######## design 1 ########
==> design_1/final_clocks.png <==
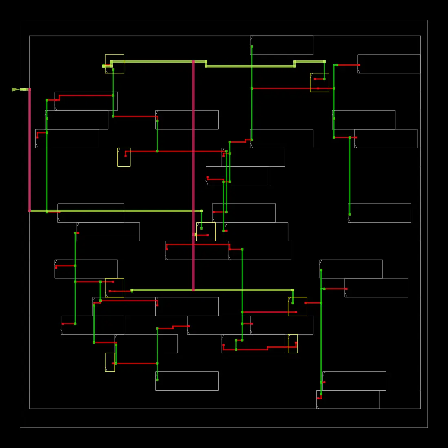

### config.mk
export PLATFORM = sky130hd
export DESIGN_NAME = serial_adder_ctrl_flat
export DESIGN_NICKNAME = d
export VERILOG_FILES = /design/src/rtl/serial_adder_pkg.sv /design/src/rtl/serial_adder_if.sv /design/src/rtl/full_adder.sv /design/src/rtl/serial_adder_ctrl.sv /design/src/flat_wrapper.sv
export SDC_FILE = /design/constraint.sdc
export NUM_CORES = 1
export LEC_CHECK = 0
export CAP_MARGIN = 20
export CORE_UTILIZATION = 45
export CTS_CLUSTER_DIAMETER = 200
export DETAILED_ROUTE_END_ITERATION = 12
export PLACE_DENSITY = 0.73
export SETUP_SLACK_MARGIN = 0.3
export SLEW_MARGIN = 10
export SYNTH_ARGS = -nofsm -noshare
export SYNTH_HDL_FRONTEND = slang
export SYNTH_SLANG_ARGS = --single-unit
export TNS_END_PERCENT = 20
### constraint.sdc
create_clock -name clk -period 1.25 [get_ports clk]
set_input_delay 0.125 -clock clk [delete_from_list [all_inputs] [get_ports clk]]
set_output_delay 0.125 -clock clk [all_outputs]
set_load 0.03 [all_outputs]
### src/rtl/serial_adder_pkg.sv
// serial_adder_pkg: shared types for the bit-serial adder controller.
// State encoding; 2'd3 is unused and recovers to IDLE.
package serial_adder_pkg;

  localparam logic [1:0] ST_IDLE = 2'd0;
  localparam logic [1:0] ST_RUN  = 2'd1;
  localparam logic [1:0] ST_DONE = 2'd2;

  typedef enum logic [1:0] {
    IDLE = ST_IDLE,
    RUN  = ST_RUN,
    DONE = ST_DONE
  } state_t;

  localparam int MAX_WIDTH = 64;

endpackage

### src/rtl/serial_adder_if.sv
// serial_adder_if: start/done bundle of the serial adder.
// master = requester, slave = adder. ovf exists with SERIAL_ADDER_OVF_EN.
interface serial_adder_if #(
  parameter int WIDTH = 8
);

  logic             start;
  logic [WIDTH-1:0] a;
  logic [WIDTH-1:0] b;
  logic             c_in;
  logic             ready;
  logic             done;
  logic [WIDTH-1:0] sum;
  logic             c_out;
`ifdef SERIAL_ADDER_OVF_EN
  logic             ovf;
`endif

  modport master (
    output start, a, b, c_in,
    input  ready, done, sum,
`ifdef SERIAL_ADDER_OVF_EN
    input  ovf,
`endif
    input  c_out
  );

  modport slave (
    input  start, a, b, c_in,
    output ready, done, sum,
`ifdef SERIAL_ADDER_OVF_EN
    output ovf,
`endif
    output c_out
  );

endinterface

### src/rtl/full_adder.sv
// full_adder: combinational one-bit full adder cell.
// Ports: A, B, C_in in; S, C_out out.
module full_adder (
  input  logic A,
  input  logic B,
  input  logic C_in,
  output logic S,
  output logic C_out
);

  logic p;

  assign p     = A ^ B;
  assign S     = p ^ C_in;
  assign C_out = (A & B) | (C_in & p);

endmodule

### src/rtl/serial_adder_ctrl.sv
// serial_adder_ctrl: adds a+b+c_in LSB first through one full_adder.
// Ports: clk, rst_n, bus (slave). Optional ovf: SERIAL_ADDER_OVF_EN.
module serial_adder_ctrl
  import serial_adder_pkg::*;
#(
  parameter int WIDTH = 8
) (
  input  logic         clk,
  input  logic         rst_n,
  serial_adder_if.slave bus
);

  localparam int CW = $clog2(WIDTH) + 1;
  localparam logic [CW-1:0] LAST = CW'(WIDTH - 1);

  state_t state;
  state_t state_n;

  logic [WIDTH-1:0] op_a;
  logic [WIDTH-1:0] op_b;
  logic [WIDTH-1:0] sum_q;
  logic [WIDTH-1:0] sum_n;
  logic             carry;
  logic [CW-1:0]    cnt;
  logic [CW-1:0]    cnt_n;
  logic             last;
  logic             load;
  logic             fa_s;
  logic             fa_co;

  full_adder u_fa (
    .A     (op_a[0]),
    .B     (op_b[0]),
    .C_in  (carry),
    .S     (fa_s),
    .C_out (fa_co)
  );

  assign last = (cnt == LAST);
  assign load = (state == IDLE) && bus.start;

  // New sum bit enters at the MSB; the LSB falls off.
  if (WIDTH == 1) begin : g_sum1
    assign sum_n = fa_s;
  end else begin : g_sumn
    assign sum_n = {fa_s, sum_q[WIDTH-1:1]};
  end

  // Ripple incrementer for the bit counter.
  always_comb begin
    logic c;
    cnt_n = '0;
    c     = 1'b1;
    for (int i = 0; i < CW; i++) begin
      cnt_n[i] = cnt[i] ^ c;
      c        = cnt[i] & c;
    end
  end

  always_ff @(posedge clk or negedge rst_n) begin
    if (!rst_n) begin
      state <= IDLE;
    end else begin
      state <= state_n;
    end
  end

  always_comb begin
    state_n   = IDLE;
    bus.ready = 1'b0;
    bus.done  = 1'b0;
    unique case (1'b1)
      (state == IDLE): begin
        bus.ready = 1'b1;
        state_n   = bus.start ? RUN : IDLE;
      end
      (state == RUN): begin
        state_n = last ? DONE : RUN;
      end
      (state == DONE): begin
        bus.done = 1'b1;
        state_n  = IDLE;
      end
      default: state_n = IDLE;
    endcase
  end

  always_ff @(posedge clk or negedge rst_n) begin
    if (!rst_n) begin
      op_a  <= '0;
      op_b  <= '0;
      sum_q <= '0;
      carry <= 1'b0;
      cnt   <= '0;
    end else if (load) begin
      op_a  <= bus.a;
      op_b  <= bus.b;
      carry <= bus.c_in;
      cnt   <= '0;
    end else if (state == RUN) begin
      op_a  <= op_a >> 1;
      op_b  <= op_b >> 1;
      sum_q <= sum_n;
      carry <= fa_co;
      cnt   <= cnt_n;
    end
  end

  assign bus.sum   = sum_q;
  assign bus.c_out = carry;

`ifdef SERIAL_ADDER_OVF_EN
  logic c_msb;

  // On the last bit, carry still holds the carry into the MSB.
  always_ff @(posedge clk or negedge rst_n) begin
    if (!rst_n) begin
      c_msb <= 1'b0;
    end else if (state == RUN && last) begin
      c_msb <= carry;
    end
  end

  assign bus.ovf = c_msb ^ carry;
`endif

endmodule

### src/flat_wrapper.sv
// flat-port wrapper written by rule: the top's interface ports become plain ports
module serial_adder_ctrl_flat import serial_adder_pkg::*;
#(
  parameter int WIDTH = 8
)
  (clk, rst_n, bus_start, bus_a, bus_b, bus_c_in, bus_ready, bus_done, bus_sum, bus_c_out);
  serial_adder_if #(.WIDTH(WIDTH)) bus_i ();
  input  logic clk;
  input  logic rst_n;
  input wire logic [$bits(bus_i.start)-1:0] bus_start;
  input wire logic [$bits(bus_i.a)-1:0] bus_a;
  input wire logic [$bits(bus_i.b)-1:0] bus_b;
  input wire logic [$bits(bus_i.c_in)-1:0] bus_c_in;
  output wire logic [$bits(bus_i.ready)-1:0] bus_ready;
  output wire logic [$bits(bus_i.done)-1:0] bus_done;
  output wire logic [$bits(bus_i.sum)-1:0] bus_sum;
  output wire logic [$bits(bus_i.c_out)-1:0] bus_c_out;
  assign bus_i.start = bus_start;
  assign bus_i.a = bus_a;
  assign bus_i.b = bus_b;
  assign bus_i.c_in = bus_c_in;
  assign bus_ready = bus_i.ready;
  assign bus_done = bus_i.done;
  assign bus_sum = bus_i.sum;
  assign bus_c_out = bus_i.c_out;
  serial_adder_ctrl #(.WIDTH(WIDTH)) u_core (.clk(clk), .rst_n(rst_n), .bus(bus_i));
endmodule
######## design 2 ########
### src/rtl/lcd_pkg.sv
// rtl/lcd_pkg.sv - shared constants, state encodings and helpers for the LCD text driver
package lcd_pkg;

    localparam int TEXT_W = 257;

    // Write-path handshake: writer done -> top advance -> top start -> writer accepts
    localparam int HANDSHAKE_CYC = 3;

    localparam logic [7:0] LCD_FUNC_SET = 8'h28;
    localparam logic [7:0] LCD_ENTRY    = 8'h06;
    localparam logic [7:0] LCD_DISP_ON  = 8'h0C;
    localparam logic [7:0] LCD_CLEAR    = 8'h01;
    localparam logic [7:0] LCD_LINE1    = 8'h80;
    localparam logic [7:0] LCD_LINE2    = 8'hC0;

    typedef enum logic [7:0] {
        POWERUP   = 8'b0000_0001,
        INIT      = 8'b0000_0010,
        LATCH     = 8'b0000_0100,
        ADDR1     = 8'b0000_1000,
        LINE1     = 8'b0001_0000,
        ADDR2     = 8'b0010_0000,
        LINE2     = 8'b0100_0000,
        FRAME_END = 8'b1000_0000
    } lcd_state_t;

    typedef enum logic [1:0] {
        W_IDLE, W_SETUP, W_PULSE, W_HOLD
    } wr_phase_t;

    function automatic logic [7:0] init_cmd(input logic [1:0] i);
        case (i)
            2'd0:    return LCD_FUNC_SET;
            2'd1:    return LCD_ENTRY;
            2'd2:    return LCD_DISP_ON;
            default: return LCD_CLEAR;
        endcase
    endfunction

    function automatic logic [7:0] char_at(input logic [255:0] t, input logic [4:0] i);
        return t[8*(31 - int'(i)) +: 8];
    endfunction

endpackage

### src/rtl/lcd_nibble_writer.sv
// rtl/lcd_nibble_writer.sv - one 4-bit LCD write: setup, E pulse, hold, done
// done leads the end of the hold by HANDSHAKE_CYC so the next DB change lands exactly post_wait after E falls; post_wait >= 4.
module lcd_nibble_writer
    import lcd_pkg::*;
#(
    parameter int SETUP_CYC   = 2,
    parameter int E_PULSE_CYC = 12
) (
    input  logic        Clk,
    input  logic        reset_n,
    input  logic        start,
    input  logic        rs,
    input  logic [3:0]  nibble,
    input  logic [31:0] post_wait,
    output logic        done,
    output logic        lcd_e,
    output logic        lcd_rs,
    output logic [3:0]  lcd_db
);

    wr_phase_t   phase;
    logic [31:0] cnt;

    always_ff @(posedge Clk or negedge reset_n) begin
        if (!reset_n) begin
            phase  <= W_IDLE;
            cnt    <= '0;
            done   <= 1'b0;
            lcd_e  <= 1'b0;
            lcd_rs <= 1'b0;
            lcd_db <= '0;
        end else begin
            done <= 1'b0;
            case (phase)
                W_IDLE: if (start) begin
                    lcd_rs <= rs;
                    lcd_db <= nibble;
                    cnt    <= 32'(SETUP_CYC - 1);
                    phase  <= W_SETUP;
                end
                W_SETUP: if (cnt == '0) begin
                    lcd_e <= 1'b1;
                    cnt   <= 32'(E_PULSE_CYC - 1);
                    phase <= W_PULSE;
                end else begin
                    cnt <= cnt - 32'd1;
                end
                W_PULSE: if (cnt == '0) begin
                    lcd_e <= 1'b0;
                    cnt   <= post_wait - 32'(HANDSHAKE_CYC + 1);
                    phase <= W_HOLD;
                end else begin
                    cnt <= cnt - 32'd1;
                end
                W_HOLD: if (cnt == '0) begin
                    done  <= 1'b1;
                    phase <= W_IDLE;
                end else begin
                    cnt <= cnt - 32'd1;
                end
            endcase
        end
    end

endmodule

### src/rtl/lcd_text_driver.sv
// rtl/lcd_text_driver.sv - HD44780 16x2 4-bit driver: power-up init, then endless two-line refresh
// Frame = 34*(2*(SETUP_CYC+E_PULSE_CYC)+NIBBLE_GAP_CYC+CMD_WAIT_CYC) + 2 cycles (FRAME_END and LATCH).
module lcd_text_driver
    import lcd_pkg::*;
#(
    parameter int POWERUP_CYC    = 750000,
    parameter int INIT_LONG_CYC  = 205000,
    parameter int CLEAR_WAIT_CYC = 82000,
    parameter int CMD_WAIT_CYC   = 2000,
    parameter int NIBBLE_GAP_CYC = 50,
    parameter int SETUP_CYC      = 2,
    parameter int E_PULSE_CYC    = 12
) (
    input  logic              Clk,
    input  logic              reset_n,
    input  logic [TEXT_W-1:0] textIn,
    output logic [3:0]        LCD_DB,
    output logic              LCD_E,
    output logic              LCD_RS,
    output logic              LCD_RW,
    output logic              init_done,
    output logic              frame_done
);

    lcd_state_t   state;
    logic [31:0]  cnt;
    logic [2:0]   step;
    logic [4:0]   idx;
    logic         lo, busy, start, nib_rs, wr_done;
    logic [3:0]   nib_val;
    logic [31:0]  nib_wait;
    logic [255:0] snap;
    logic         text_unused;

    logic         slot_rs, single;
    logic [7:0]   slot_byte;
    logic [3:0]   slot_nib;
    logic [31:0]  slot_wait;

    assign LCD_RW      = 1'b0;
    assign text_unused = textIn[TEXT_W-1];

    // The nibble the FSM would issue next, derived from where it is in the sequence
    always_comb begin
        slot_rs   = 1'b0;
        slot_byte = 8'h00;
        single    = 1'b0;
        case (state)
            INIT: if (!step[2]) begin
                single    = 1'b1;
                slot_byte = (step == 3'd3) ? 8'h02 : 8'h03;
            end else begin
                slot_byte = init_cmd(step[1:0]);
            end
            ADDR1:        slot_byte = LCD_LINE1;
            ADDR2:        slot_byte = LCD_LINE2;
            LINE1, LINE2: begin
                slot_rs   = 1'b1;
                slot_byte = char_at(snap, idx);
            end
            default: ;
        endcase
        slot_nib = (single || lo) ? slot_byte[3:0] : slot_byte[7:4];
        if (single)
            slot_wait = (step < 3'd2) ? 32'(INIT_LONG_CYC) : 32'(CMD_WAIT_CYC);
        else if (!lo)
            slot_wait = 32'(NIBBLE_GAP_CYC);
        else if (!slot_rs && slot_byte == LCD_CLEAR)
            slot_wait = 32'(CLEAR_WAIT_CYC);
        else
            slot_wait = 32'(CMD_WAIT_CYC);
    end

    always_ff @(posedge Clk or negedge reset_n) begin
        if (!reset_n) begin
            state      <= POWERUP;
            cnt        <= '0;
            step       <= '0;
            idx        <= '0;
            lo         <= 1'b0;
            busy       <= 1'b0;
            start      <= 1'b0;
            nib_rs     <= 1'b0;
            nib_val    <= '0;
            nib_wait   <= '0;
            snap       <= '0;
            init_done  <= 1'b0;
            frame_done <= 1'b0;
        end else begin
            start      <= 1'b0;
            frame_done <= 1'b0;
            case (state)
                POWERUP: if (cnt == 32'(POWERUP_CYC - HANDSHAKE_CYC)) state <= INIT;
                         else cnt <= cnt + 32'd1;
                LATCH: begin
                    snap  <= textIn[255:0];
                    state <= ADDR1;
                end
                FRAME_END: begin
                    frame_done <= 1'b1;
                    state      <= LATCH;
                end
                INIT, ADDR1, LINE1, ADDR2, LINE2:
                    if (!busy) begin
                        start    <= 1'b1;
                        busy     <= 1'b1;
                        nib_rs   <= slot_rs;
                        nib_val  <= slot_nib;
                        nib_wait <= slot_wait;
                    end else if (wr_done) begin
                        busy <= 1'b0;
                        if (!single && !lo) begin
                            lo <= 1'b1;
                        end else begin
                            lo <= 1'b0;
                            case (state)
                                INIT: if (step == 3'd7) begin
                                    init_done <= 1'b1;
                                    state     <= LATCH;
                                end else begin
                                    step <= step + 3'd1;
                                end
                                ADDR1: state <= LINE1;
                                LINE1: begin
                                    idx <= idx + 5'd1;
                                    if (idx == 5'd15) state <= ADDR2;
                                end
                                ADDR2: state <= LINE2;
                                LINE2: begin
                                    idx <= idx + 5'd1;
                                    if (idx == 5'd31) state <= FRAME_END;
                                end
                                default: ;
                            endcase
                        end
                    end
                default: state <= POWERUP;
            endcase
        end
    end

    lcd_nibble_writer #(
        .SETUP_CYC   (SETUP_CYC),
        .E_PULSE_CYC (E_PULSE_CYC)
    ) u_writer (
        .Clk       (Clk),
        .reset_n   (reset_n),
        .start     (start),
        .rs        (nib_rs),
        .nibble    (nib_val),
        .post_wait (nib_wait),
        .done      (wr_done),
        .lcd_e     (LCD_E),
        .lcd_rs    (LCD_RS),
        .lcd_db    (LCD_DB)
    );

endmodule

### config.mk
export PLATFORM = sky130hd
export DESIGN_NAME = lcd_text_driver
export DESIGN_NICKNAME = d
export VERILOG_FILES = /design/src/rtl/lcd_pkg.sv /design/src/rtl/lcd_nibble_writer.sv /design/src/rtl/lcd_text_driver.sv
export SDC_FILE = /design/constraint.sdc
export NUM_CORES = 1
export LEC_CHECK = 0
export ABC_AREA = 1
export CAP_MARGIN = 20
export CORE_MARGIN = 2
export CORE_UTILIZATION = 30
export DETAILED_ROUTE_END_ITERATION = 10
export PLACE_DENSITY = 0.61
export SYNTH_ARGS = -nofsm -noshare
export SYNTH_HDL_FRONTEND = slang
export SYNTH_HIERARCHICAL = 1
export SYNTH_SLANG_ARGS = --single-unit
export TNS_END_PERCENT = 10
### constraint.sdc
create_clock -name Clk -period 2.8 [get_ports Clk]
set_input_delay 0.56 -clock Clk [delete_from_list [all_inputs] [get_ports Clk]]
set_output_delay 0.56 -clock Clk [all_outputs]
set_load 0.05 [all_outputs]
==> design_1/clock_map.png <==
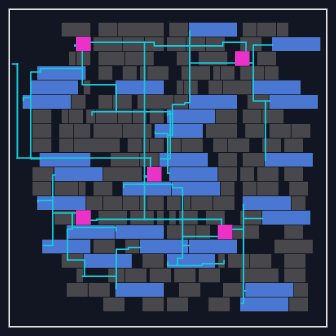
[magenta] cells driving clock nets | count: 5
[cyan] clock wires | length: 444 um
[blue] flip-flops | count: 31
routed clock nets: 6

==> design_1/cell_classes.png <==
Fill, decap, tap and diode cells in gray.
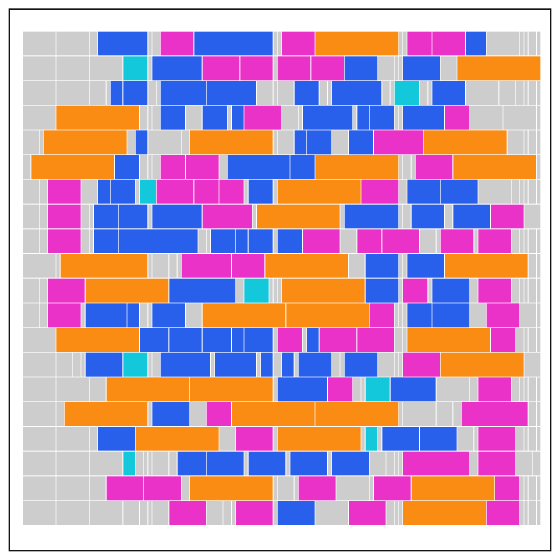
| color | class | cells | share of their area |
|---|---|---|---|
| cyan | clock drivers and dummy loads | 8 | 2.2% |
| magenta | other buffers and delay cells | 58 | 27% |
| blue | all other logic | 79 | 36% |
| orange | flip-flops | 31 | 35% |

## Picture notes: design_1/final_clocks.png
Clock Latency Late Sink: 340 ps
reported clock group power: 580 uW

==> impl_metrics.env, design 1 <==
# yosys + openroad results
export IMPL_setup_slack_ps=-160.5
export IMPL_seq_cell_share_pct=34.05
export IMPL_area_leaders="dfrtp_1 (52%), mux2_2 (6.1%), nor4b_1 (5.3%)"
export IMPL_top_cell="dfrtp_1"
export IMPL_aoi_share_pct=13.98
export IMPL_area_delta_synth_final_pct=53.66
export IMPL_logic_area_um2=753.2
export IMPL_warnings=29
export IMPL_dp_cells=200
export IMPL_taps=44
export IMPL_ff_count=31
export IMPL_top_layer_used="met4"
export IMPL_wl_met3_um=180
export IMPL_status="finished, violations left"
export IMPL_seqPwrFrac_pct=30.9
export IMPL_hold_ws_ps=148.9
export IMPL_finalSetupViolations=21
export IMPL_violations="negative setup slack"
[design 1: path summary, 6_finish.rpt]
kind                            cells after the start             from                to
min in group clk                                    2         bus_a[7]    u_core.op_a[7]
worst min register to register                      1    u_core.cnt[0]     u_core.cnt[0]
worst max-delay path                                4  u_core.state[1]          bus_done
worst min-delay path                                2            rst_n    u_core.op_b[3]
max in group asynchronous                           2            rst_n  u_core.bus.c_out
worst max register to register                      4  u_core.state[0]    u_core.op_b[6]
[design 1: power by group through the flow]
stage                     Sequential, uW  Clock (uW)  Combinational, uW
after floorplan                     2080           0               1610
after global placement              1810           0               2680
after detailed placement            1840           0               2790
after CTS                           1840         581               3290
after global routing                1920         644               3820
final                               1840         580               3550
[design 1: per-layer routing]
layer	global-route usage [%]	vias up
li1	-	563
met1	28.83	590
met2	34.67	29
met3	8.297	9
met4	8.163	0
met5	0	-
[design 1: critical path, stage by stage (launching register included)]
cell,delay [ps]
dfrtp_1,390
buf_6,140
buf_8,140
nor2b_4,150
buf_6,130
[design 1: flip-flops by register name, indices dropped and copies added, names as in the netlist]
signal and cells:
u_core.op_a 8, u_core.state 2, u_core.op_b 8, u_core.bus.c_out 1, u_core.cnt 4, u_core.bus.sum 8
==> design_2/pdn.png <==
Bar = 100 um. Pins as bars on the die edge.
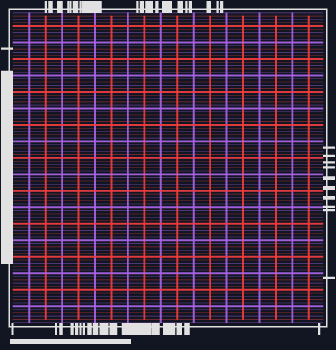
| color | net |
|---|---|
| purple | VSS |
| red | VDD |
met5 straps: 18
signal pins: 268
rows: 94
met1 rails: 95
met4 straps: 18
Core Area: 0.06551 mm2
die span in x: 260.8 um
maximum vdd ir drop: 0.3738 mV

==> impl_metrics.env, design 2 <==
# yosys + openroad results
export IMPL_dp_cells=3765
export IMPL_area_delta_synth_final_pct=25.89
export IMPL_numCtsBuffers=42
export IMPL_clkSlewWorstSetupHoldPaths_ps=60
export IMPL_ys_cells=2667
export IMPL_hold_buffers=1
export IMPL_status="finished clean"
export IMPL_top_cell="nand2_1"
export IMPL_synth_top_flop_cell="dfrtp_1"
export IMPL_firstDrtPassIters=8
export IMPL_antenna_found_initial=3
export IMPL_logic_area_mm2=0.009449
export IMPL_hold_ws_ps=474.0
export IMPL_drt_wl_total_um=61170
export IMPL_ys_warn_count=6
export IMPL_seq_power_uw=5250
export IMPL_largest_register_ffs=256
export IMPL_layout_cells_most_common="nand2_1"
export IMPL_syn_area_mm2=0.01978
export IMPL_pg_clk_uw=5470
export IMPL_relSlewSlack_pct=50.67
export IMPL_hpwlAfterDp_um=43720
export IMPL_post_dp_cell_area_mm2=0.02353
export IMPL_finalSetupViolations=0
export IMPL_async_flop_share_pct=100.0
export IMPL_cp_num_buf_inv=1
export IMPL_pre_cts_ws_ps=403.6
export IMPL_htree_num_levels=2
export IMPL_fmax_ghz=0.4070
export IMPL_warnings=40
export IMPL_final_cell_mix="nand2_1 (1,049), dfrtp_1 (359), clkdlybuf4s50_1 (264)"
export IMPL_p_per_area_mw_per_mm2=454.5
export IMPL_synthTopCellsByCount="nand2_1 (1,050), dfrtp_1 (362), inv_1 (200)"
export IMPL_track_usage_pct=18.13
export IMPL_vias_per_cell=4.621
export IMPL_final_cells=3842
[design 2: routing by layer]
| metal | vias to the layer above | part of all wire (%) |
|---|---|---|
| li1 | 8965 | - |
| met1 | 8289 | 46 |
| met2 | 408 | 45 |
| met3 | 88 | 5.5 |
| met4 | 4 | 2.6 |
| met5 | - | 0.043 |
[design 2: cells by family (layout without fill, tap and decap cells)]
family,Yosys count,in the layout,share of synthesized area (%)
and+or+nand+nor,1526,1526,32.16
DFF,363,363,45.94
buffers and inverters,343,591,7.516
AOI/OAI and AO/OA,338,338,9.686
xor gates and xnor gates,72,72,3.189
adders and majority gates,19,19,1.202
muxes,5,5,0.2847
other,1,64,0.01896
[design 2: cell type report]
cell class / count / share of cell area, %
tap: 864 / 4.342
multi-input combinational: 2024 / 37.95
clock inverter: 13 / 0.4372
sequential: 363 / 36.53
clock buffer: 63 / 5.026
timing repair buffer: 296 / 12.37
inverter: 219 / 3.342
[design 2: worst paths after layout]
path,startpoint,to,slack (ps),cells after the start
min reg2reg,snap[106],snap[106],470,2
min in group asynchronous,reset_n,snap[88],560,2
max,init_done,init_done,340,1
min,snap[106],snap[106],470,2
max in group asynchronous,reset_n,snap[158],1470,3
max reg2reg,idx[0],state[6],430,13

==> screenshots <==
Metal layers overlaid.
image #1
Bar = 20 um. Only two layers are drawn.
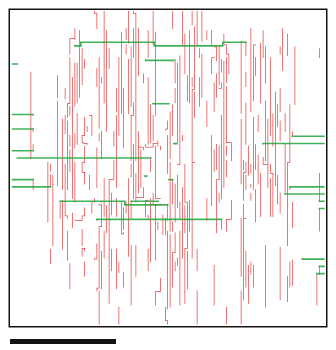
image #2
Bar = 100 um. Only two layers are drawn.
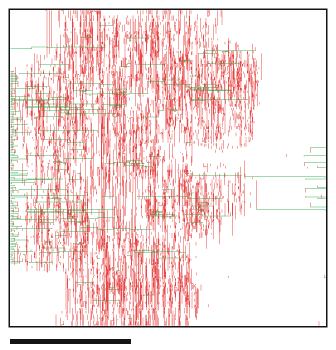
Image #1 is design 1.
Image #2 is design 2.
The one with the most wire is image #2.
The one with the largest die is image #2.


######## design 3 ########
[config.mk]
export PLATFORM = sky130hd
export DESIGN_NAME = ysyx_25020047_lsu_flat
export DESIGN_NICKNAME = d
export VERILOG_FILES = /design/src/rtl/ysyx_25020047_pkg.sv /design/src/rtl/ysyx_25020047_lsu_if.sv /design/src/rtl/ysyx_25020047_lsu_align.sv /design/src/rtl/ysyx_25020047_lsu.sv /design/src/flat_wrapper.sv
export SDC_FILE = /design/constraint.sdc
export NUM_CORES = 1
export LEC_CHECK = 0
export ABC_AREA = 1
export CELL_PAD_IN_SITES_DETAIL_PLACEMENT = 0
export CELL_PAD_IN_SITES_GLOBAL_PLACEMENT = 2
export CORE_ASPECT_RATIO = 2
export CORE_MARGIN = 3
export CORE_UTILIZATION = 23
export CTS_CLUSTER_SIZE = 20
export DETAILED_ROUTE_END_ITERATION = 7
export GPL_ROUTABILITY_DRIVEN = 0
export PLACE_DENSITY = 0.86
export SLEW_MARGIN = 20
export SYNTH_ARGS = -nofsm -noshare
export SYNTH_HDL_FRONTEND = slang
export SYNTH_SLANG_ARGS = --single-unit
[constraint.sdc]
create_clock -name clk -period 4.75 [get_ports clk]
set_input_delay 0.95 -clock clk [delete_from_list [all_inputs] [get_ports clk]]
set_output_delay 0.95 -clock clk [all_outputs]
set_load 0.01 [all_outputs]
[src/rtl/ysyx_25020047_pkg.sv]
// Shared definitions for the ysyx_25020047 load/store unit:
// access-size encodings, LSU FSM states and byte-strobe constants.
package ysyx_25020047_pkg;

  // Access size encodings (value 1 is reserved for halfword support).
  localparam logic [1:0] SZ_BYTE = 2'd0;
  localparam logic [1:0] SZ_WORD = 2'd2;

  // Byte strobe constants for a 32-bit data bus.
  localparam logic [3:0] WMASK_NONE  = 4'h0;
  localparam logic [3:0] WMASK_BYTE0 = 4'h1;
  localparam logic [3:0] WMASK_WORD  = 4'hF;

  // One memory transaction per instruction: accept, request, wait, deliver.
  typedef enum logic [1:0] {
    IDLE,
    REQ,
    WAIT,
    DONE
  } lsu_state_e;

endpackage

[src/rtl/ysyx_25020047_lsu_if.sv]
// Valid/ready memory bus between the LSU (master) and the memory side (slave).
// Request channel carries a word-aligned address, write flag, lane data and
// byte strobes; response channel returns read data and an error flag.
interface ysyx_25020047_lsu_if #(
  parameter int ADDR_W = 32,
  parameter int DATA_W = 32
);

  logic                  req_valid;
  logic                  req_ready;
  logic [ADDR_W-1:0]     req_addr;
  logic                  req_wen;
  logic [DATA_W-1:0]     req_wdata;
  logic [DATA_W/8-1:0]   req_wmask;
  logic                  resp_valid;
  logic [DATA_W-1:0]     resp_rdata;
  logic                  resp_err;

  modport master (
    output req_valid, req_addr, req_wen, req_wdata, req_wmask,
    input  req_ready, resp_valid, resp_rdata, resp_err
  );

  modport slave (
    input  req_valid, req_addr, req_wen, req_wdata, req_wmask,
    output req_ready, resp_valid, resp_rdata, resp_err
  );

endinterface

[src/rtl/ysyx_25020047_lsu_align.sv]
// Combinational lane logic for the LSU: store data replication and byte
// strobes on the way out, byte extraction with zero extension on the way in.
// Kept separate so halfword variants can be added in one place.
module ysyx_25020047_lsu_align
  import ysyx_25020047_pkg::*;
(
  input  logic [1:0]  size_i,
  input  logic [1:0]  addr_lo_i,
  input  logic        write_i,
  input  logic [31:0] st_data_i,
  output logic [31:0] st_wdata_o,
  output logic [3:0]  st_wmask_o,
  input  logic [31:0] ld_rdata_i,
  output logic [31:0] ld_data_o
);

  // Select lanes by access size; any non-byte size is handled as a full word.
  always_comb begin
    // NOTE: every output gets a default before the branches so no path leaves
    // a value unassigned, which would otherwise infer a latch.
    st_wdata_o = st_data_i;
    st_wmask_o = WMASK_NONE;
    ld_data_o  = ld_rdata_i;
    if (size_i == SZ_BYTE) begin
      st_wdata_o = {4{st_data_i[7:0]}};
      ld_data_o  = {24'd0, ld_rdata_i[8*addr_lo_i +: 8]};
      if (write_i) begin
        st_wmask_o = WMASK_BYTE0 << addr_lo_i;
      end
    end else if (write_i) begin
      st_wmask_o = WMASK_WORD;
    end
  end

endmodule

[src/rtl/ysyx_25020047_lsu.sv]
// Load/store unit behind the execute stage. Accepts one instruction at a
// time, issues at most one bus transaction, and hands the result to
// writeback. Non-memory instructions pass their ALU result straight through.
// Optional build macro YSYX_25020047_LSU_MISALIGN_CHECK_EN: when defined, a
// word access with a non-zero low address pair faults without touching the bus.
module ysyx_25020047_lsu
  import ysyx_25020047_pkg::*;
#(
  parameter int ADDR_W      = 32,
  parameter int DATA_W      = 32,
  parameter int TIMEOUT_CYC = 255
) (
  input  logic                clk,
  input  logic                rst,
  input  logic                in_valid_i,
  output logic                in_ready_o,
  input  logic [ADDR_W-1:0]   in_addr_i,
  input  logic [DATA_W-1:0]   in_wdata_i,
  input  logic                in_read_i,
  input  logic                in_write_i,
  input  logic [1:0]          in_size_i,
  input  logic [4:0]          in_rd_i,
  input  logic                in_reg_wen_i,
  ysyx_25020047_lsu_if.master mem,
  output logic                out_valid_o,
  input  logic                out_ready_i,
  output logic [DATA_W-1:0]   out_data_o,
  output logic [4:0]          out_rd_o,
  output logic                out_reg_wen_o,
  output logic                out_err_o
);

  localparam int               CNT_W    = $clog2(TIMEOUT_CYC + 1);
  localparam logic [CNT_W-1:0] CNT_MAX  = CNT_W'(TIMEOUT_CYC);
  localparam logic [CNT_W-1:0] CNT_LAST = CNT_W'(TIMEOUT_CYC - 1);

  lsu_state_e          state_q, state_d;
  logic [ADDR_W-1:0]   addr_q, addr_d;
  logic [DATA_W-1:0]   wdata_q, wdata_d;
  logic                read_q, read_d;
  logic                write_q, write_d;
  logic [1:0]          size_q, size_d;
  logic [4:0]          rd_q, rd_d;
  logic                reg_wen_q, reg_wen_d;
  logic [DATA_W-1:0]   data_q, data_d;
  logic                err_q, err_d;
  logic [CNT_W-1:0]    cnt_q, cnt_d;

  logic                misalign;
  logic                timeout_hit;
  logic                req_valid;
  logic                done;
  logic [DATA_W-1:0]   st_wdata;
  logic [3:0]          st_wmask;
  logic [DATA_W-1:0]   ld_data;

`ifdef YSYX_25020047_LSU_MISALIGN_CHECK_EN
  assign misalign = (in_size_i == SZ_WORD) && (in_addr_i[1:0] != 2'b00);
`else
  assign misalign = 1'b0;
`endif

  // The last counted WAIT cycle; a response in the same cycle still wins.
  assign timeout_hit = (cnt_q >= CNT_LAST);

  ysyx_25020047_lsu_align u_align (
    .size_i     (size_q),
    .addr_lo_i  (addr_q[1:0]),
    .write_i    (write_q),
    .st_data_i  (wdata_q),
    .st_wdata_o (st_wdata),
    .st_wmask_o (st_wmask),
    .ld_rdata_i (mem.resp_rdata),
    .ld_data_o  (ld_data)
  );

  // Next-state and datapath capture for the accept/request/wait/deliver FSM.
  always_comb begin
    state_d   = state_q;
    addr_d    = addr_q;
    wdata_d   = wdata_q;
    read_d    = read_q;
    write_d   = write_q;
    size_d    = size_q;
    rd_d      = rd_q;
    reg_wen_d = reg_wen_q;
    data_d    = data_q;
    err_d     = err_q;
    cnt_d     = '0;
    unique case (state_q)
      IDLE: begin
        if (in_valid_i) begin
          addr_d    = in_addr_i;
          wdata_d   = in_wdata_i;
          read_d    = in_read_i;
          write_d   = in_write_i;
          size_d    = in_size_i;
          rd_d      = in_rd_i;
          reg_wen_d = in_reg_wen_i;
          data_d    = '0;
          err_d     = 1'b0;
          if (in_read_i && in_write_i) begin
            err_d   = 1'b1;
            state_d = DONE;
          end else if (!in_read_i && !in_write_i) begin
            data_d  = DATA_W'(in_addr_i);
            state_d = DONE;
          end else if (misalign) begin
            err_d   = 1'b1;
            state_d = DONE;
          end else begin
            state_d = REQ;
          end
        end
      end
      REQ: begin
        if (mem.req_ready) begin
          state_d = WAIT;
        end
      end
      WAIT: begin
        if (mem.resp_valid) begin
          data_d  = read_q ? ld_data : '0;
          err_d   = mem.resp_err;
          state_d = DONE;
        end else begin
          cnt_d = (cnt_q == CNT_MAX) ? cnt_q : cnt_q + CNT_W'(1);
          if (timeout_hit) begin
            err_d   = 1'b1;
            state_d = DONE;
          end
        end
      end
      DONE: begin
        if (out_ready_i) begin
          state_d = IDLE;
        end
      end
      default: state_d = IDLE;
    endcase
  end

  // State and capture registers with synchronous reset.
  always_ff @(posedge clk) begin
    // NOTE: sequential state uses non-blocking assignments so every register
    // samples the pre-edge values regardless of statement order.
    if (rst) begin
      state_q   <= IDLE;
      addr_q    <= '0;
      wdata_q   <= '0;
      read_q    <= 1'b0;
      write_q   <= 1'b0;
      size_q    <= SZ_BYTE;
      rd_q      <= '0;
      reg_wen_q <= 1'b0;
      data_q    <= '0;
      err_q     <= 1'b0;
      cnt_q     <= '0;
    end else begin
      state_q   <= state_d;
      addr_q    <= addr_d;
      wdata_q   <= wdata_d;
      read_q    <= read_d;
      write_q   <= write_d;
      size_q    <= size_d;
      rd_q      <= rd_d;
      reg_wen_q <= reg_wen_d;
      data_q    <= data_d;
      err_q     <= err_d;
      cnt_q     <= cnt_d;
    end
  end

  // Request fields come from latched values, so they hold while stalled.
  assign req_valid     = (state_q == REQ);
  assign mem.req_valid = req_valid;
  assign mem.req_addr  = req_valid ? {addr_q[ADDR_W-1:2], 2'b00} : '0;
  assign mem.req_wen   = req_valid & write_q;
  assign mem.req_wdata = req_valid ? st_wdata : '0;
  assign mem.req_wmask = req_valid ? st_wmask : WMASK_NONE;

  // Writeback side: faults and stores never write a register.
  assign done          = (state_q == DONE);
  assign in_ready_o    = (state_q == IDLE);
  assign out_valid_o   = done;
  assign out_data_o    = done ? data_q : '0;
  assign out_err_o     = done & err_q;
  assign out_reg_wen_o = done & reg_wen_q & ~write_q & ~err_q;
  assign out_rd_o      = out_reg_wen_o ? rd_q : '0;

endmodule
[src/flat_wrapper.sv]
// flat-port wrapper written by rule: the top's interface ports become plain ports
module ysyx_25020047_lsu_flat import ysyx_25020047_pkg::*;
#(
  parameter int ADDR_W      = 32,
  parameter int DATA_W      = 32,
  parameter int TIMEOUT_CYC = 255
)
  (clk, rst, in_valid_i, in_ready_o, in_addr_i, in_wdata_i, in_read_i, in_write_i, in_size_i, in_rd_i, in_reg_wen_i, out_valid_o, out_ready_i, out_data_o, out_rd_o, out_reg_wen_o, out_err_o, mem_req_valid, mem_req_addr, mem_req_wen, mem_req_wdata, mem_req_wmask, mem_req_ready, mem_resp_valid, mem_resp_rdata, mem_resp_err);
  ysyx_25020047_lsu_if #(.ADDR_W(ADDR_W), .DATA_W(DATA_W)) mem_i ();
  input  logic clk;
  input  logic rst;
  input  logic in_valid_i;
  output logic in_ready_o;
  input  logic [ADDR_W-1:0] in_addr_i;
  input  logic [DATA_W-1:0] in_wdata_i;
  input  logic in_read_i;
  input  logic in_write_i;
  input  logic [1:0] in_size_i;
  input  logic [4:0] in_rd_i;
  input  logic in_reg_wen_i;
  output logic out_valid_o;
  input  logic out_ready_i;
  output logic [DATA_W-1:0] out_data_o;
  output logic [4:0] out_rd_o;
  output logic out_reg_wen_o;
  output logic out_err_o;
  output wire logic [$bits(mem_i.req_valid)-1:0] mem_req_valid;
  output wire logic [$bits(mem_i.req_addr)-1:0] mem_req_addr;
  output wire logic [$bits(mem_i.req_wen)-1:0] mem_req_wen;
  output wire logic [$bits(mem_i.req_wdata)-1:0] mem_req_wdata;
  output wire logic [$bits(mem_i.req_wmask)-1:0] mem_req_wmask;
  input wire logic [$bits(mem_i.req_ready)-1:0] mem_req_ready;
  input wire logic [$bits(mem_i.resp_valid)-1:0] mem_resp_valid;
  input wire logic [$bits(mem_i.resp_rdata)-1:0] mem_resp_rdata;
  input wire logic [$bits(mem_i.resp_err)-1:0] mem_resp_err;
  assign mem_req_valid = mem_i.req_valid;
  assign mem_req_addr = mem_i.req_addr;
  assign mem_req_wen = mem_i.req_wen;
  assign mem_req_wdata = mem_i.req_wdata;
  assign mem_req_wmask = mem_i.req_wmask;
  assign mem_i.req_ready = mem_req_ready;
  assign mem_i.resp_valid = mem_resp_valid;
  assign mem_i.resp_rdata = mem_resp_rdata;
  assign mem_i.resp_err = mem_resp_err;
  ysyx_25020047_lsu #(.ADDR_W(ADDR_W), .DATA_W(DATA_W), .TIMEOUT_CYC(TIMEOUT_CYC)) u_core (.clk(clk), .rst(rst), .in_valid_i(in_valid_i), .in_ready_o(in_ready_o), .in_addr_i(in_addr_i), .in_wdata_i(in_wdata_i), .in_read_i(in_read_i), .in_write_i(in_write_i), .in_size_i(in_size_i), .in_rd_i(in_rd_i), .in_reg_wen_i(in_reg_wen_i), .mem(mem_i), .out_valid_o(out_valid_o), .out_ready_i(out_ready_i), .out_data_o(out_data_o), .out_rd_o(out_rd_o), .out_reg_wen_o(out_reg_wen_o), .out_err_o(out_err_o));
endmodule
######## design 4 ########
File: config.mk
export PLATFORM = sky130hd
export DESIGN_NAME = multicycle_ctrl
export DESIGN_NICKNAME = d
export VERILOG_FILES = /design/src/rtl/multicycle_ctrl.sv
export SDC_FILE = /design/constraint.sdc
export NUM_CORES = 1
export LEC_CHECK = 0
export ABC_CLOCK_PERIOD_IN_PS = 1900
export CAP_MARGIN = 5
export CORE_MARGIN = 2
export CORE_UTILIZATION = 43
export DETAILED_ROUTE_END_ITERATION = 8
export PLACE_DENSITY_LB_ADDON = 0.2
export SYNTH_ARGS = -nofsm -noshare
export SYNTH_HDL_FRONTEND = slang
export SYNTH_SLANG_ARGS = --single-unit
File: constraint.sdc
create_clock -name clk -period 1.9 [get_ports clk]
set_clock_uncertainty 0.05 [all_clocks]
set_input_delay 0.38 -clock clk [delete_from_list [all_inputs] [get_ports clk]]
set_output_delay 0.38 -clock clk [all_outputs]
set_load 0.02 [all_outputs]
File: src/rtl/multicycle_ctrl.sv
// Moore control FSM for a single-accumulator multicycle CPU.
// Optional `SINGLE_STEP_EN adds a step input that holds the machine in FETCH until stepped.
module multicycle_ctrl (
    input  logic       clk,
    input  logic       rst_n,
    input  logic [2:0] opcode,
`ifdef SINGLE_STEP_EN
    input  logic       step,
`endif
    output logic       MemRead,
    output logic       MemWrite,
    output logic       ldIR,
    output logic       ldMDR,
    output logic       ldAcc,
    output logic       IorD,
    output logic       Asrc,
    output logic [1:0] Bsrc,
    output logic       PCsrc,
    output logic       PCwrite,
    output logic       jz,
    output logic       AccSrc,
    output logic [1:0] ALUop
);

    localparam logic [2:0] OP_LDA = 3'b000;
    localparam logic [2:0] OP_STA = 3'b001;
    localparam logic [2:0] OP_ADD = 3'b010;
    localparam logic [2:0] OP_SUB = 3'b011;
    localparam logic [2:0] OP_AND = 3'b100;
    localparam logic [2:0] OP_NOT = 3'b101;
    localparam logic [2:0] OP_JMP = 3'b110;
    localparam logic [2:0] OP_JZ  = 3'b111;

    localparam logic [1:0] ALU_ADD = 2'b00;
    localparam logic [1:0] ALU_SUB = 2'b01;
    localparam logic [1:0] ALU_AND = 2'b10;
    localparam logic [1:0] ALU_NOT = 2'b11;

    typedef enum logic [3:0] {
        S_FETCH  = 4'd0,
        S_DECODE = 4'd1,
        S_MEMRD  = 4'd2,
        S_LDWB   = 4'd3,
        S_ALUWB  = 4'd4,
        S_MEMWR  = 4'd5,
        S_NOTWB  = 4'd6,
        S_JUMP   = 4'd7,
        S_JZERO  = 4'd8
    } state_t;

    typedef struct packed {
        logic       mem_read;
        logic       mem_write;
        logic       ld_ir;
        logic       ld_mdr;
        logic       ld_acc;
        logic       iord;
        logic       asrc;
        logic [1:0] bsrc;
        logic       pcsrc;
        logic       pcwrite;
        logic       jz;
        logic       acc_src;
        logic [1:0] aluop;
    } ctrl_t;

    state_t     state;
    logic [2:0] op_q;
    logic       fetch_go;
    ctrl_t      ctrl;

`ifdef SINGLE_STEP_EN
    logic armed;
    assign fetch_go = armed;
`else
    assign fetch_go = 1'b1;
`endif

    // op_q is captured as DECODE is left so later states ignore opcode changes on the bus.
    always_ff @(posedge clk or negedge rst_n) begin
        if (!rst_n) begin
            state <= S_FETCH;
            op_q  <= OP_LDA;
`ifdef SINGLE_STEP_EN
            armed <= 1'b0;
`endif
        end else begin
`ifdef SINGLE_STEP_EN
            if (state == S_FETCH)
                armed <= armed ? 1'b0 : step;
            else
                armed <= 1'b0;
`endif
            case (state)
                S_FETCH: begin
                    if (fetch_go)
                        state <= S_DECODE;
                end
                S_DECODE: begin
                    op_q <= opcode;
                    case (opcode)
                        OP_LDA, OP_ADD, OP_SUB, OP_AND: state <= S_MEMRD;
                        OP_STA:                         state <= S_MEMWR;
                        OP_NOT:                         state <= S_NOTWB;
                        OP_JMP:                         state <= S_JUMP;
                        OP_JZ:                          state <= S_JZERO;
                        default:                        state <= S_FETCH;
                    endcase
                end
                S_MEMRD: begin
                    if (op_q == OP_LDA)
                        state <= S_LDWB;
                    else
                        state <= S_ALUWB;
                end
                S_LDWB:  state <= S_FETCH;
                S_ALUWB: state <= S_FETCH;
                S_MEMWR: state <= S_FETCH;
                S_NOTWB: state <= S_FETCH;
                S_JUMP:  state <= S_FETCH;
                S_JZERO: state <= S_FETCH;
                default: state <= S_FETCH;
            endcase
        end
    end

    // Output decode depends only on the state register and the latched opcode.
    always_comb begin
        ctrl = '0;
        case (state)
            S_FETCH: begin
                if (fetch_go) begin
                    ctrl.mem_read = 1'b1;
                    ctrl.ld_ir    = 1'b1;
                    ctrl.bsrc     = 2'b01;
                    ctrl.aluop    = ALU_ADD;
                    ctrl.pcwrite  = 1'b1;
                end
            end
            S_DECODE: ctrl = '0;
            S_MEMRD: begin
                ctrl.mem_read = 1'b1;
                ctrl.iord     = 1'b1;
                ctrl.ld_mdr   = 1'b1;
            end
            S_LDWB: begin
                ctrl.acc_src = 1'b1;
                ctrl.ld_acc  = 1'b1;
            end
            S_ALUWB: begin
                ctrl.asrc   = 1'b1;
                ctrl.bsrc   = 2'b10;
                ctrl.ld_acc = 1'b1;
                case (op_q)
                    OP_SUB:  ctrl.aluop = ALU_SUB;
                    OP_AND:  ctrl.aluop = ALU_AND;
                    default: ctrl.aluop = ALU_ADD;
                endcase
            end
            S_MEMWR: begin
                ctrl.mem_write = 1'b1;
                ctrl.iord      = 1'b1;
            end
            S_NOTWB: begin
                ctrl.asrc   = 1'b1;
                ctrl.aluop  = ALU_NOT;
                ctrl.ld_acc = 1'b1;
            end
            S_JUMP: begin
                ctrl.pcsrc   = 1'b1;
                ctrl.pcwrite = 1'b1;
            end
            S_JZERO: begin
                ctrl.asrc  = 1'b1;
                ctrl.bsrc  = 2'b00;
                ctrl.aluop = ALU_ADD;
                ctrl.pcsrc = 1'b1;
                ctrl.jz    = 1'b1;
            end
            default: ctrl = '0;
        endcase
    end

    // Gating with rst_n kills every strobe the instant reset asserts, without waiting for a clock.
    assign {MemRead, MemWrite, ldIR, ldMDR, ldAcc, IorD, Asrc, Bsrc,
            PCsrc, PCwrite, jz, AccSrc, ALUop} = rst_n ? ctrl : '0;

endmodule
######## design 5 ########
===== src/rtl/sb_pkg.sv =====
// sb_pkg: shared types and defaults for the sideband transmit path.
// SB_TX_PARITY_EN (optional define) selects the appended even-parity bit.
package sb_pkg;

    localparam int SB_MSG_W_DEFAULT  = 64;
    localparam int SB_GAP_UI_DEFAULT = 32;
    // Widest message the parity helper covers; narrower messages are zero-extended.
    localparam int SB_PAR_MAX_W      = 1024;

    typedef enum logic [1:0] {
        IDLE  = 2'd0,
        SHIFT = 2'd1,
        GAP   = 2'd2
    } sb_tx_state_e;

    // Even parity: the bit that makes the total count of ones even.
    function automatic logic sb_even_parity(input logic [SB_PAR_MAX_W-1:0] d);
        return ^d;
    endfunction

endpackage


===== src/rtl/sb_sync_fifo.sv =====
// sb_sync_fifo: MSG_W x DEPTH single-clock message FIFO.
// A push is refused when full even if a pop happens in the same cycle.
module sb_sync_fifo #(
    parameter int MSG_W = 64,
    parameter int DEPTH = 4
) (
    input  logic                       clk_800MHz,
    input  logic                       reset_n,
    input  logic                       push,
    input  logic [MSG_W-1:0]           push_data,
    input  logic                       pop,
    output logic [MSG_W-1:0]           head,
    output logic                       full,
    output logic                       empty,
    output logic [$clog2(DEPTH+1)-1:0] level
);

    localparam int AW = $clog2(DEPTH);
    localparam int LW = $clog2(DEPTH+1);

    logic [MSG_W-1:0] mem [DEPTH];
    logic [AW-1:0]    wr_ptr, rd_ptr;
    logic [LW-1:0]    level_nxt;
    logic             do_push, do_pop;

    assign do_push = push && !full;
    assign do_pop  = pop && !empty;
    assign head    = mem[rd_ptr];

    // Occupancy after this cycle's push/pop.
    always_comb begin
        level_nxt = level;
        if (do_push && !do_pop)      level_nxt = level + LW'(1);
        else if (do_pop && !do_push) level_nxt = level - LW'(1);
    end

    // Storage array; contents are don't-care until written.
    always_ff @(posedge clk_800MHz) begin
        if (do_push) mem[wr_ptr] <= push_data;
    end

    // Pointers wrap modulo DEPTH (power of two); flags registered from the next level.
    always_ff @(posedge clk_800MHz or negedge reset_n) begin
        if (!reset_n) begin
            wr_ptr <= '0;
            rd_ptr <= '0;
            level  <= '0;
            full   <= 1'b0;
            empty  <= 1'b1;
        end else begin
            if (do_push) wr_ptr <= wr_ptr + AW'(1);
            if (do_pop)  rd_ptr <= rd_ptr + AW'(1);
            level <= level_nxt;
            full  <= (level_nxt == LW'(DEPTH));
            empty <= (level_nxt == '0);
        end
    end

endmodule


===== src/rtl/sb_tx_framer.sv =====
// sb_tx_framer: buffers sideband messages and serialises them MSB-first
// with a forwarded clock (1 UI = 2 cycles) and an idle gap between frames.
// Optional define SB_TX_PARITY_EN appends an even-parity bit to each frame.
module sb_tx_framer
    import sb_pkg::*;
#(
    parameter int MSG_W  = SB_MSG_W_DEFAULT,
    parameter int DEPTH  = 4,
    parameter int GAP_UI = SB_GAP_UI_DEFAULT
) (
    input  logic                       clk_800MHz,
    input  logic                       reset_n,
    input  logic                       enable_i,
    input  logic [MSG_W-1:0]           data_i,
    input  logic                       valid_i,
    output logic                       data_valid_ack_o,
    output logic                       full_o,
    output logic [$clog2(DEPTH+1)-1:0] level_o,
    output logic                       busy_o,
    output logic                       dataPin_o,
    output logic                       clkPin_o
);

`ifdef SB_TX_PARITY_EN
    localparam int FRAME_W = MSG_W + 1;
`else
    localparam int FRAME_W = MSG_W;
`endif
    localparam int BW = $clog2(FRAME_W+1);
    localparam int GW = $clog2(GAP_UI+1);

    sb_tx_state_e     state_q, state_d;
    logic             phase_q, phase_d;
    logic [FRAME_W-1:0] shreg_q, shreg_d, frame;
    logic [BW-1:0]    bit_cnt_q, bit_cnt_d;
    logic [GW-1:0]    gap_cnt_q, gap_cnt_d;
    logic             data_d, clk_d, busy_d;
    logic             push, pop, fifo_empty;
    logic [MSG_W-1:0] head;

    // Ack is registered, so a held valid_i cannot be taken twice in a row.
    assign push = valid_i && !full_o && !data_valid_ack_o;

    sb_sync_fifo #(.MSG_W(MSG_W), .DEPTH(DEPTH)) u_fifo (
        .clk_800MHz (clk_800MHz),
        .reset_n    (reset_n),
        .push       (push),
        .push_data  (data_i),
        .pop        (pop),
        .head       (head),
        .full       (full_o),
        .empty      (fifo_empty),
        .level      (level_o)
    );

`ifdef SB_TX_PARITY_EN
    assign frame = {head, sb_even_parity(SB_PAR_MAX_W'(head))};
`else
    assign frame = head;
`endif

    // Next-state and next-pin logic. The pin register holds the current bit,
    // so shreg carries only the bits still to be sent, MSB next.
    always_comb begin
        state_d   = state_q;
        phase_d   = phase_q;
        shreg_d   = shreg_q;
        bit_cnt_d = bit_cnt_q;
        gap_cnt_d = gap_cnt_q;
        data_d    = dataPin_o;
        clk_d     = 1'b0;
        pop       = 1'b0;
        case (state_q)
            IDLE: begin
                data_d = 1'b0;
                if (enable_i && !fifo_empty) begin
                    pop       = 1'b1;
                    data_d    = frame[FRAME_W-1];
                    shreg_d   = frame << 1;
                    bit_cnt_d = BW'(FRAME_W);
                    phase_d   = 1'b0;
                    state_d   = SHIFT;
                end
            end
            SHIFT: begin
                if (!phase_q) begin
                    phase_d = 1'b1;
                    clk_d   = 1'b1;
                end else begin
                    phase_d   = 1'b0;
                    bit_cnt_d = bit_cnt_q - BW'(1);
                    if (bit_cnt_q == BW'(1)) begin
                        data_d    = 1'b0;
                        gap_cnt_d = GW'(GAP_UI);
                        state_d   = GAP;
                    end else begin
                        data_d  = shreg_q[FRAME_W-1];
                        shreg_d = shreg_q << 1;
                    end
                end
            end
            GAP: begin
                data_d  = 1'b0;
                phase_d = ~phase_q;
                if (phase_q) begin
                    gap_cnt_d = gap_cnt_q - GW'(1);
                    if (gap_cnt_q == GW'(1)) state_d = IDLE;
                end
            end
            default: begin
                data_d  = 1'b0;
                state_d = IDLE;
            end
        endcase
        busy_d = (state_d != IDLE);
    end

    // State, datapath and output registers; reset aborts any frame in flight.
    always_ff @(posedge clk_800MHz or negedge reset_n) begin
        if (!reset_n) begin
            state_q          <= IDLE;
            phase_q          <= 1'b0;
            shreg_q          <= '0;
            bit_cnt_q        <= '0;
            gap_cnt_q        <= '0;
            data_valid_ack_o <= 1'b0;
            busy_o           <= 1'b0;
            dataPin_o        <= 1'b0;
            clkPin_o         <= 1'b0;
        end else begin
            state_q          <= state_d;
            phase_q          <= phase_d;
            shreg_q          <= shreg_d;
            bit_cnt_q        <= bit_cnt_d;
            gap_cnt_q        <= gap_cnt_d;
            data_valid_ack_o <= push;
            busy_o           <= busy_d;
            dataPin_o        <= data_d;
            clkPin_o         <= clk_d;
        end
    end

endmodule

===== config.mk =====
export PLATFORM = sky130hd
export DESIGN_NAME = sb_tx_framer
export DESIGN_NICKNAME = d
export VERILOG_FILES = /design/src/rtl/sb_pkg.sv /design/src/rtl/sb_sync_fifo.sv /design/src/rtl/sb_tx_framer.sv
export SDC_FILE = /design/constraint.sdc
export NUM_CORES = 1
export LEC_CHECK = 0
export CAP_MARGIN = 20
export CORE_ASPECT_RATIO = 0.75
export CORE_MARGIN = 4
export CORE_UTILIZATION = 50
export DETAILED_ROUTE_END_ITERATION = 8
export MAX_ROUTING_LAYER = met4
export PLACE_DENSITY = 0.65
export SLEW_MARGIN = 20
export SYNTH_ARGS = -nofsm -noshare
export SYNTH_HDL_FRONTEND = slang
export SYNTH_HIERARCHICAL = 1
export SYNTH_SLANG_ARGS = --single-unit

===== constraint.sdc =====
create_clock -name clk_800MHz -period 2.6 [get_ports clk_800MHz]
set_input_delay 0.26 -clock clk_800MHz [delete_from_list [all_inputs] [get_ports clk_800MHz]]
set_output_delay 0.26 -clock clk_800MHz [all_outputs]
set_load 0.03 [all_outputs]

==> design_4/metal_stack.png <==
Bar = 10 um. Only two layers are drawn.
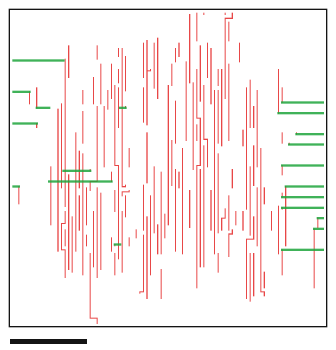
| color | layer | wire length |
|---|---|---|
| red | met2 | 843 um |
| green | met3 | 73.2 um |

==> design_4/cell_classes.png <==
Fill, decap, tap and diode cells in gray.
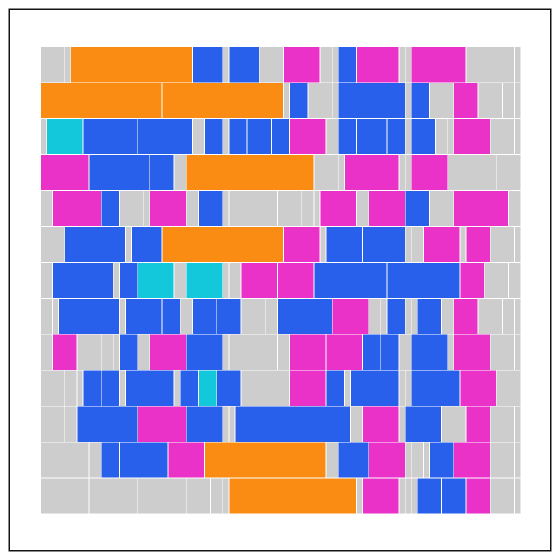
| color | class | cells | share of their area |
|---|---|---|---|
| blue | all other logic | 60 | 47% |
| magenta | other buffers and delay cells | 37 | 31% |
| orange | flip-flops | 7 | 20% |
| cyan | clock drivers and dummy loads | 4 | 2.9% |

==> impl_metrics.env, design 4 <==
# yosys + openroad results
export IMPL_final_area_um2=927.1
export IMPL_top_cell="nor2_1"
export IMPL_drt_first_iter_violations=6
export IMPL_combPwrFrac_pct=65.4
export IMPL_ys_chip_area_um2=584.3
export IMPL_ys_flops=7
export IMPL_yosys_area_top_type="dfrtp_1"
export IMPL_switching_share_pct=43.93
export IMPL_relSlewSlack_pct=79.59
export IMPL_firstDrtPassIters=2
export IMPL_worst_pin_slew_ps=304.9
export IMPL_cts_tree="done"
export IMPL_layout_min_cycle_time_ps=1873
export IMPL_end_kind="output pin"
export IMPL_crit_fanout=6
export IMPL_syn_area_um2=584.3
export IMPL_drt_wl_total_um=1517
export IMPL_area_leaders="dfrtp_1 (30%), ha_1 (11%), nor2_1 (5.1%)"
export IMPL_ys_cells=72
export IMPL_setup_slack_ps=26.66
export IMPL_io_buffer_count=19
export IMPL_pre_cts_ws_ps=-513.0
export IMPL_grt_pass1_vias=581
export IMPL_numCtsBuffers=3
export IMPL_critPathLaunchType="flop"
export IMPL_hold_ws_ps=190.7
export IMPL_status="finished clean"
export IMPL_totalPowerFinal_uw=1323
export IMPL_async_flop_share_pct=100.0
export IMPL_final_cell_mix="buf_4 (23), nand2_1 (7), nor2_1 (7)"
export IMPL_drive_above_1_share_pct=44.44
export IMPL_power_leader="combinational cells"
export IMPL_p_comb_uw=865
export IMPL_chip_area_mm2=0.001670
export IMPL_place_congestion=0.7326
export IMPL_startpoint="state[0]"
export IMPL_cp_data_arrival_time_ps=1440
export IMPL_finalSetupViolations=0
export IMPL_clock_sinks=7
export IMPL_use_met1_pct=16.94
export IMPL_cts_repair_resized=61
export IMPL_use_met3_pct=5.978
export IMPL_p_leak_uw=0.0004702
-- design 4: kinds of logic after synthesis --
| kind of cell | share of synthesized area [%] |
|---|---|
| flip-flops | 29.98 |
| AND-OR/OR-AND | 11.78 |
| adder cells (fa/ha/maj) | 10.71 |
| AND/OR/NAND/NOR | 32.12 |
| multiplexers | 7.280 |
| buffers and inverters | 8.138 |
-- design 4: cell type report --
class | count | area [um2]
Multi-Input combinational cell | 54 | 401.6
Inverter | 6 | 22.52
Fill cell | 111 | 357.8
Tap cell | 15 | 18.77
Sequential cell | 7 | 177.7
Clock buffer | 4 | 26.28
Timing Repair Buffer | 37 | 280.3
-- design 4: flip-flops by register name (all words and copies together), names as in the netlist --
register  count
state         4
op_q          3
-- design 4: worst max-delay path, stage by stage, from the launching register on --
cell,delay (ps)
dfrtp_2,440
nor4b_2,330
nand2_1,110
inv_1,70
clkdlybuf4s15_2,250
-- design 4: how the worst min path moves through the flow --
stage                       start        to  slack (ps)  depth (start not counted)
after floorplan             rst_n   op_q[0]          30                          0
after global placement    op_q[1]   op_q[1]         520                          1
after detailed placement  op_q[0]   op_q[0]         540                          1
after CTS                   rst_n  state[2]         130                          2
after global routing        rst_n  state[3]         200                          2
final                       rst_n  state[3]         190                          2
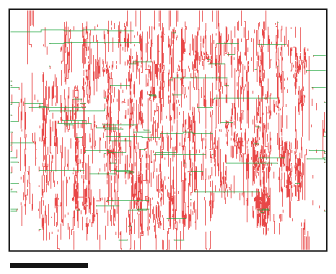
(design_5/metal_stack.png)
Bar = 50 um. Only two layers are drawn.
| color | layer | wire length |
|---|---|---|
| red | met2 | 12,800 um |
| green | met3 | 1,110 um |

==> design_5/clock_map.png <==
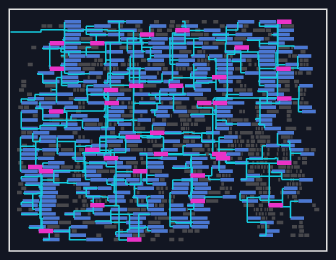
[magenta] cells driving clock nets | count: 34
[blue] flip-flops | count: 348
[cyan] clock wires | length: 3,770 um
flops lie: spread over the die
routed clock nets: 35
Layout Skew: 24.45 ps
reported clock group power: 4640 uW
power share of the clock group: 35.1%
Clock Latency Late Sink: 510 ps

==> impl_metrics.env, design 5 <==
# yosys + openroad results
export IMPL_warnings=36
export IMPL_chip_area_mm2=0.03082
export IMPL_firstDrtPassIters=5
export IMPL_top_logic_kind="multiplexers"
export IMPL_finalHoldViolations=0
export IMPL_cp_data_arrival_time_ps=2720
export IMPL_wl_met3_um=1105
export IMPL_p_per_area_mw_per_mm2=804.3
export IMPL_synth_distinct_cells=56
export IMPL_use_met3_pct=2.902
export IMPL_hpwlAfterDp_um=16180
export IMPL_crit_fanout=5
export IMPL_drc=0
export IMPL_area_leaders="edfxtp_1 (55%), dfrtp_1 (16%), mux4_2 (10%)"
export IMPL_rsz0062_at_grt="false"
export IMPL_drt_first_iter_violations=479
export IMPL_n_antenna_cell=0
export IMPL_ant_nets=0
export IMPL_top_cell="edfxtp_1"
export IMPL_status="finished clean"
export IMPL_rr_startpoint="state_q[0]"
export IMPL_slowest_delay_ps=470
export IMPL_p_sw_uw=3099
export IMPL_top_area_share_pct=54.82
export IMPL_switching_share_pct=23.44
export IMPL_area_delta_synth_final_pct=17.24
[design 5: metrics by stage]
stage	setup slack [ps]	instances	util [%]	cell area [um2]	power (uW)
after floorplan	140.8	796	-	14020	7939
after global placement	215.1	1195	56.24	15370	8621
after detailed placement	171.1	1195	56.24	15370	8729
after CTS	307.4	1257	60.16	16440	13400
after global routing	142.3	1257	60.16	16440	13820
final	272.9	1257	60.16	16440	13220
[design 5: flip-flops by register name (all words and copies together), names as in the netlist]
name,flops
dataPin_o,1
u_fifo/empty,1
u_fifo/wr_ptr,2
u_fifo/level,3
phase_q,1
gap_cnt_q,6
u_fifo/full,1
state_q,2
u_fifo/mem,256
bit_cnt_q,7
shreg_q,63
u_fifo/rd_ptr,2
data_valid_ack_o,1
busy_o,1
clkPin_o,1
[design 5: final cells by class]
cell class / instances / area (um2) / area share (%)
tap: 351 / 439.2 / 2.671
sequential: 348 / 9998 / 60.82
clock inverter: 18 / 126.4 / 0.7687
inverter: 16 / 60.06 / 0.3653
clock buffer: 43 / 935.9 / 5.693
timing repair buffer: 102 / 1129 / 6.865
multi-input combinational: 379 / 3751 / 22.82
==> design_3/final_clocks.png <==
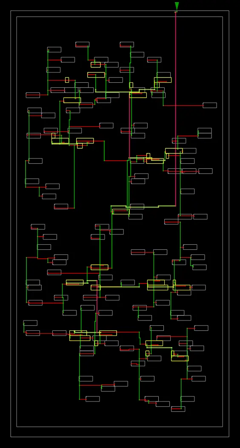
Layout clock buffers: 22
reported clock group power: 1260 uW

==> impl_metrics.env, design 3 <==
# yosys + openroad results
export IMPL_rsz0062_at_grt="false"
export IMPL_synthTopCellsByCount="nand2_1 (159), nor2_1 (153), dfxtp_1 (117)"
export IMPL_fin_tns_setup_ps=0
export IMPL_worst_pin_slew_ps=1112
export IMPL_drive_above_1_share_pct=4.949
export IMPL_layout_min_cycle_time_ps=3521
export IMPL_use_met1_pct=17.16
export IMPL_overflow=0
export IMPL_final_cells=1406
export IMPL_nonClkBufAreaFrac_pct=26.09
export IMPL_inverters_excl_clock=99
export IMPL_ctsLongestPathBuffers=2
export IMPL_ys_seq_share_pct=40.95
export IMPL_drv_slew=0
export IMPL_yosys_area_top_type="dfxtp_1"
export IMPL_taps=332
export IMPL_syn_inst=866
export IMPL_ys_flops=117
export IMPL_cts_tree="done"
export IMPL_pre_cts_ws_ps=1552
export IMPL_clock_sinks=117
export IMPL_sh_comb_area_pct=31.59
export IMPL_critPathLaunchType="flop"
export IMPL_post_cts_repair_setup_buffers=0
export IMPL_seq_cell_share_pct=26.75
export IMPL_switching_share_pct=38.28
export IMPL_signal_buffers=229
export IMPL_avgSynthCellArea_um2=6.604
export IMPL_status="finished clean"
export IMPL_ff_count=117
export IMPL_top_area_share_pct=40.95
export IMPL_grt_pass1_vias=6346
export IMPL_final_cell_mix="clkdlybuf4s50_1 (221), nand2_1 (158), nor2_1 (151)"
export IMPL_xor_area_share_pct=0.4594
export IMPL_period_used_pct=74.12
export IMPL_clk_share_pct=6.501
## design 3: power groups by stage
stage               clock (uW)  sequential [uW]  combinational, uW
global placement             0             1520               1690
floorplan                    0             1440               1080
CTS                       1300             1500               1700
detailed placement           0             1520               1690
global route              1340             1540               1880
finish                    1260             1500               1660
## design 3: worst min-delay path by stage
| stage | end | slack [ps] | depth (start not counted) |
|---|---|---|---|
| finish | u_core.rd_q[2] | 450 | 2 |
| global route | u_core.rd_q[2] | 480 | 2 |
| CTS | u_core.rd_q[2] | 450 | 2 |
| detailed placement | u_core.rd_q[2] | 450 | 2 |
| global placement | u_core.rd_q[2] | 440 | 2 |
| floorplan | u_core.rd_q[0] | 430 | 2 |
## design 3: through the flow
step	total power (uW)	hold slack [ps]	cell area, um2	util (%)
3_3_place_gp	3206	443.9	8180	33.49
5_1_grt	4752	475.7	8757	35.85
2_1_floorplan	2520	430.0	5723	-
6_report	4428	454.5	8757	35.85
3_5_place_dp	3212	445.9	8180	33.49
4_1_cts	4503	454.6	8750	35.82
## design 3: critical path: stages (launching register included)
cell and delay [ps]:
dfxtp_1 330, nor2_2 40, buf_4 210, inv_1 600
nand2_1 110, a21oi_1 260, clkdlybuf4s50_1 590

==> gallery <==
Power grid.
shot_01.png
Bar = 50 um. Pins as bars on the die edge.
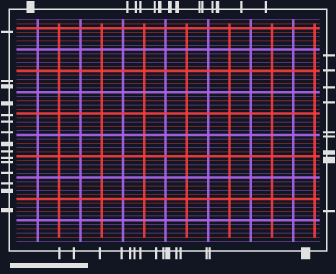
shot_02.png
Bar = 10 um. Pins as bars on the die edge.
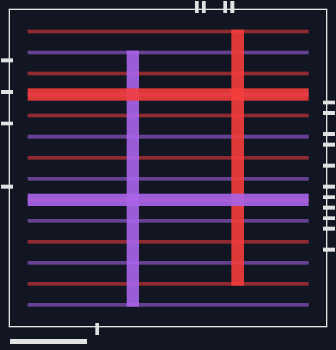
shot_03.png
Bar = 20 um. Pins as bars on the die edge.
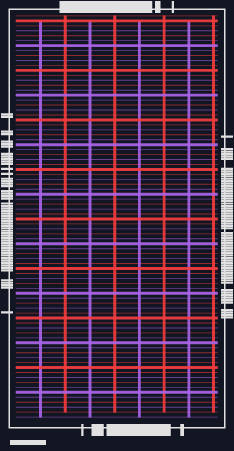
Of these, most pins: shot_03.png
Of these, fewest pins: shot_02.png
shot_03.png -> design 3
shot_02.png -> design 4
shot_01.png -> design 5


######## design 6 ########
==> design_6/final_clocks.png <==
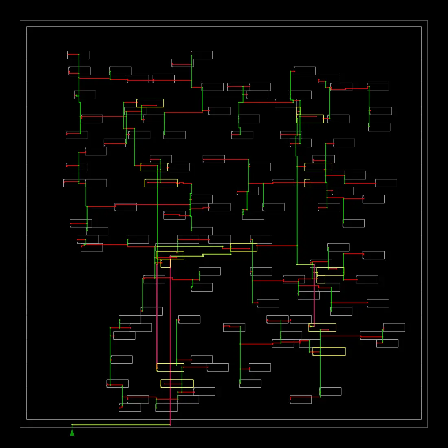

===== config.mk =====
export PLATFORM = sky130hd
export DESIGN_NAME = enc_frame_serializer
export DESIGN_NICKNAME = d
export VERILOG_FILES = /design/src/rtl/enc_frame_serializer.sv
export SDC_FILE = /design/constraint.sdc
export NUM_CORES = 1
export LEC_CHECK = 0
export CORE_MARGIN = 2
export CORE_UTILIZATION = 30
export CTS_BUF_LIST = sky130_fd_sc_hd__clkbuf_16
export DETAILED_ROUTE_END_ITERATION = 10
export PLACE_DENSITY = 0.49
export SYNTH_ARGS = -nofsm -noshare
export SYNTH_HDL_FRONTEND = slang
export SYNTH_SLANG_ARGS = --single-unit

===== constraint.sdc =====
create_clock -name Clk -period 3.14 [get_ports Clk]
set_clock_uncertainty 0.05 [all_clocks]
set_input_delay 0.942 -clock Clk [delete_from_list [all_inputs] [get_ports Clk]]
set_output_delay 0.942 -clock Clk [all_outputs]
set_load 0.03 [all_outputs]

===== src/rtl/enc_frame_serializer.sv =====
// enc_frame_serializer
//   Takes 78-bit words from the encryption stage and sends each one out on a
//   single serial line as a frame of 80 bit periods:
//     - 78 data bits, MSB first
//     - 1 even-parity bit (XOR of the 78 data bits)
//     - 1 gap bit at idle level 1
//   Each bit is held for CLKS_PER_BIT clock cycles. All outputs are registered.
//
// Parameters
//   CLKS_PER_BIT  clock cycles per serial bit (1..255)
//
// Ports
//   Clk          system clock; all state updates on its rising edge
//   Rst          synchronous active-high reset; wins over enc_valid
//   enc_valid    upstream word present on enc_data
//   enc_data     78-bit encrypted word
//   enc_ready    a word offered this cycle will be accepted
//   tx_bit       serial line (idle 1)
//   tx_valid     one-cycle strobe on the first cycle of each transmitted bit
//   tx_sof       flags the strobe of the first data bit of a frame
//   tx_eof       flags the strobe of the parity bit
//   busy         frame in progress (inverse of enc_ready)
//   frame_count  frames accepted since reset, modulo 256
module enc_frame_serializer #(
  parameter int CLKS_PER_BIT = 4
) (
  input  logic        Clk,
  input  logic        Rst,
  input  logic        enc_valid,
  input  logic [77:0] enc_data,
  output logic        enc_ready,
  output logic        tx_bit,
  output logic        tx_valid,
  output logic        tx_sof,
  output logic        tx_eof,
  output logic        busy,
  output logic [7:0]  frame_count
);

  typedef enum logic [1:0] {IDLE, SHIFT, PARITY, GAP} state_t;

  localparam logic [7:0] DIV_LAST = 8'(CLKS_PER_BIT - 1);
  localparam logic [6:0] BIT_LAST = 7'd77;

  // state_q always describes what is currently on the registered outputs.
  state_t      state_q, state_d;
  logic [7:0]  div_q, div_d;
  logic [6:0]  bit_q, bit_d;
  // Holds the data bits not yet driven; bit 77 goes straight to tx_bit on
  // acceptance, so only the remaining 77 bits need storing.
  logic [76:0] shreg_q, shreg_d;
  logic        par_q, par_d;
  logic [7:0]  fcnt_q, fcnt_d;
  logic        ready_q, ready_d;
  logic        tx_bit_q, tx_bit_d;
  logic        tx_valid_q, tx_valid_d;
  logic        tx_sof_q, tx_sof_d;
  logic        tx_eof_q, tx_eof_d;

  logic div_wrap;
  logic accept;

  assign div_wrap = (div_q == DIV_LAST);
  // ready_q is high in IDLE and in the final cycle of GAP, which lets a new
  // frame start immediately after the gap with no idle cycle in between.
  assign accept   = ready_q & enc_valid;

  always_comb begin
    state_d    = state_q;
    div_d      = div_wrap ? 8'd0 : div_q + 8'd1;
    bit_d      = bit_q;
    shreg_d    = shreg_q;
    par_d      = par_q;
    fcnt_d     = fcnt_q;
    tx_bit_d   = tx_bit_q;
    tx_valid_d = 1'b0;
    tx_sof_d   = 1'b0;
    tx_eof_d   = 1'b0;

    case (state_q)
      IDLE: begin
        div_d    = 8'd0;
        tx_bit_d = 1'b1;
      end
      SHIFT: begin
        if (div_wrap) begin
          tx_valid_d = 1'b1;
          if (bit_q == BIT_LAST) begin
            state_d  = PARITY;
            bit_d    = 7'd0;
            tx_bit_d = par_q;
            tx_eof_d = 1'b1;
          end else begin
            bit_d    = bit_q + 7'd1;
            shreg_d  = {shreg_q[75:0], 1'b0};
            tx_bit_d = shreg_q[76];
          end
        end
      end
      PARITY: begin
        if (div_wrap) begin
          state_d  = GAP;
          tx_bit_d = 1'b1;
        end
      end
      GAP: begin
        if (div_wrap) begin
          state_d  = IDLE;
          div_d    = 8'd0;
          tx_bit_d = 1'b1;
        end
      end
      default: begin
        state_d  = IDLE;
        div_d    = 8'd0;
        tx_bit_d = 1'b1;
      end
    endcase

    // Acceptance overrides both IDLE and the last GAP cycle.
    if (accept) begin
      state_d    = SHIFT;
      div_d      = 8'd0;
      bit_d      = 7'd0;
      shreg_d    = enc_data[76:0];
      par_d      = ^enc_data;
      fcnt_d     = fcnt_q + 8'd1;
      tx_bit_d   = enc_data[77];
      tx_valid_d = 1'b1;
      tx_sof_d   = 1'b1;
    end

    ready_d = (state_d == IDLE) || ((state_d == GAP) && (div_d == DIV_LAST));
  end

  always_ff @(posedge Clk) begin
    if (Rst) begin
      state_q    <= IDLE;
      div_q      <= 8'd0;
      bit_q      <= 7'd0;
      shreg_q    <= '0;
      par_q      <= 1'b0;
      fcnt_q     <= 8'd0;
      ready_q    <= 1'b1;
      tx_bit_q   <= 1'b1;
      tx_valid_q <= 1'b0;
      tx_sof_q   <= 1'b0;
      tx_eof_q   <= 1'b0;
    end else begin
      state_q    <= state_d;
      div_q      <= div_d;
      bit_q      <= bit_d;
      shreg_q    <= shreg_d;
      par_q      <= par_d;
      fcnt_q     <= fcnt_d;
      ready_q    <= ready_d;
      tx_bit_q   <= tx_bit_d;
      tx_valid_q <= tx_valid_d;
      tx_sof_q   <= tx_sof_d;
      tx_eof_q   <= tx_eof_d;
    end
  end

  assign enc_ready   = ready_q;
  assign busy        = ~ready_q;
  assign tx_bit      = tx_bit_q;
  assign tx_valid    = tx_valid_q;
  assign tx_sof      = tx_sof_q;
  assign tx_eof      = tx_eof_q;
  assign frame_count = fcnt_q;

endmodule


######## design 7 ########
**src/rtl/bcd_pkg.sv**
```systemverilog
// Shared types and constants for the BCD down-timer: FSM state encoding,
// digit width and the per-digit clamp used when loading presets.
package bcd_pkg;

    localparam int BCD_W = 4;
    localparam logic [BCD_W-1:0] BCD_MAX = 4'd9;

    typedef enum logic [1:0] {
        IDLE  = 2'd0,
        RUN   = 2'd1,
        PAUSE = 2'd2,
        DONE  = 2'd3
    } bcd_state_e;

    // Nibbles above 9 are not valid BCD; saturate them to 9.
    function automatic logic [BCD_W-1:0] bcd_clamp(input logic [BCD_W-1:0] d);
        return (d > BCD_MAX) ? BCD_MAX : d;
    endfunction

endpackage

```
**src/rtl/bcd_down_digit.sv**
```systemverilog
// One BCD digit of the down-counter: parallel load, or decrement with
// 0 -> 9 wrap when the borrow chain enables it.
module bcd_down_digit
    import bcd_pkg::*;
(
    input  logic             clk,
    input  logic             rst_n,
    input  logic             load,
    input  logic [BCD_W-1:0] load_digit,
    input  logic             dec,
    output logic [BCD_W-1:0] q,
    output logic             is_zero
);

    logic [BCD_W-1:0] q_q;
    logic [BCD_W-1:0] q_d;

    always_comb begin
        q_d = q_q;
        if (load) begin
            q_d = load_digit;
        end else if (dec) begin
            q_d = (q_q == '0) ? BCD_MAX : (q_q - 4'd1);
        end
    end

    always_ff @(posedge clk or negedge rst_n) begin
        if (!rst_n) begin
            q_q <= '0;
        end else begin
            q_q <= q_d;
        end
    end

    assign q       = q_q;
    assign is_zero = (q_q == '0);

endmodule

```
**src/rtl/bcd_down_timer.sv**
```systemverilog
// Multi-digit BCD countdown timer with load/start/pause and a one-cycle done
// pulse. Define BCD_DOWN_AUTO_RELOAD_EN to reload instead of stopping at zero.
module bcd_down_timer
    import bcd_pkg::*;
#(
    parameter int DIGITS = 2
) (
    input  logic                clk,
    input  logic                rst_n,
    input  logic                load,
    input  logic [4*DIGITS-1:0] load_val,
    input  logic                start,
    input  logic                pause,
    input  logic                tick,
    output logic [4*DIGITS-1:0] q,
    output logic                busy,
    output logic                done
);

    localparam int W = BCD_W * DIGITS;

`ifdef BCD_DOWN_AUTO_RELOAD_EN
    localparam bit AUTO_RELOAD = 1'b1;
`else
    localparam bit AUTO_RELOAD = 1'b0;
`endif

    bcd_state_e state_q, state_d;
    logic [W-1:0] reload_q, reload_d;
    logic         busy_q, busy_d;
    logic         done_q, done_d;

    logic [W-1:0]      load_clamped;
    logic [W-1:0]      q_int;
    logic [W-1:0]      dig_src;
    logic              dig_load;
    logic              count_en;
    logic [DIGITS-1:0] dig_zero;
    logic [DIGITS-1:0] dig_dec;
    logic [DIGITS:0]   lower_zero;
    logic              all_zero;
    logic              is_one;
    logic              reload_zero;

    always_comb begin
        load_clamped = '0;
        for (int i = 0; i < DIGITS; i++) begin
            load_clamped[i*BCD_W +: BCD_W] = bcd_clamp(load_val[i*BCD_W +: BCD_W]);
        end
    end

    // lower_zero[i] is high when every digit below i reads zero (the borrow).
    always_comb begin
        lower_zero    = '0;
        lower_zero[0] = 1'b1;
        for (int i = 0; i < DIGITS; i++) begin
            lower_zero[i+1] = lower_zero[i] & dig_zero[i];
        end
    end

    assign all_zero    = lower_zero[DIGITS];
    assign dig_dec     = {DIGITS{count_en}} & lower_zero[DIGITS-1:0];
    assign is_one      = (q_int == W'(1));
    assign reload_zero = (reload_q == '0);

    for (genvar g = 0; g < DIGITS; g++) begin : g_digit
        bcd_down_digit u_digit (
            .clk        (clk),
            .rst_n      (rst_n),
            .load       (dig_load),
            .load_digit (dig_src[g*BCD_W +: BCD_W]),
            .dec        (dig_dec[g]),
            .q          (q_int[g*BCD_W +: BCD_W]),
            .is_zero    (dig_zero[g])
        );
    end

    // Control FSM: load beats everything, then start, pause and tick.
    always_comb begin
        state_d  = state_q;
        reload_d = reload_q;
        done_d   = 1'b0;
        dig_load = 1'b0;
        dig_src  = reload_q;
        count_en = 1'b0;

        if (load) begin
            state_d  = IDLE;
            reload_d = load_clamped;
            dig_load = 1'b1;
            dig_src  = load_clamped;
        end else begin
            case (state_q)
                IDLE: begin
                    if (start) begin
                        if (all_zero) begin
                            state_d = DONE;
                            done_d  = 1'b1;
                        end else begin
                            state_d = RUN;
                        end
                    end
                end
                RUN: begin
                    if (pause) begin
                        state_d = PAUSE;
                    end else if (tick && !all_zero) begin
                        count_en = 1'b1;
                        if (is_one) begin
                            done_d = 1'b1;
                            if (AUTO_RELOAD && !reload_zero) begin
                                dig_load = 1'b1;
                            end else begin
                                state_d = DONE;
                            end
                        end
                    end
                end
                PAUSE: begin
                    if (!pause) begin
                        state_d = RUN;
                    end
                end
                DONE: begin
                    // Holding start with a zero reload must not stretch done.
                    if (start) begin
                        if (!reload_zero) begin
                            dig_load = 1'b1;
                            state_d  = RUN;
                        end else begin
                            done_d = !done_q;
                        end
                    end
                end
                default: begin
                    state_d = IDLE;
                end
            endcase
        end

        busy_d = (state_d == RUN) || (state_d == PAUSE);
    end

    always_ff @(posedge clk or negedge rst_n) begin
        if (!rst_n) begin
            state_q  <= IDLE;
            reload_q <= '0;
            busy_q   <= 1'b0;
            done_q   <= 1'b0;
        end else begin
            state_q  <= state_d;
            reload_q <= reload_d;
            busy_q   <= busy_d;
            done_q   <= done_d;
        end
    end

    assign q    = q_int;
    assign busy = busy_q;
    assign done = done_q;

endmodule
```
**config.mk**
```make
export PLATFORM = sky130hd
export DESIGN_NAME = bcd_down_timer
export DESIGN_NICKNAME = d
export VERILOG_FILES = /design/src/rtl/bcd_pkg.sv /design/src/rtl/bcd_down_digit.sv /design/src/rtl/bcd_down_timer.sv
export SDC_FILE = /design/constraint.sdc
export NUM_CORES = 1
export LEC_CHECK = 0
export CAP_MARGIN = 10
export CORE_AREA = 2 2 54 56
export DETAILED_ROUTE_END_ITERATION = 8
export DIE_AREA = 0 0 56 58
export PLACE_DENSITY = 0.72
export SLEW_MARGIN = 20
export SYNTH_ARGS = -nofsm -noshare
export SYNTH_HDL_FRONTEND = slang
export SYNTH_SLANG_ARGS = --single-unit
```
**constraint.sdc**
```tcl
create_clock -name clk -period 2 [get_ports clk]
set_input_delay 0.3 -clock clk [delete_from_list [all_inputs] [get_ports clk]]
set_output_delay 0.3 -clock clk [all_outputs]
set_load 0.05 [all_outputs]
```
######## design 8 ########
==> src/rtl/rv64_pkg.sv <==
// Shared definitions for the RV64 back end: opcode classes, queue geometry
// and default field widths used by the issue queue and its entries.
package rv64_pkg;

  // Queue geometry
  localparam int IQ_DEPTH     = 16;
  localparam int IQ_IDX_WIDTH = 4;
  localparam int IQ_CNT_WIDTH = 5;

  // Default field widths
  localparam int RV_OPCODE_WIDTH  = 7;
  localparam int RV_AGE_WIDTH     = 5;
  localparam int RV_TAG_WIDTH     = 6;
  localparam int RV_PAYLOAD_WIDTH = 64;

  // Opcode class constants (major opcode encodings)
  localparam logic [RV_OPCODE_WIDTH-1:0] R_TYPE      = 7'h33;
  localparam logic [RV_OPCODE_WIDTH-1:0] I_TYPE      = 7'h13;
  localparam logic [RV_OPCODE_WIDTH-1:0] LOAD_TYPE   = 7'h03;
  localparam logic [RV_OPCODE_WIDTH-1:0] STORE_TYPE  = 7'h23;
  localparam logic [RV_OPCODE_WIDTH-1:0] BRANCH_TYPE = 7'h63;
  localparam logic [RV_OPCODE_WIDTH-1:0] JAL_TYPE    = 7'h6f;
  localparam logic [RV_OPCODE_WIDTH-1:0] LUI_TYPE    = 7'h37;

  // Index of the lowest-numbered invalid entry. Callers only use the result
  // when at least one entry is free (count below depth).
  function automatic logic [IQ_IDX_WIDTH-1:0] lowest_free(
    input logic [IQ_DEPTH-1:0] valid
  );
    logic [IQ_IDX_WIDTH-1:0] idx;
    idx = '0;
    for (int i = IQ_DEPTH - 1; i >= 0; i--) begin
      if (!valid[i]) idx = IQ_IDX_WIDTH'(i);
    end
    return idx;
  endfunction

endpackage

==> src/rtl/iq_entry.sv <==
// One issue-queue slot: holds the instruction, its source tags/ready bits
// and its relative age. Wakes itself up on matching writebacks and closes
// the age gap when an older entry issues.
module iq_entry
  import rv64_pkg::*;
#(
  parameter int OPCODE_WIDTH  = RV_OPCODE_WIDTH,
  parameter int AGE_WIDTH     = RV_AGE_WIDTH,
  parameter int TAG_WIDTH     = RV_TAG_WIDTH,
  parameter int PAYLOAD_WIDTH = RV_PAYLOAD_WIDTH
) (
  input  logic                     clk,
  input  logic                     rst_n,
  input  logic                     flush,
  input  logic                     alloc,
  input  logic [OPCODE_WIDTH-1:0]  alloc_op,
  input  logic [PAYLOAD_WIDTH-1:0] alloc_payload,
  input  logic [TAG_WIDTH-1:0]     alloc_src1_tag,
  input  logic [TAG_WIDTH-1:0]     alloc_src2_tag,
  input  logic                     alloc_src1_rdy,
  input  logic                     alloc_src2_rdy,
  input  logic [AGE_WIDTH-1:0]     alloc_age,
  input  logic                     wb_valid,
  input  logic [TAG_WIDTH-1:0]     wb_tag,
  input  logic                     issue_fire,
  input  logic                     issue_sel,
  input  logic [AGE_WIDTH-1:0]     issue_age,
  output logic                     valid,
  output logic                     req,
  output logic [OPCODE_WIDTH-1:0]  op,
  output logic [AGE_WIDTH-1:0]     age,
  output logic [PAYLOAD_WIDTH-1:0] payload
);

  logic                     valid_reg, valid_next;
  logic [OPCODE_WIDTH-1:0]  op_reg, op_next;
  logic [PAYLOAD_WIDTH-1:0] payload_reg, payload_next;
  logic [TAG_WIDTH-1:0]     src1_tag_reg, src1_tag_next;
  logic [TAG_WIDTH-1:0]     src2_tag_reg, src2_tag_next;
  logic                     src1_rdy_reg, src1_rdy_next;
  logic                     src2_rdy_reg, src2_rdy_next;
  logic [AGE_WIDTH-1:0]     age_reg, age_next;

  // Writeback tag comparators for the held sources and for a same-cycle
  // dispatch into this slot.
  logic wake1, wake2, alloc_wake1, alloc_wake2;
  assign wake1       = wb_valid && (wb_tag == src1_tag_reg);
  assign wake2       = wb_valid && (wb_tag == src2_tag_reg);
  assign alloc_wake1 = wb_valid && (wb_tag == alloc_src1_tag);
  assign alloc_wake2 = wb_valid && (wb_tag == alloc_src2_tag);

  // Next-state: flush beats allocate beats issue/wakeup/age compaction.
  always_comb begin
    valid_next    = valid_reg;
    op_next       = op_reg;
    payload_next  = payload_reg;
    src1_tag_next = src1_tag_reg;
    src2_tag_next = src2_tag_reg;
    src1_rdy_next = src1_rdy_reg;
    src2_rdy_next = src2_rdy_reg;
    age_next      = age_reg;
    if (flush) begin
      valid_next    = 1'b0;
      src1_rdy_next = 1'b0;
      src2_rdy_next = 1'b0;
      age_next      = '0;
    end else if (alloc) begin
      valid_next    = 1'b1;
      op_next       = alloc_op;
      payload_next  = alloc_payload;
      src1_tag_next = alloc_src1_tag;
      src2_tag_next = alloc_src2_tag;
      src1_rdy_next = alloc_src1_rdy | alloc_wake1;
      src2_rdy_next = alloc_src2_rdy | alloc_wake2;
      age_next      = alloc_age;
    end else if (valid_reg) begin
      if (issue_fire && issue_sel) begin
        valid_next    = 1'b0;
        src1_rdy_next = 1'b0;
        src2_rdy_next = 1'b0;
        age_next      = '0;
      end else begin
        if (wake1) src1_rdy_next = 1'b1;
        if (wake2) src2_rdy_next = 1'b1;
        // Younger than the departing entry: slide down to keep ages dense.
        if (issue_fire && (age_reg > issue_age)) age_next = age_reg - 1'b1;
      end
    end
  end

  // State register; only control and age need a defined reset value.
  always_ff @(posedge clk) begin
    if (!rst_n) begin
      valid_reg    <= 1'b0;
      src1_rdy_reg <= 1'b0;
      src2_rdy_reg <= 1'b0;
      age_reg      <= '0;
    end else begin
      valid_reg    <= valid_next;
      src1_rdy_reg <= src1_rdy_next;
      src2_rdy_reg <= src2_rdy_next;
      age_reg      <= age_next;
    end
    op_reg       <= op_next;
    payload_reg  <= payload_next;
    src1_tag_reg <= src1_tag_next;
    src2_tag_reg <= src2_tag_next;
  end

  // Invalid slots present zeros so arbiters never see stale fields.
  assign valid   = valid_reg;
  assign req     = valid_reg & src1_rdy_reg & src2_rdy_reg;
  assign op      = valid_reg ? op_reg : '0;
  assign age     = valid_reg ? age_reg : '0;
  assign payload = valid_reg ? payload_reg : '0;

endmodule

==> src/rtl/issue_queue16.sv <==
// 16-entry out-of-order issue queue. Allocates into the lowest free slot,
// exports per-entry op/request/age vectors to external age-based arbiters,
// and registers the granted entry's payload toward execution.
module issue_queue16
  import rv64_pkg::*;
#(
  parameter int OPCODE_WIDTH  = RV_OPCODE_WIDTH,
  parameter int AGE_WIDTH     = RV_AGE_WIDTH,
  parameter int TAG_WIDTH     = RV_TAG_WIDTH,
  parameter int PAYLOAD_WIDTH = RV_PAYLOAD_WIDTH
) (
  input  logic                             clk,
  input  logic                             rst_n,
  input  logic                             flush,
  input  logic                             disp_valid,
  output logic                             disp_ready,
  input  logic [OPCODE_WIDTH-1:0]          disp_op,
  input  logic [PAYLOAD_WIDTH-1:0]         disp_payload,
  input  logic [TAG_WIDTH-1:0]             disp_src1_tag,
  input  logic [TAG_WIDTH-1:0]             disp_src2_tag,
  input  logic                             disp_src1_rdy,
  input  logic                             disp_src2_rdy,
  input  logic                             wb_valid,
  input  logic [TAG_WIDTH-1:0]             wb_tag,
  output logic [IQ_DEPTH*OPCODE_WIDTH-1:0] iq_op,
  output logic [IQ_DEPTH-1:0]              iq_req,
  output logic [IQ_DEPTH*AGE_WIDTH-1:0]    iq_age,
  input  logic                             issue_grant,
  input  logic [IQ_IDX_WIDTH-1:0]          issue_addr,
  output logic                             issue_valid,
  output logic [OPCODE_WIDTH-1:0]          issue_op,
  output logic [PAYLOAD_WIDTH-1:0]         issue_payload,
  output logic [IQ_CNT_WIDTH-1:0]          count
);

  logic [IQ_DEPTH-1:0]      valid_vec;
  logic [IQ_DEPTH-1:0]      req_vec;
  logic [OPCODE_WIDTH-1:0]  op_arr      [IQ_DEPTH];
  logic [AGE_WIDTH-1:0]     age_arr     [IQ_DEPTH];
  logic [PAYLOAD_WIDTH-1:0] payload_arr [IQ_DEPTH];

  logic [IQ_CNT_WIDTH-1:0]  count_reg, count_next;
  logic                     issue_valid_reg, issue_valid_next;
  logic [OPCODE_WIDTH-1:0]  issue_op_reg, issue_op_next;
  logic [PAYLOAD_WIDTH-1:0] issue_payload_reg, issue_payload_next;

  logic                     accept;
  logic                     issue_fire;
  logic [IQ_IDX_WIDTH-1:0]  alloc_idx;
  logic [AGE_WIDTH-1:0]     issue_age;
  logic [AGE_WIDTH-1:0]     new_age;

  // Ready depends only on registered occupancy; a slot freed this cycle is
  // not reusable until the next one.
  assign disp_ready = (count_reg != IQ_CNT_WIDTH'(IQ_DEPTH));
  assign accept     = disp_valid & disp_ready & ~flush;
  assign alloc_idx  = lowest_free(valid_vec);

  // A grant to a non-requesting entry is dropped without side effects.
  assign issue_fire = issue_grant & req_vec[issue_addr] & ~flush;
  assign issue_age  = age_arr[issue_addr];

  // The newcomer is youngest; an issue this cycle shifts everyone down one.
  assign new_age = issue_fire ? AGE_WIDTH'(count_reg - 1'b1) : AGE_WIDTH'(count_reg);

  genvar gi;
  generate
    for (gi = 0; gi < IQ_DEPTH; gi++) begin : g_entry
      iq_entry #(
        .OPCODE_WIDTH  (OPCODE_WIDTH),
        .AGE_WIDTH     (AGE_WIDTH),
        .TAG_WIDTH     (TAG_WIDTH),
        .PAYLOAD_WIDTH (PAYLOAD_WIDTH)
      ) u_entry (
        .clk            (clk),
        .rst_n          (rst_n),
        .flush          (flush),
        .alloc          (accept && (alloc_idx == IQ_IDX_WIDTH'(gi))),
        .alloc_op       (disp_op),
        .alloc_payload  (disp_payload),
        .alloc_src1_tag (disp_src1_tag),
        .alloc_src2_tag (disp_src2_tag),
        .alloc_src1_rdy (disp_src1_rdy),
        .alloc_src2_rdy (disp_src2_rdy),
        .alloc_age      (new_age),
        .wb_valid       (wb_valid),
        .wb_tag         (wb_tag),
        .issue_fire     (issue_fire),
        .issue_sel      (issue_addr == IQ_IDX_WIDTH'(gi)),
        .issue_age      (issue_age),
        .valid          (valid_vec[gi]),
        .req            (req_vec[gi]),
        .op             (op_arr[gi]),
        .age            (age_arr[gi]),
        .payload        (payload_arr[gi])
      );

      assign iq_op[gi*OPCODE_WIDTH +: OPCODE_WIDTH] = op_arr[gi];
      assign iq_age[gi*AGE_WIDTH +: AGE_WIDTH]      = age_arr[gi];
    end
  endgenerate

  assign iq_req = req_vec;

  // Occupancy: dispatch and issue in the same cycle cancel out.
  always_comb begin
    count_next = count_reg;
    if (flush) begin
      count_next = '0;
    end else if (accept && !issue_fire) begin
      count_next = count_reg + 1'b1;
    end else if (!accept && issue_fire) begin
      count_next = count_reg - 1'b1;
    end
  end

  // Issue output: strobe for one cycle per accepted grant, hold data otherwise.
  always_comb begin
    issue_valid_next   = 1'b0;
    issue_op_next      = issue_op_reg;
    issue_payload_next = issue_payload_reg;
    if (issue_fire) begin
      issue_valid_next   = 1'b1;
      issue_op_next      = op_arr[issue_addr];
      issue_payload_next = payload_arr[issue_addr];
    end
  end

  // Count and issue output registers.
  always_ff @(posedge clk) begin
    if (!rst_n) begin
      count_reg         <= '0;
      issue_valid_reg   <= 1'b0;
      issue_op_reg      <= '0;
      issue_payload_reg <= '0;
    end else begin
      count_reg         <= count_next;
      issue_valid_reg   <= issue_valid_next;
      issue_op_reg      <= issue_op_next;
      issue_payload_reg <= issue_payload_next;
    end
  end

  assign count         = count_reg;
  assign issue_valid   = issue_valid_reg;
  assign issue_op      = issue_op_reg;
  assign issue_payload = issue_payload_reg;

endmodule

==> config.mk <==
export PLATFORM = sky130hd
export DESIGN_NAME = issue_queue16
export DESIGN_NICKNAME = d
export VERILOG_FILES = /design/src/rtl/rv64_pkg.sv /design/src/rtl/iq_entry.sv /design/src/rtl/issue_queue16.sv
export SDC_FILE = /design/constraint.sdc
export NUM_CORES = 2
export LEC_CHECK = 0
export ABC_CLOCK_PERIOD_IN_PS = 14900
export CORE_MARGIN = 2
export CORE_UTILIZATION = 55
export CTS_BUF_LIST = sky130_fd_sc_hd__clkbuf_8 sky130_fd_sc_hd__clkbuf_16
export DETAILED_ROUTE_END_ITERATION = 8
export PLACE_DENSITY = 0.87
export REMOVE_ABC_BUFFERS = 1
export SYNTH_ARGS = -nofsm -noshare
export SYNTH_HDL_FRONTEND = slang
export SYNTH_SLANG_ARGS = --single-unit
==> constraint.sdc <==
create_clock -name clk -period 14.9 [get_ports clk]
set_input_delay 2.98 -clock clk [delete_from_list [all_inputs] [get_ports clk]]
set_output_delay 2.98 -clock clk [all_outputs]
set_load 0.01 [all_outputs]
######## design 9 ########
<file path="config.mk">
export PLATFORM = sky130hd
export DESIGN_NAME = controle_banco_registro
export DESIGN_NICKNAME = d
export VERILOG_FILES = /design/src/rtl/controle_pkg.sv /design/src/rtl/ula_controle.sv /design/src/rtl/controle_banco_registro.sv
export SDC_FILE = /design/constraint.sdc
export NUM_CORES = 1
export LEC_CHECK = 0
export CAP_MARGIN = 0
export CORE_MARGIN = 8
export CORE_UTILIZATION = 40
export DETAILED_ROUTE_END_ITERATION = 7
export DONT_BUFFER_PORTS = 1
export GPL_TIMING_DRIVEN = 0
export PLACE_DENSITY = 0.56
export SLEW_MARGIN = 5
export SYNTH_ARGS = -nofsm -noshare
export SYNTH_HDL_FRONTEND = slang
export SYNTH_SLANG_ARGS = --single-unit
</file>
<file path="constraint.sdc">
create_clock -name clock -period 4.63 [get_ports clock]
set_input_delay 0.926 -clock clock [delete_from_list [all_inputs] [get_ports clock]]
set_output_delay 0.926 -clock clock [all_outputs]
set_load 0.005 [all_outputs]
</file>
<file path="src/rtl/controle_pkg.sv">
// Shared types, instruction field positions and opcode helpers for the
// register-bank sequencer.
package controle_pkg;

  // Opcodes carried in instr[15:12]; values 10-15 are illegal.
  typedef enum logic [3:0] {
    OP_NOP = 4'd0,
    OP_ADD = 4'd1,
    OP_SUB = 4'd2,
    OP_AND = 4'd3,
    OP_OR  = 4'd4,
    OP_XOR = 4'd5,
    OP_MOV = 4'd6,
    OP_LDI = 4'd7,
    OP_LDH = 4'd8,
    OP_NOT = 4'd9
  } opcode_t;

  // Sequencer states, one per phase of an instruction.
  typedef enum logic [2:0] {
    OCIOSO    = 3'd0,
    LEITURA   = 3'd1,
    EXECUCAO  = 3'd2,
    ESCRITA   = 3'd3,
    CONCLUIDO = 3'd4
  } estado_t;

  // Instruction field positions (format fixed at 16 bits).
  localparam int OP_MSB  = 15;
  localparam int OP_LSB  = 12;
  localparam int RD_MSB  = 11;
  localparam int RD_LSB  = 10;
  localparam int RS_MSB  = 9;
  localparam int RS_LSB  = 8;
  localparam int IMM_MSB = 7;
  localparam int IMM_LSB = 0;

  // True for opcodes that write rd back to the bank (ADD..NOT).
  function automatic logic is_escrita(input logic [3:0] opcode);
    return (opcode >= 4'(OP_ADD)) && (opcode <= 4'(OP_NOT));
  endfunction

  // True for opcodes whose carry/borrow updates flag_carry.
  function automatic logic is_aritmetica(input logic [3:0] opcode);
    return (opcode == 4'(OP_ADD)) || (opcode == 4'(OP_SUB));
  endfunction

  // True for opcodes outside the defined set.
  function automatic logic is_ilegal(input logic [3:0] opcode);
    return opcode > 4'(OP_NOT);
  endfunction

endpackage

</file>
<file path="src/rtl/ula_controle.sv">
// Combinational ALU of the sequencer: computes the write-back value and the
// carry/borrow from the latched operands and the immediate byte.
module ula_controle
  import controle_pkg::*;
#(
  parameter int bits_palavra = 16
) (
  input  logic [3:0]              opcode,
  input  logic [bits_palavra-1:0] op_a,
  input  logic [bits_palavra-1:0] op_b,
  input  logic [7:0]              imm8,
  output logic [bits_palavra-1:0] result,
  output logic                    carry
);

  logic [bits_palavra:0]   soma;
  logic [bits_palavra:0]   diferenca;
  logic [bits_palavra-1:0] imm_ext;
  logic [bits_palavra-1:0] mascara_baixa;

  // Subtraction is done as a + ~b + 1 so the carry-out is the inverted borrow.
  assign soma          = {1'b0, op_a} + {1'b0, op_b};
  assign diferenca     = {1'b0, op_a} + {1'b0, ~op_b} + (bits_palavra + 1)'(1);
  assign imm_ext       = bits_palavra'(imm8);
  assign mascara_baixa = bits_palavra'(8'hFF);

  // Opcode decode into result and carry; unused opcodes give zero.
  always_comb begin
    result = '0;
    carry  = 1'b0;
    case (opcode)
      OP_ADD: begin
        result = soma[bits_palavra-1:0];
        carry  = soma[bits_palavra];
      end
      OP_SUB: begin
        result = diferenca[bits_palavra-1:0];
        carry  = ~diferenca[bits_palavra];
      end
      OP_AND: result = op_a & op_b;
      OP_OR:  result = op_a | op_b;
      OP_XOR: result = op_a ^ op_b;
      OP_MOV: result = op_b;
      OP_LDI: result = imm_ext;
      OP_LDH: result = (op_a & mascara_baixa) | (imm_ext << (bits_palavra - 8));
      OP_NOT: result = ~op_b;
      default: begin
        result = '0;
        carry  = 1'b0;
      end
    endcase
  end

endmodule

</file>
<file path="src/rtl/controle_banco_registro.sv">
// Multi-cycle sequencer driving a 4-register bank: accepts one instruction per
// handshake, reads rd/rs, computes in ula_controle and writes rd back.
module controle_banco_registro
  import controle_pkg::*;
#(
  parameter int bits_palavra  = 16,
  parameter int end_registros = 2
) (
  input  logic                     clock,
  input  logic                     reset,
  input  logic                     instr_valid,
  output logic                     instr_ready,
  input  logic [15:0]              instr,
  output logic                     Hab_Escrita,
  output logic [end_registros-1:0] Sel_E_SA,
  output logic [end_registros-1:0] Sel_SB,
  output logic [bits_palavra-1:0]  E,
  input  logic [bits_palavra-1:0]  A,
  input  logic [bits_palavra-1:0]  B,
  output logic                     concluido,
  output logic [bits_palavra-1:0]  resultado,
  output logic                     flag_zero,
  output logic                     flag_carry,
  output logic                     erro
);

  estado_t                  estado_q, estado_d;
  logic [3:0]               opcode_q;
  logic [7:0]               imm_q;
  logic [end_registros-1:0] sel_a_q;
  logic [end_registros-1:0] sel_b_q;
  logic [bits_palavra-1:0]  op_a_q;
  logic [bits_palavra-1:0]  op_b_q;
  logic [bits_palavra-1:0]  res_q;
  logic                     carry_q;
  logic [bits_palavra-1:0]  resultado_q;
  logic                     flag_zero_q;
  logic                     flag_carry_q;

  logic [bits_palavra-1:0]  ula_result;
  logic                     ula_carry;
  logic                     handshake;

  assign handshake = instr_valid && (estado_q == OCIOSO);

  ula_controle #(
    .bits_palavra(bits_palavra)
  ) u_ula (
    .opcode (opcode_q),
    .op_a   (op_a_q),
    .op_b   (op_b_q),
    .imm8   (imm_q),
    .result (ula_result),
    .carry  (ula_carry)
  );

  // State register; reset aborts any instruction in flight.
  always_ff @(posedge clock) begin
    if (reset) begin
      estado_q <= OCIOSO;
    end else begin
      estado_q <= estado_d;
    end
  end

  // Next-state sequencing and per-state control outputs.
  always_comb begin
    estado_d    = estado_q;
    instr_ready = 1'b0;
    Hab_Escrita = 1'b0;
    concluido   = 1'b0;
    erro        = 1'b0;
    case (estado_q)
      OCIOSO: begin
        instr_ready = 1'b1;
        if (instr_valid) estado_d = LEITURA;
      end
      LEITURA: begin
        estado_d = EXECUCAO;
      end
      EXECUCAO: begin
        estado_d = is_escrita(opcode_q) ? ESCRITA : CONCLUIDO;
      end
      ESCRITA: begin
        Hab_Escrita = 1'b1;
        estado_d    = CONCLUIDO;
      end
      CONCLUIDO: begin
        concluido = 1'b1;
        erro      = is_ilegal(opcode_q);
        estado_d  = OCIOSO;
      end
      default: begin
        estado_d = OCIOSO;
      end
    endcase
  end

  // Latch the instruction fields at the handshake; the selects then hold.
  always_ff @(posedge clock) begin
    if (reset) begin
      opcode_q <= '0;
      imm_q    <= '0;
      sel_a_q  <= '0;
      sel_b_q  <= '0;
    end else if (handshake) begin
      opcode_q <= instr[OP_MSB:OP_LSB];
      imm_q    <= instr[IMM_MSB:IMM_LSB];
      sel_a_q  <= end_registros'(instr[RD_MSB:RD_LSB]);
      sel_b_q  <= end_registros'(instr[RS_MSB:RS_LSB]);
    end
  end

  // Capture both read ports during LEITURA, before the bank freezes A for the write.
  always_ff @(posedge clock) begin
    if (reset) begin
      op_a_q <= '0;
      op_b_q <= '0;
    end else if (estado_q == LEITURA) begin
      op_a_q <= A;
      op_b_q <= B;
    end
  end

  // Register the ALU output so the write cycle drives E from a flop.
  always_ff @(posedge clock) begin
    if (reset) begin
      res_q   <= '0;
      carry_q <= 1'b0;
    end else if (estado_q == EXECUCAO) begin
      res_q   <= ula_result;
      carry_q <= ula_carry;
    end
  end

  // Retire state: visible result and flags update with the write itself.
  always_ff @(posedge clock) begin
    if (reset) begin
      resultado_q  <= '0;
      flag_zero_q  <= 1'b0;
      flag_carry_q <= 1'b0;
    end else if (estado_q == ESCRITA) begin
      resultado_q <= res_q;
      flag_zero_q <= (res_q == '0);
      if (is_aritmetica(opcode_q)) flag_carry_q <= carry_q;
    end
  end

  // Write data is forced to zero whenever no write is in progress.
  for (genvar gi = 0; gi < bits_palavra; gi++) begin : g_saida_e
    assign E[gi] = Hab_Escrita & res_q[gi];
  end

  assign Sel_E_SA   = sel_a_q;
  assign Sel_SB     = sel_b_q;
  assign resultado  = resultado_q;
  assign flag_zero  = flag_zero_q;
  assign flag_carry = flag_carry_q;

endmodule

</file>
==> design_6/clock_map.png <==
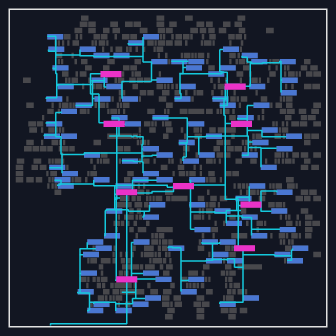
[cyan] clock wires | length: 1,470 um
[magenta] cells driving clock nets | count: 9
[blue] flip-flops | count: 108
flops lie: spread over the die
routed clock nets: 10

## Picture notes: design_6/final_clocks.png
reported clock group power: 1310 uW
Seq cells: 108
Layout clock buffers: 9
CTS Sinks: 108

==> impl_metrics.env, design 6 <==
# yosys + openroad results
export IMPL_relSlewSlack_pct=63.14
export IMPL_core_area_mm2=0.01784
export IMPL_status="finished clean"
export IMPL_crit_family="XOR/XNOR gates"
export IMPL_ctsLongestPathBuffers=2
export IMPL_crit_path_frequent_cell="xnor2_1"
export IMPL_yosys_area_top_type="dfxtp_1"
export IMPL_inverters_excl_clock=5
export IMPL_met2_length_um=6409
export IMPL_n_fill_cell=1808
export IMPL_place_congestion=0.7961
export IMPL_root_buffer="clkbuf_16"
export IMPL_cp_num_buf_inv=2
export IMPL_r2r_setup_slack_ps=820
export IMPL_logic_area_mm2=0.003025
export IMPL_cts_tree="done"
export IMPL_use_met2_pct=21.94
export IMPL_clk_share_pct=4.929
export IMPL_finalSetupViolations=0
export IMPL_min_path_cells=1
export IMPL_p_int_uw=2668
export IMPL_synth_distinct_cells=36
export IMPL_hold_buffers=0
export IMPL_path_depth=9
export IMPL_top_area_share_pct=40.03
export IMPL_rsz0062_at_grt="false"
export IMPL_reg2reg_depth=8
export IMPL_hp_start="div_q[0]"
export IMPL_taps=229
export IMPL_switching_share_pct=26.43
export IMPL_clkSlewWorstSetupHoldPaths_ps=70
export IMPL_p_leak_uw=0.002386
export IMPL_synthTopCellsByCount="nand2_1 (167), nor2_1 (110), dfxtp_1 (108)"
export IMPL_insertion_delay_ps=350
export IMPL_seqPwrFrac_pct=42.0
export IMPL_area_delta_synth_final_pct=27.82
export IMPL_largest_register_ffs=77
export IMPL_vias=4724
export IMPL_max_cap_violations=0
export IMPL_worstSetupEndpoint="par_q"
export IMPL_startpoint="enc_data[73]"
export IMPL_avgRoutedWirePerCell_um=14.19
export IMPL_grt_pass1_wl_um=22500
export IMPL_top_usage_layer="met2"
-- design 6: logic make-up (layout without fill, tap and decap cells) --
family | after synthesis | after routing | share of synthesized area [%]
xor gates and xnor gates | 93 | 93 | 15.33
AOI/OAI and AO/OA | 96 | 96 | 14.64
and+or+nand+nor | 315 | 315 | 23.72
adders and majority gates | 8 | 8 | 1.853
muxes | 1 | 1 | 0.1853
DFF | 108 | 108 | 40.03
buffers and inverters | 50 | 126 | 4.239
-- design 6: cell usage in the layout (no fill, tap or decap), drive strengths merged, types with 2 or more instances in the layout --
cell and instances:
bufinv 3, o21ai 2, nor2 112, a211oi 2, nand4 7, clkdlybuf4s50 93, xnor2 73, a21oi 10
inv 7, nor3 6, nor2b 2, dfxtp 108, nand2 167, nand3 8, and3 6, ha 8
buf 12, clkbuf 9, xor2 19, a311oi 77
-- design 6: through the flow --
stage / hold WS (ps) / area (um2) / total power, uW / util (%)
3_3_place_gp: 394.2 / 6564 / 2340 / 36.79
6_report: 412.9 / 6904 / 3627 / 38.70
5_1_grt: 445.8 / 6904 / 3814 / 38.70
4_1_cts: 420.9 / 6904 / 3676 / 38.70
3_5_place_dp: 404.3 / 6564 / 2350 / 36.79
2_1_floorplan: 376.1 / 5401 / 2077 / -
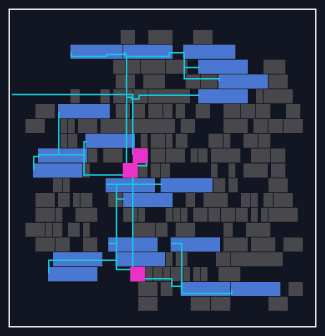
(design_7/clock_map.png)
[blue] flip-flops | count: 20
[magenta] cells driving clock nets | count: 3
[cyan] clock wires | length: 246 um
routed clock nets: 4

==> impl_metrics.env, design 7 <==
# yosys + openroad results
export IMPL_status="finished clean"
export IMPL_post_dp_cell_area_mm2=0.001513
export IMPL_pre_cts_ws_ps=-90.96
export IMPL_path_class="reg -> reg"
export IMPL_clock_sinks=20
export IMPL_root_buffer="clkbuf_4"
export IMPL_finalHoldViolations=0
export IMPL_drc=0
export IMPL_avgRoutedWirePerCell_um=14.32
export IMPL_relSlewSlack_pct=66.36
export IMPL_logic_area_um2=635.6
export IMPL_fin_tns_setup_ps=0
export IMPL_layout_min_cycle_time_ps=1970
export IMPL_track_usage_pct=17.92
export IMPL_aoi_share_pct=19.76
export IMPL_worstPathRequired_ps=2240
export IMPL_ys_flops=20
export IMPL_antenna_found_initial=0
export IMPL_drive_above_1_share_pct=26.42
export IMPL_firstDrtPassIters=5
export IMPL_synthMuxAreaShare_pct=3.712
export IMPL_syn_area_mm2=0.001146
export IMPL_chip_area_mm2=0.003248
export IMPL_n_antenna_cell=0
export IMPL_regToRegEndpoint="busy"
export IMPL_rows=19
export IMPL_startpoint="g_digit[1].u_digit.q[1]"
export IMPL_ctsLongestPathBuffers=2
export IMPL_ys_warn_count=0
export IMPL_numCtsBuffers=3
export IMPL_vias=1028
export IMPL_finalSetupViolations=0
export IMPL_worst_pin_slew_ps=503.1
export IMPL_drv_slew=0
export IMPL_synth_top_flop_cell="dfrtp_1"
export IMPL_clkSlewWorstSetupHoldPaths_ps=120
export IMPL_ys_cells=117
design 7: cells in the mapped netlist (3+ instances only):
cell type	number	area, um2
o22ai_1	3	18.77
nand2_1	6	22.52
a31oi_1	5	31.28
ha_1	4	50.05
nor2b_1	3	18.77
o21ai_0	6	30.03
o21a_1	3	22.52
dfrtp_1	20	500.5
a21oi_1	9	45.04
nor2_1	15	56.30
inv_1	10	37.54
design 7: critical path, cell delays in order (launching register included):
cell      delay, ps
dfrtp_2         420
or4_4           550
nor4_4          210
nand4_2         200
a221oi_4        360
xor2_1          160
design 7: power by group:
part / switching, uW / internal [uW]
clock: 123 / 77.6
sequential: 74.2 / 476
combinational: 413 / 315
design 7: layer usage:
layer  GRT usage, %  part of all wire, %
met1          21.65                   42
met4          7.823                  1.7
met3          2.679                  3.5
met5              0                    0
met2          31.93                   53
design 7: layout make-up:
class,count,share of cell area [%]
multi-input cells,84,39.44
inverters,10,2.329
flip-flops and latches,20,31.37
clock buffers,4,1.630
well taps,31,2.407
repair buffers,41,22.83
design 7: sequential cells by signal (all words and copies together), names as in the netlist:
name	cells
g_digit.u_digit.q	8
reload_q	8
state_q	2
busy	1
done	1
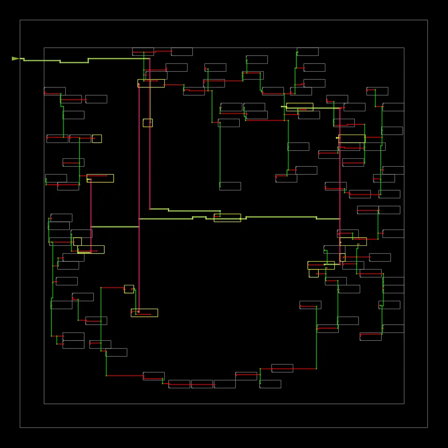
(design_9/final_clocks.png)
Layout Skew: 10.26 ps
CTS Sinks: 86
Seq cells: 86
Layout clock buffers: 9
reported clock group power: 691 uW

==> impl_metrics.env, design 9 <==
# yosys + openroad results
export IMPL_min_path_type="reg -> reg"
export IMPL_grt_pass1_wl_um=33110
export IMPL_wl_met3_um=1868
export IMPL_totalPowerFinal_uw=2056
export IMPL_path_class="reg -> reg"
export IMPL_top_usage_layer="met2"
export IMPL_reg2reg_depth=9
export IMPL_post_cts_repair_setup_buffers=0
export IMPL_min_path_cells=2
export IMPL_crit_fanout=8
export IMPL_die_y_um=140.1
export IMPL_dp_cells=1044
export IMPL_synth_top_flop_cell="dfxtp_1"
export IMPL_fp_util_pct=40.67
export IMPL_status="finished clean"
export IMPL_drt_met1_wl_um=9435
export IMPL_grt_pass1_vias=5792
export IMPL_clkSlewWorstSetupHoldPaths_ps=60
export IMPL_root_buffer="clkbuf_16"
export IMPL_p_comb_uw=549
export IMPL_combPwrFrac_pct=26.7
export IMPL_worstPathRequired_ps=4860
export IMPL_ys_chip_area_mm2=0.006160
export IMPL_avgSynthCellArea_um2=7.196
export IMPL_cpMaxStageDelayCell="o311ai_1"
export IMPL_fmax_ghz=0.3444
export IMPL_end_kind="flop"
export IMPL_fin_util_pct=44.02
export IMPL_pre_cts_ws_ps=1817
[design 9: Yosys cell counts (3+ instances only)]
cell type  number
nor3b_1         3
o211ai_1        7
o21ai_1         4
nand3_1         7
dfxtp_1        86
a32oi_1         9
o221ai_1        7
o21a_1          3
clkbuf_1       29
buf_1           4
a21oi_1       112
o31ai_1         6
a221oi_1        7
o22ai_1         9
inv_1          64
o31a_1          4
and2_1          5
nor3_1         14
buf_2          22
nand2b_1       15
a222oi_1        3
or3_1           5
ha_1           48
a211oi_1        9
mux2i_1         3
o21ai_0        28
or2_2           3
nand4_1         4
a22oi_1         7
nor2_1         54
xnor2_1         5
nor2b_1        14
nand2_1       182
nor4_1          8
a2bb2oi_1       3
[design 9: layout make-up]
type / instances / area (um2)
multi-input combinational: 646 / 3926
clock inverter: 6 / 47.55
fill: 1658 / 8478
inverter: 66 / 247.7
buffer: 58 / 264.0
sequential: 86 / 1722
clock buffer: 9 / 225.2
tap: 188 / 235.2
[design 9: state kept, by name, indices dropped and copies added, names as in the netlist, 2 cells and up]
signal	cells
op_a_q	16
op_b_q	16
res_q	16
resultado	16
imm_q	8
opcode_q	4
estado_q	3
Sel_E_SA	2
Sel_SB	2
==> design_8/pdn.png <==
Bar = 100 um. Pins as bars on the die edge.
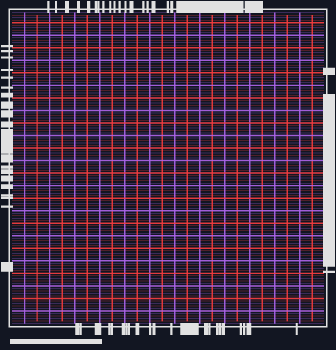
| color | net |
|---|---|
| purple | VSS |
| red | VDD |
met4 straps: 24
met5 straps: 24
rows: 124
met1 rails: 125
signal pins: 387

==> design_8/clock_map.png <==
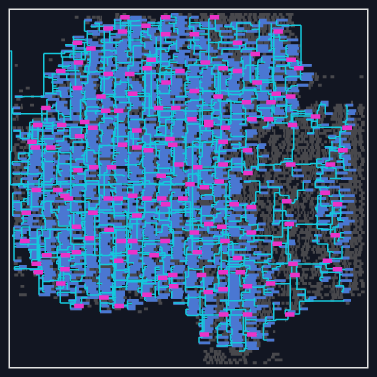
[magenta] cells driving clock nets | count: 149
[blue] flip-flops | count: 1,533
[cyan] clock wires | length: 16,600 um
flops lie: spread over the die
routed clock nets: 150

==> impl_metrics.env, design 8 <==
# yosys + openroad results
export IMPL_status="finished, violations left"
export IMPL_violations="design-rule violations"
export IMPL_cpMaxStageDelayCell="buf_4"
export IMPL_min_path_cells=2
export IMPL_antenna_found_initial=37
export IMPL_ys_cells=4417
export IMPL_drv_slew=0
export IMPL_switching_share_pct=22.20
export IMPL_avgSynthCellArea_um2=14.30
export IMPL_inverters_excl_clock=67
export IMPL_firstDrtPassIters=9
export IMPL_combPwrFrac_pct=4.4
export IMPL_rr_startpoint="g_entry[8].u_entry.valid"
export IMPL_place_congestion=1.014
export IMPL_worst_pin_slew_ps=1262
export IMPL_logic_gate_count=2499
export IMPL_use_met3_pct=13.20
export IMPL_pre_cts_ws_ps=6823
export IMPL_vias=46287
export IMPL_ioPinCount=387
export IMPL_die_w_um=342.9
export IMPL_drc=3
export IMPL_nClkBuffers=164
export IMPL_ys_seq_share_pct=69.62
export IMPL_cp_num_buf_inv=3
export IMPL_rows=124
export IMPL_power_frac_clock_pct=42.8
export IMPL_cp_data_arrival_time_ps=8240
export IMPL_clkSlewWorstSetupHoldPaths_ps=60
export IMPL_overflow=0
export IMPL_hpwlAfterDp_um=121000
export IMPL_fin_skew_ps=50.91
export IMPL_min_path_type="reg -> reg"
export IMPL_drive_above_1_share_pct=8.992
export IMPL_final_area_mm2=0.07353
export IMPL_signal_buffers=486
export IMPL_taps=1512
export IMPL_end_kind="flop"
export IMPL_rsz0062_at_grt="false"
export IMPL_worstPathRequired_ps=15580
export IMPL_crit_family="simple AND/OR/NAND/NOR gates"
export IMPL_cts_tree="done"
export IMPL_chip_area_mm2=0.1176
export IMPL_ys_flops=1533
export IMPL_seq_area_mm2=0.04398
[design 8: cell usage after synthesis, drive strengths merged (21+ instances only)]
master / number / share of area [%]
a41oi: 35 / 0.49
ha: 99 / 2.0
nand2b: 21 / 0.21
buf: 93 / 0.75
xnor2: 109 / 1.5
nor2: 221 / 1.3
o21ai: 100 / 0.79
a22o: 224 / 3.1
nor3b: 52 / 0.62
nand2: 155 / 0.92
nor2b: 24 / 0.24
o211ai: 36 / 0.44
clkbuf: 225 / 1.3
inv: 65 / 0.39
xor2: 116 / 1.6
mux2: 21 / 0.37
and3: 43 / 0.43
nand4: 29 / 0.29
a21oi: 150 / 1.2
a22oi: 106 / 1.3
a211oi: 28 / 0.34
nor4: 34 / 0.34
nor3: 104 / 0.84
dfxtp: 205 / 6.5
and2: 184 / 1.8
a221oi: 235 / 3.3
edfxtp: 1328 / 63
nand3: 45 / 0.36
o22ai: 129 / 1.3
[design 8: cells by family after synthesis]
family / Yosys count / synth area share (%)
flip-flops: 1533 / 69.62
AND-OR/OR-AND: 1174 / 13.95
AND/OR/NAND/NOR: 953 / 7.871
buffers and inverters: 385 / 2.490
XOR/XNOR: 225 / 3.143
adder cells (fa/ha/maj): 99 / 1.961
multiplexers: 48 / 0.9606


## Gallery

Power grid.
Plate I
Bar = 50 um. Pins as bars on the die edge.
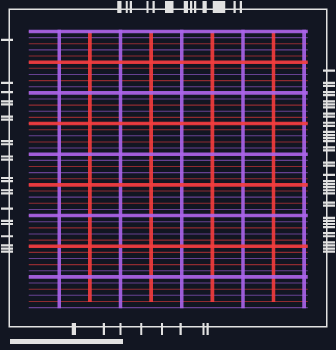
Plate II
Bar = 20 um. Pins as bars on the die edge.
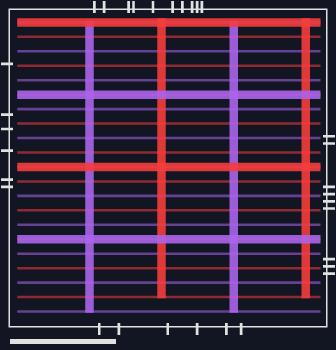
Plate III
Bar = 20 um. Pins as bars on the die edge.
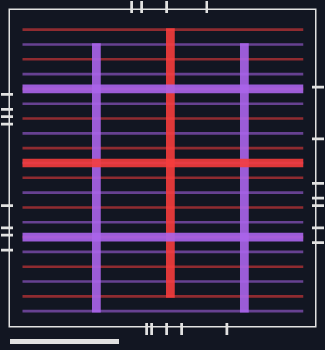
Plate IV
Bar = 50 um. Pins as bars on the die edge.
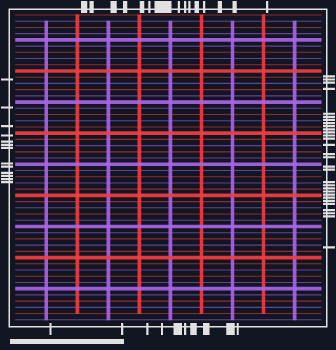
Plate IV: design 6
Plate I: design 9
Plate III: design 7
Plate II: design 1


==> gallery <==
Metal layers overlaid.
(a)
Bar = 50 um. Only two layers are drawn.
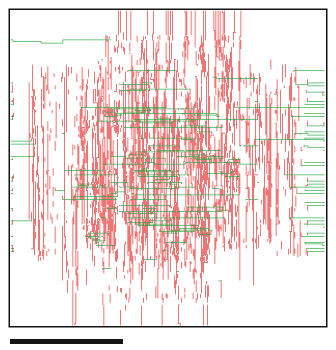
(b)
Bar = 20 um. Only two layers are drawn.
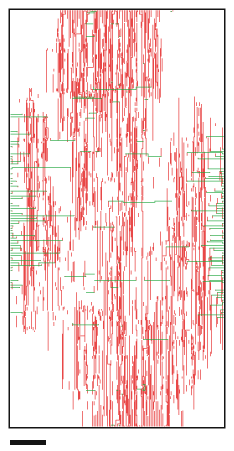
(c)
Bar = 50 um. Only two layers are drawn.
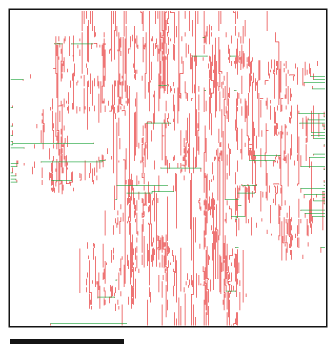
(d)
Bar = 20 um. Only two layers are drawn.
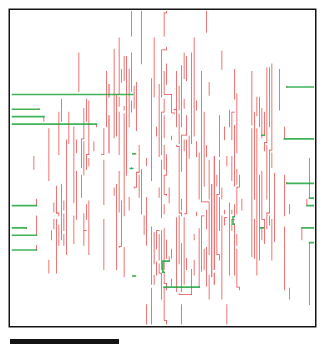
(e)
Bar = 100 um. Only two layers are drawn.
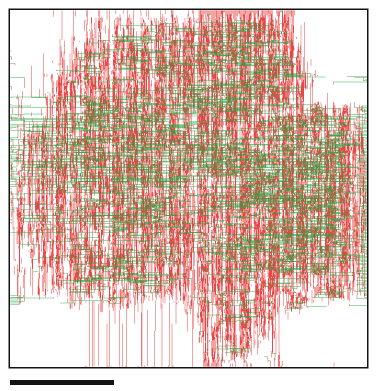
Of these, most wire: (e)
Of these, largest die: (e)
design 7: (d)
design 6: (c)
design 3: (b)
design 8: (e)
design 9: (a)

Key to (a):
| color | layer | wire length |
|---|---|---|
| red | met2 | 9,400 um |
| green | met3 | 1,870 um |

Power is estimated from default activity; no workload was simulated.
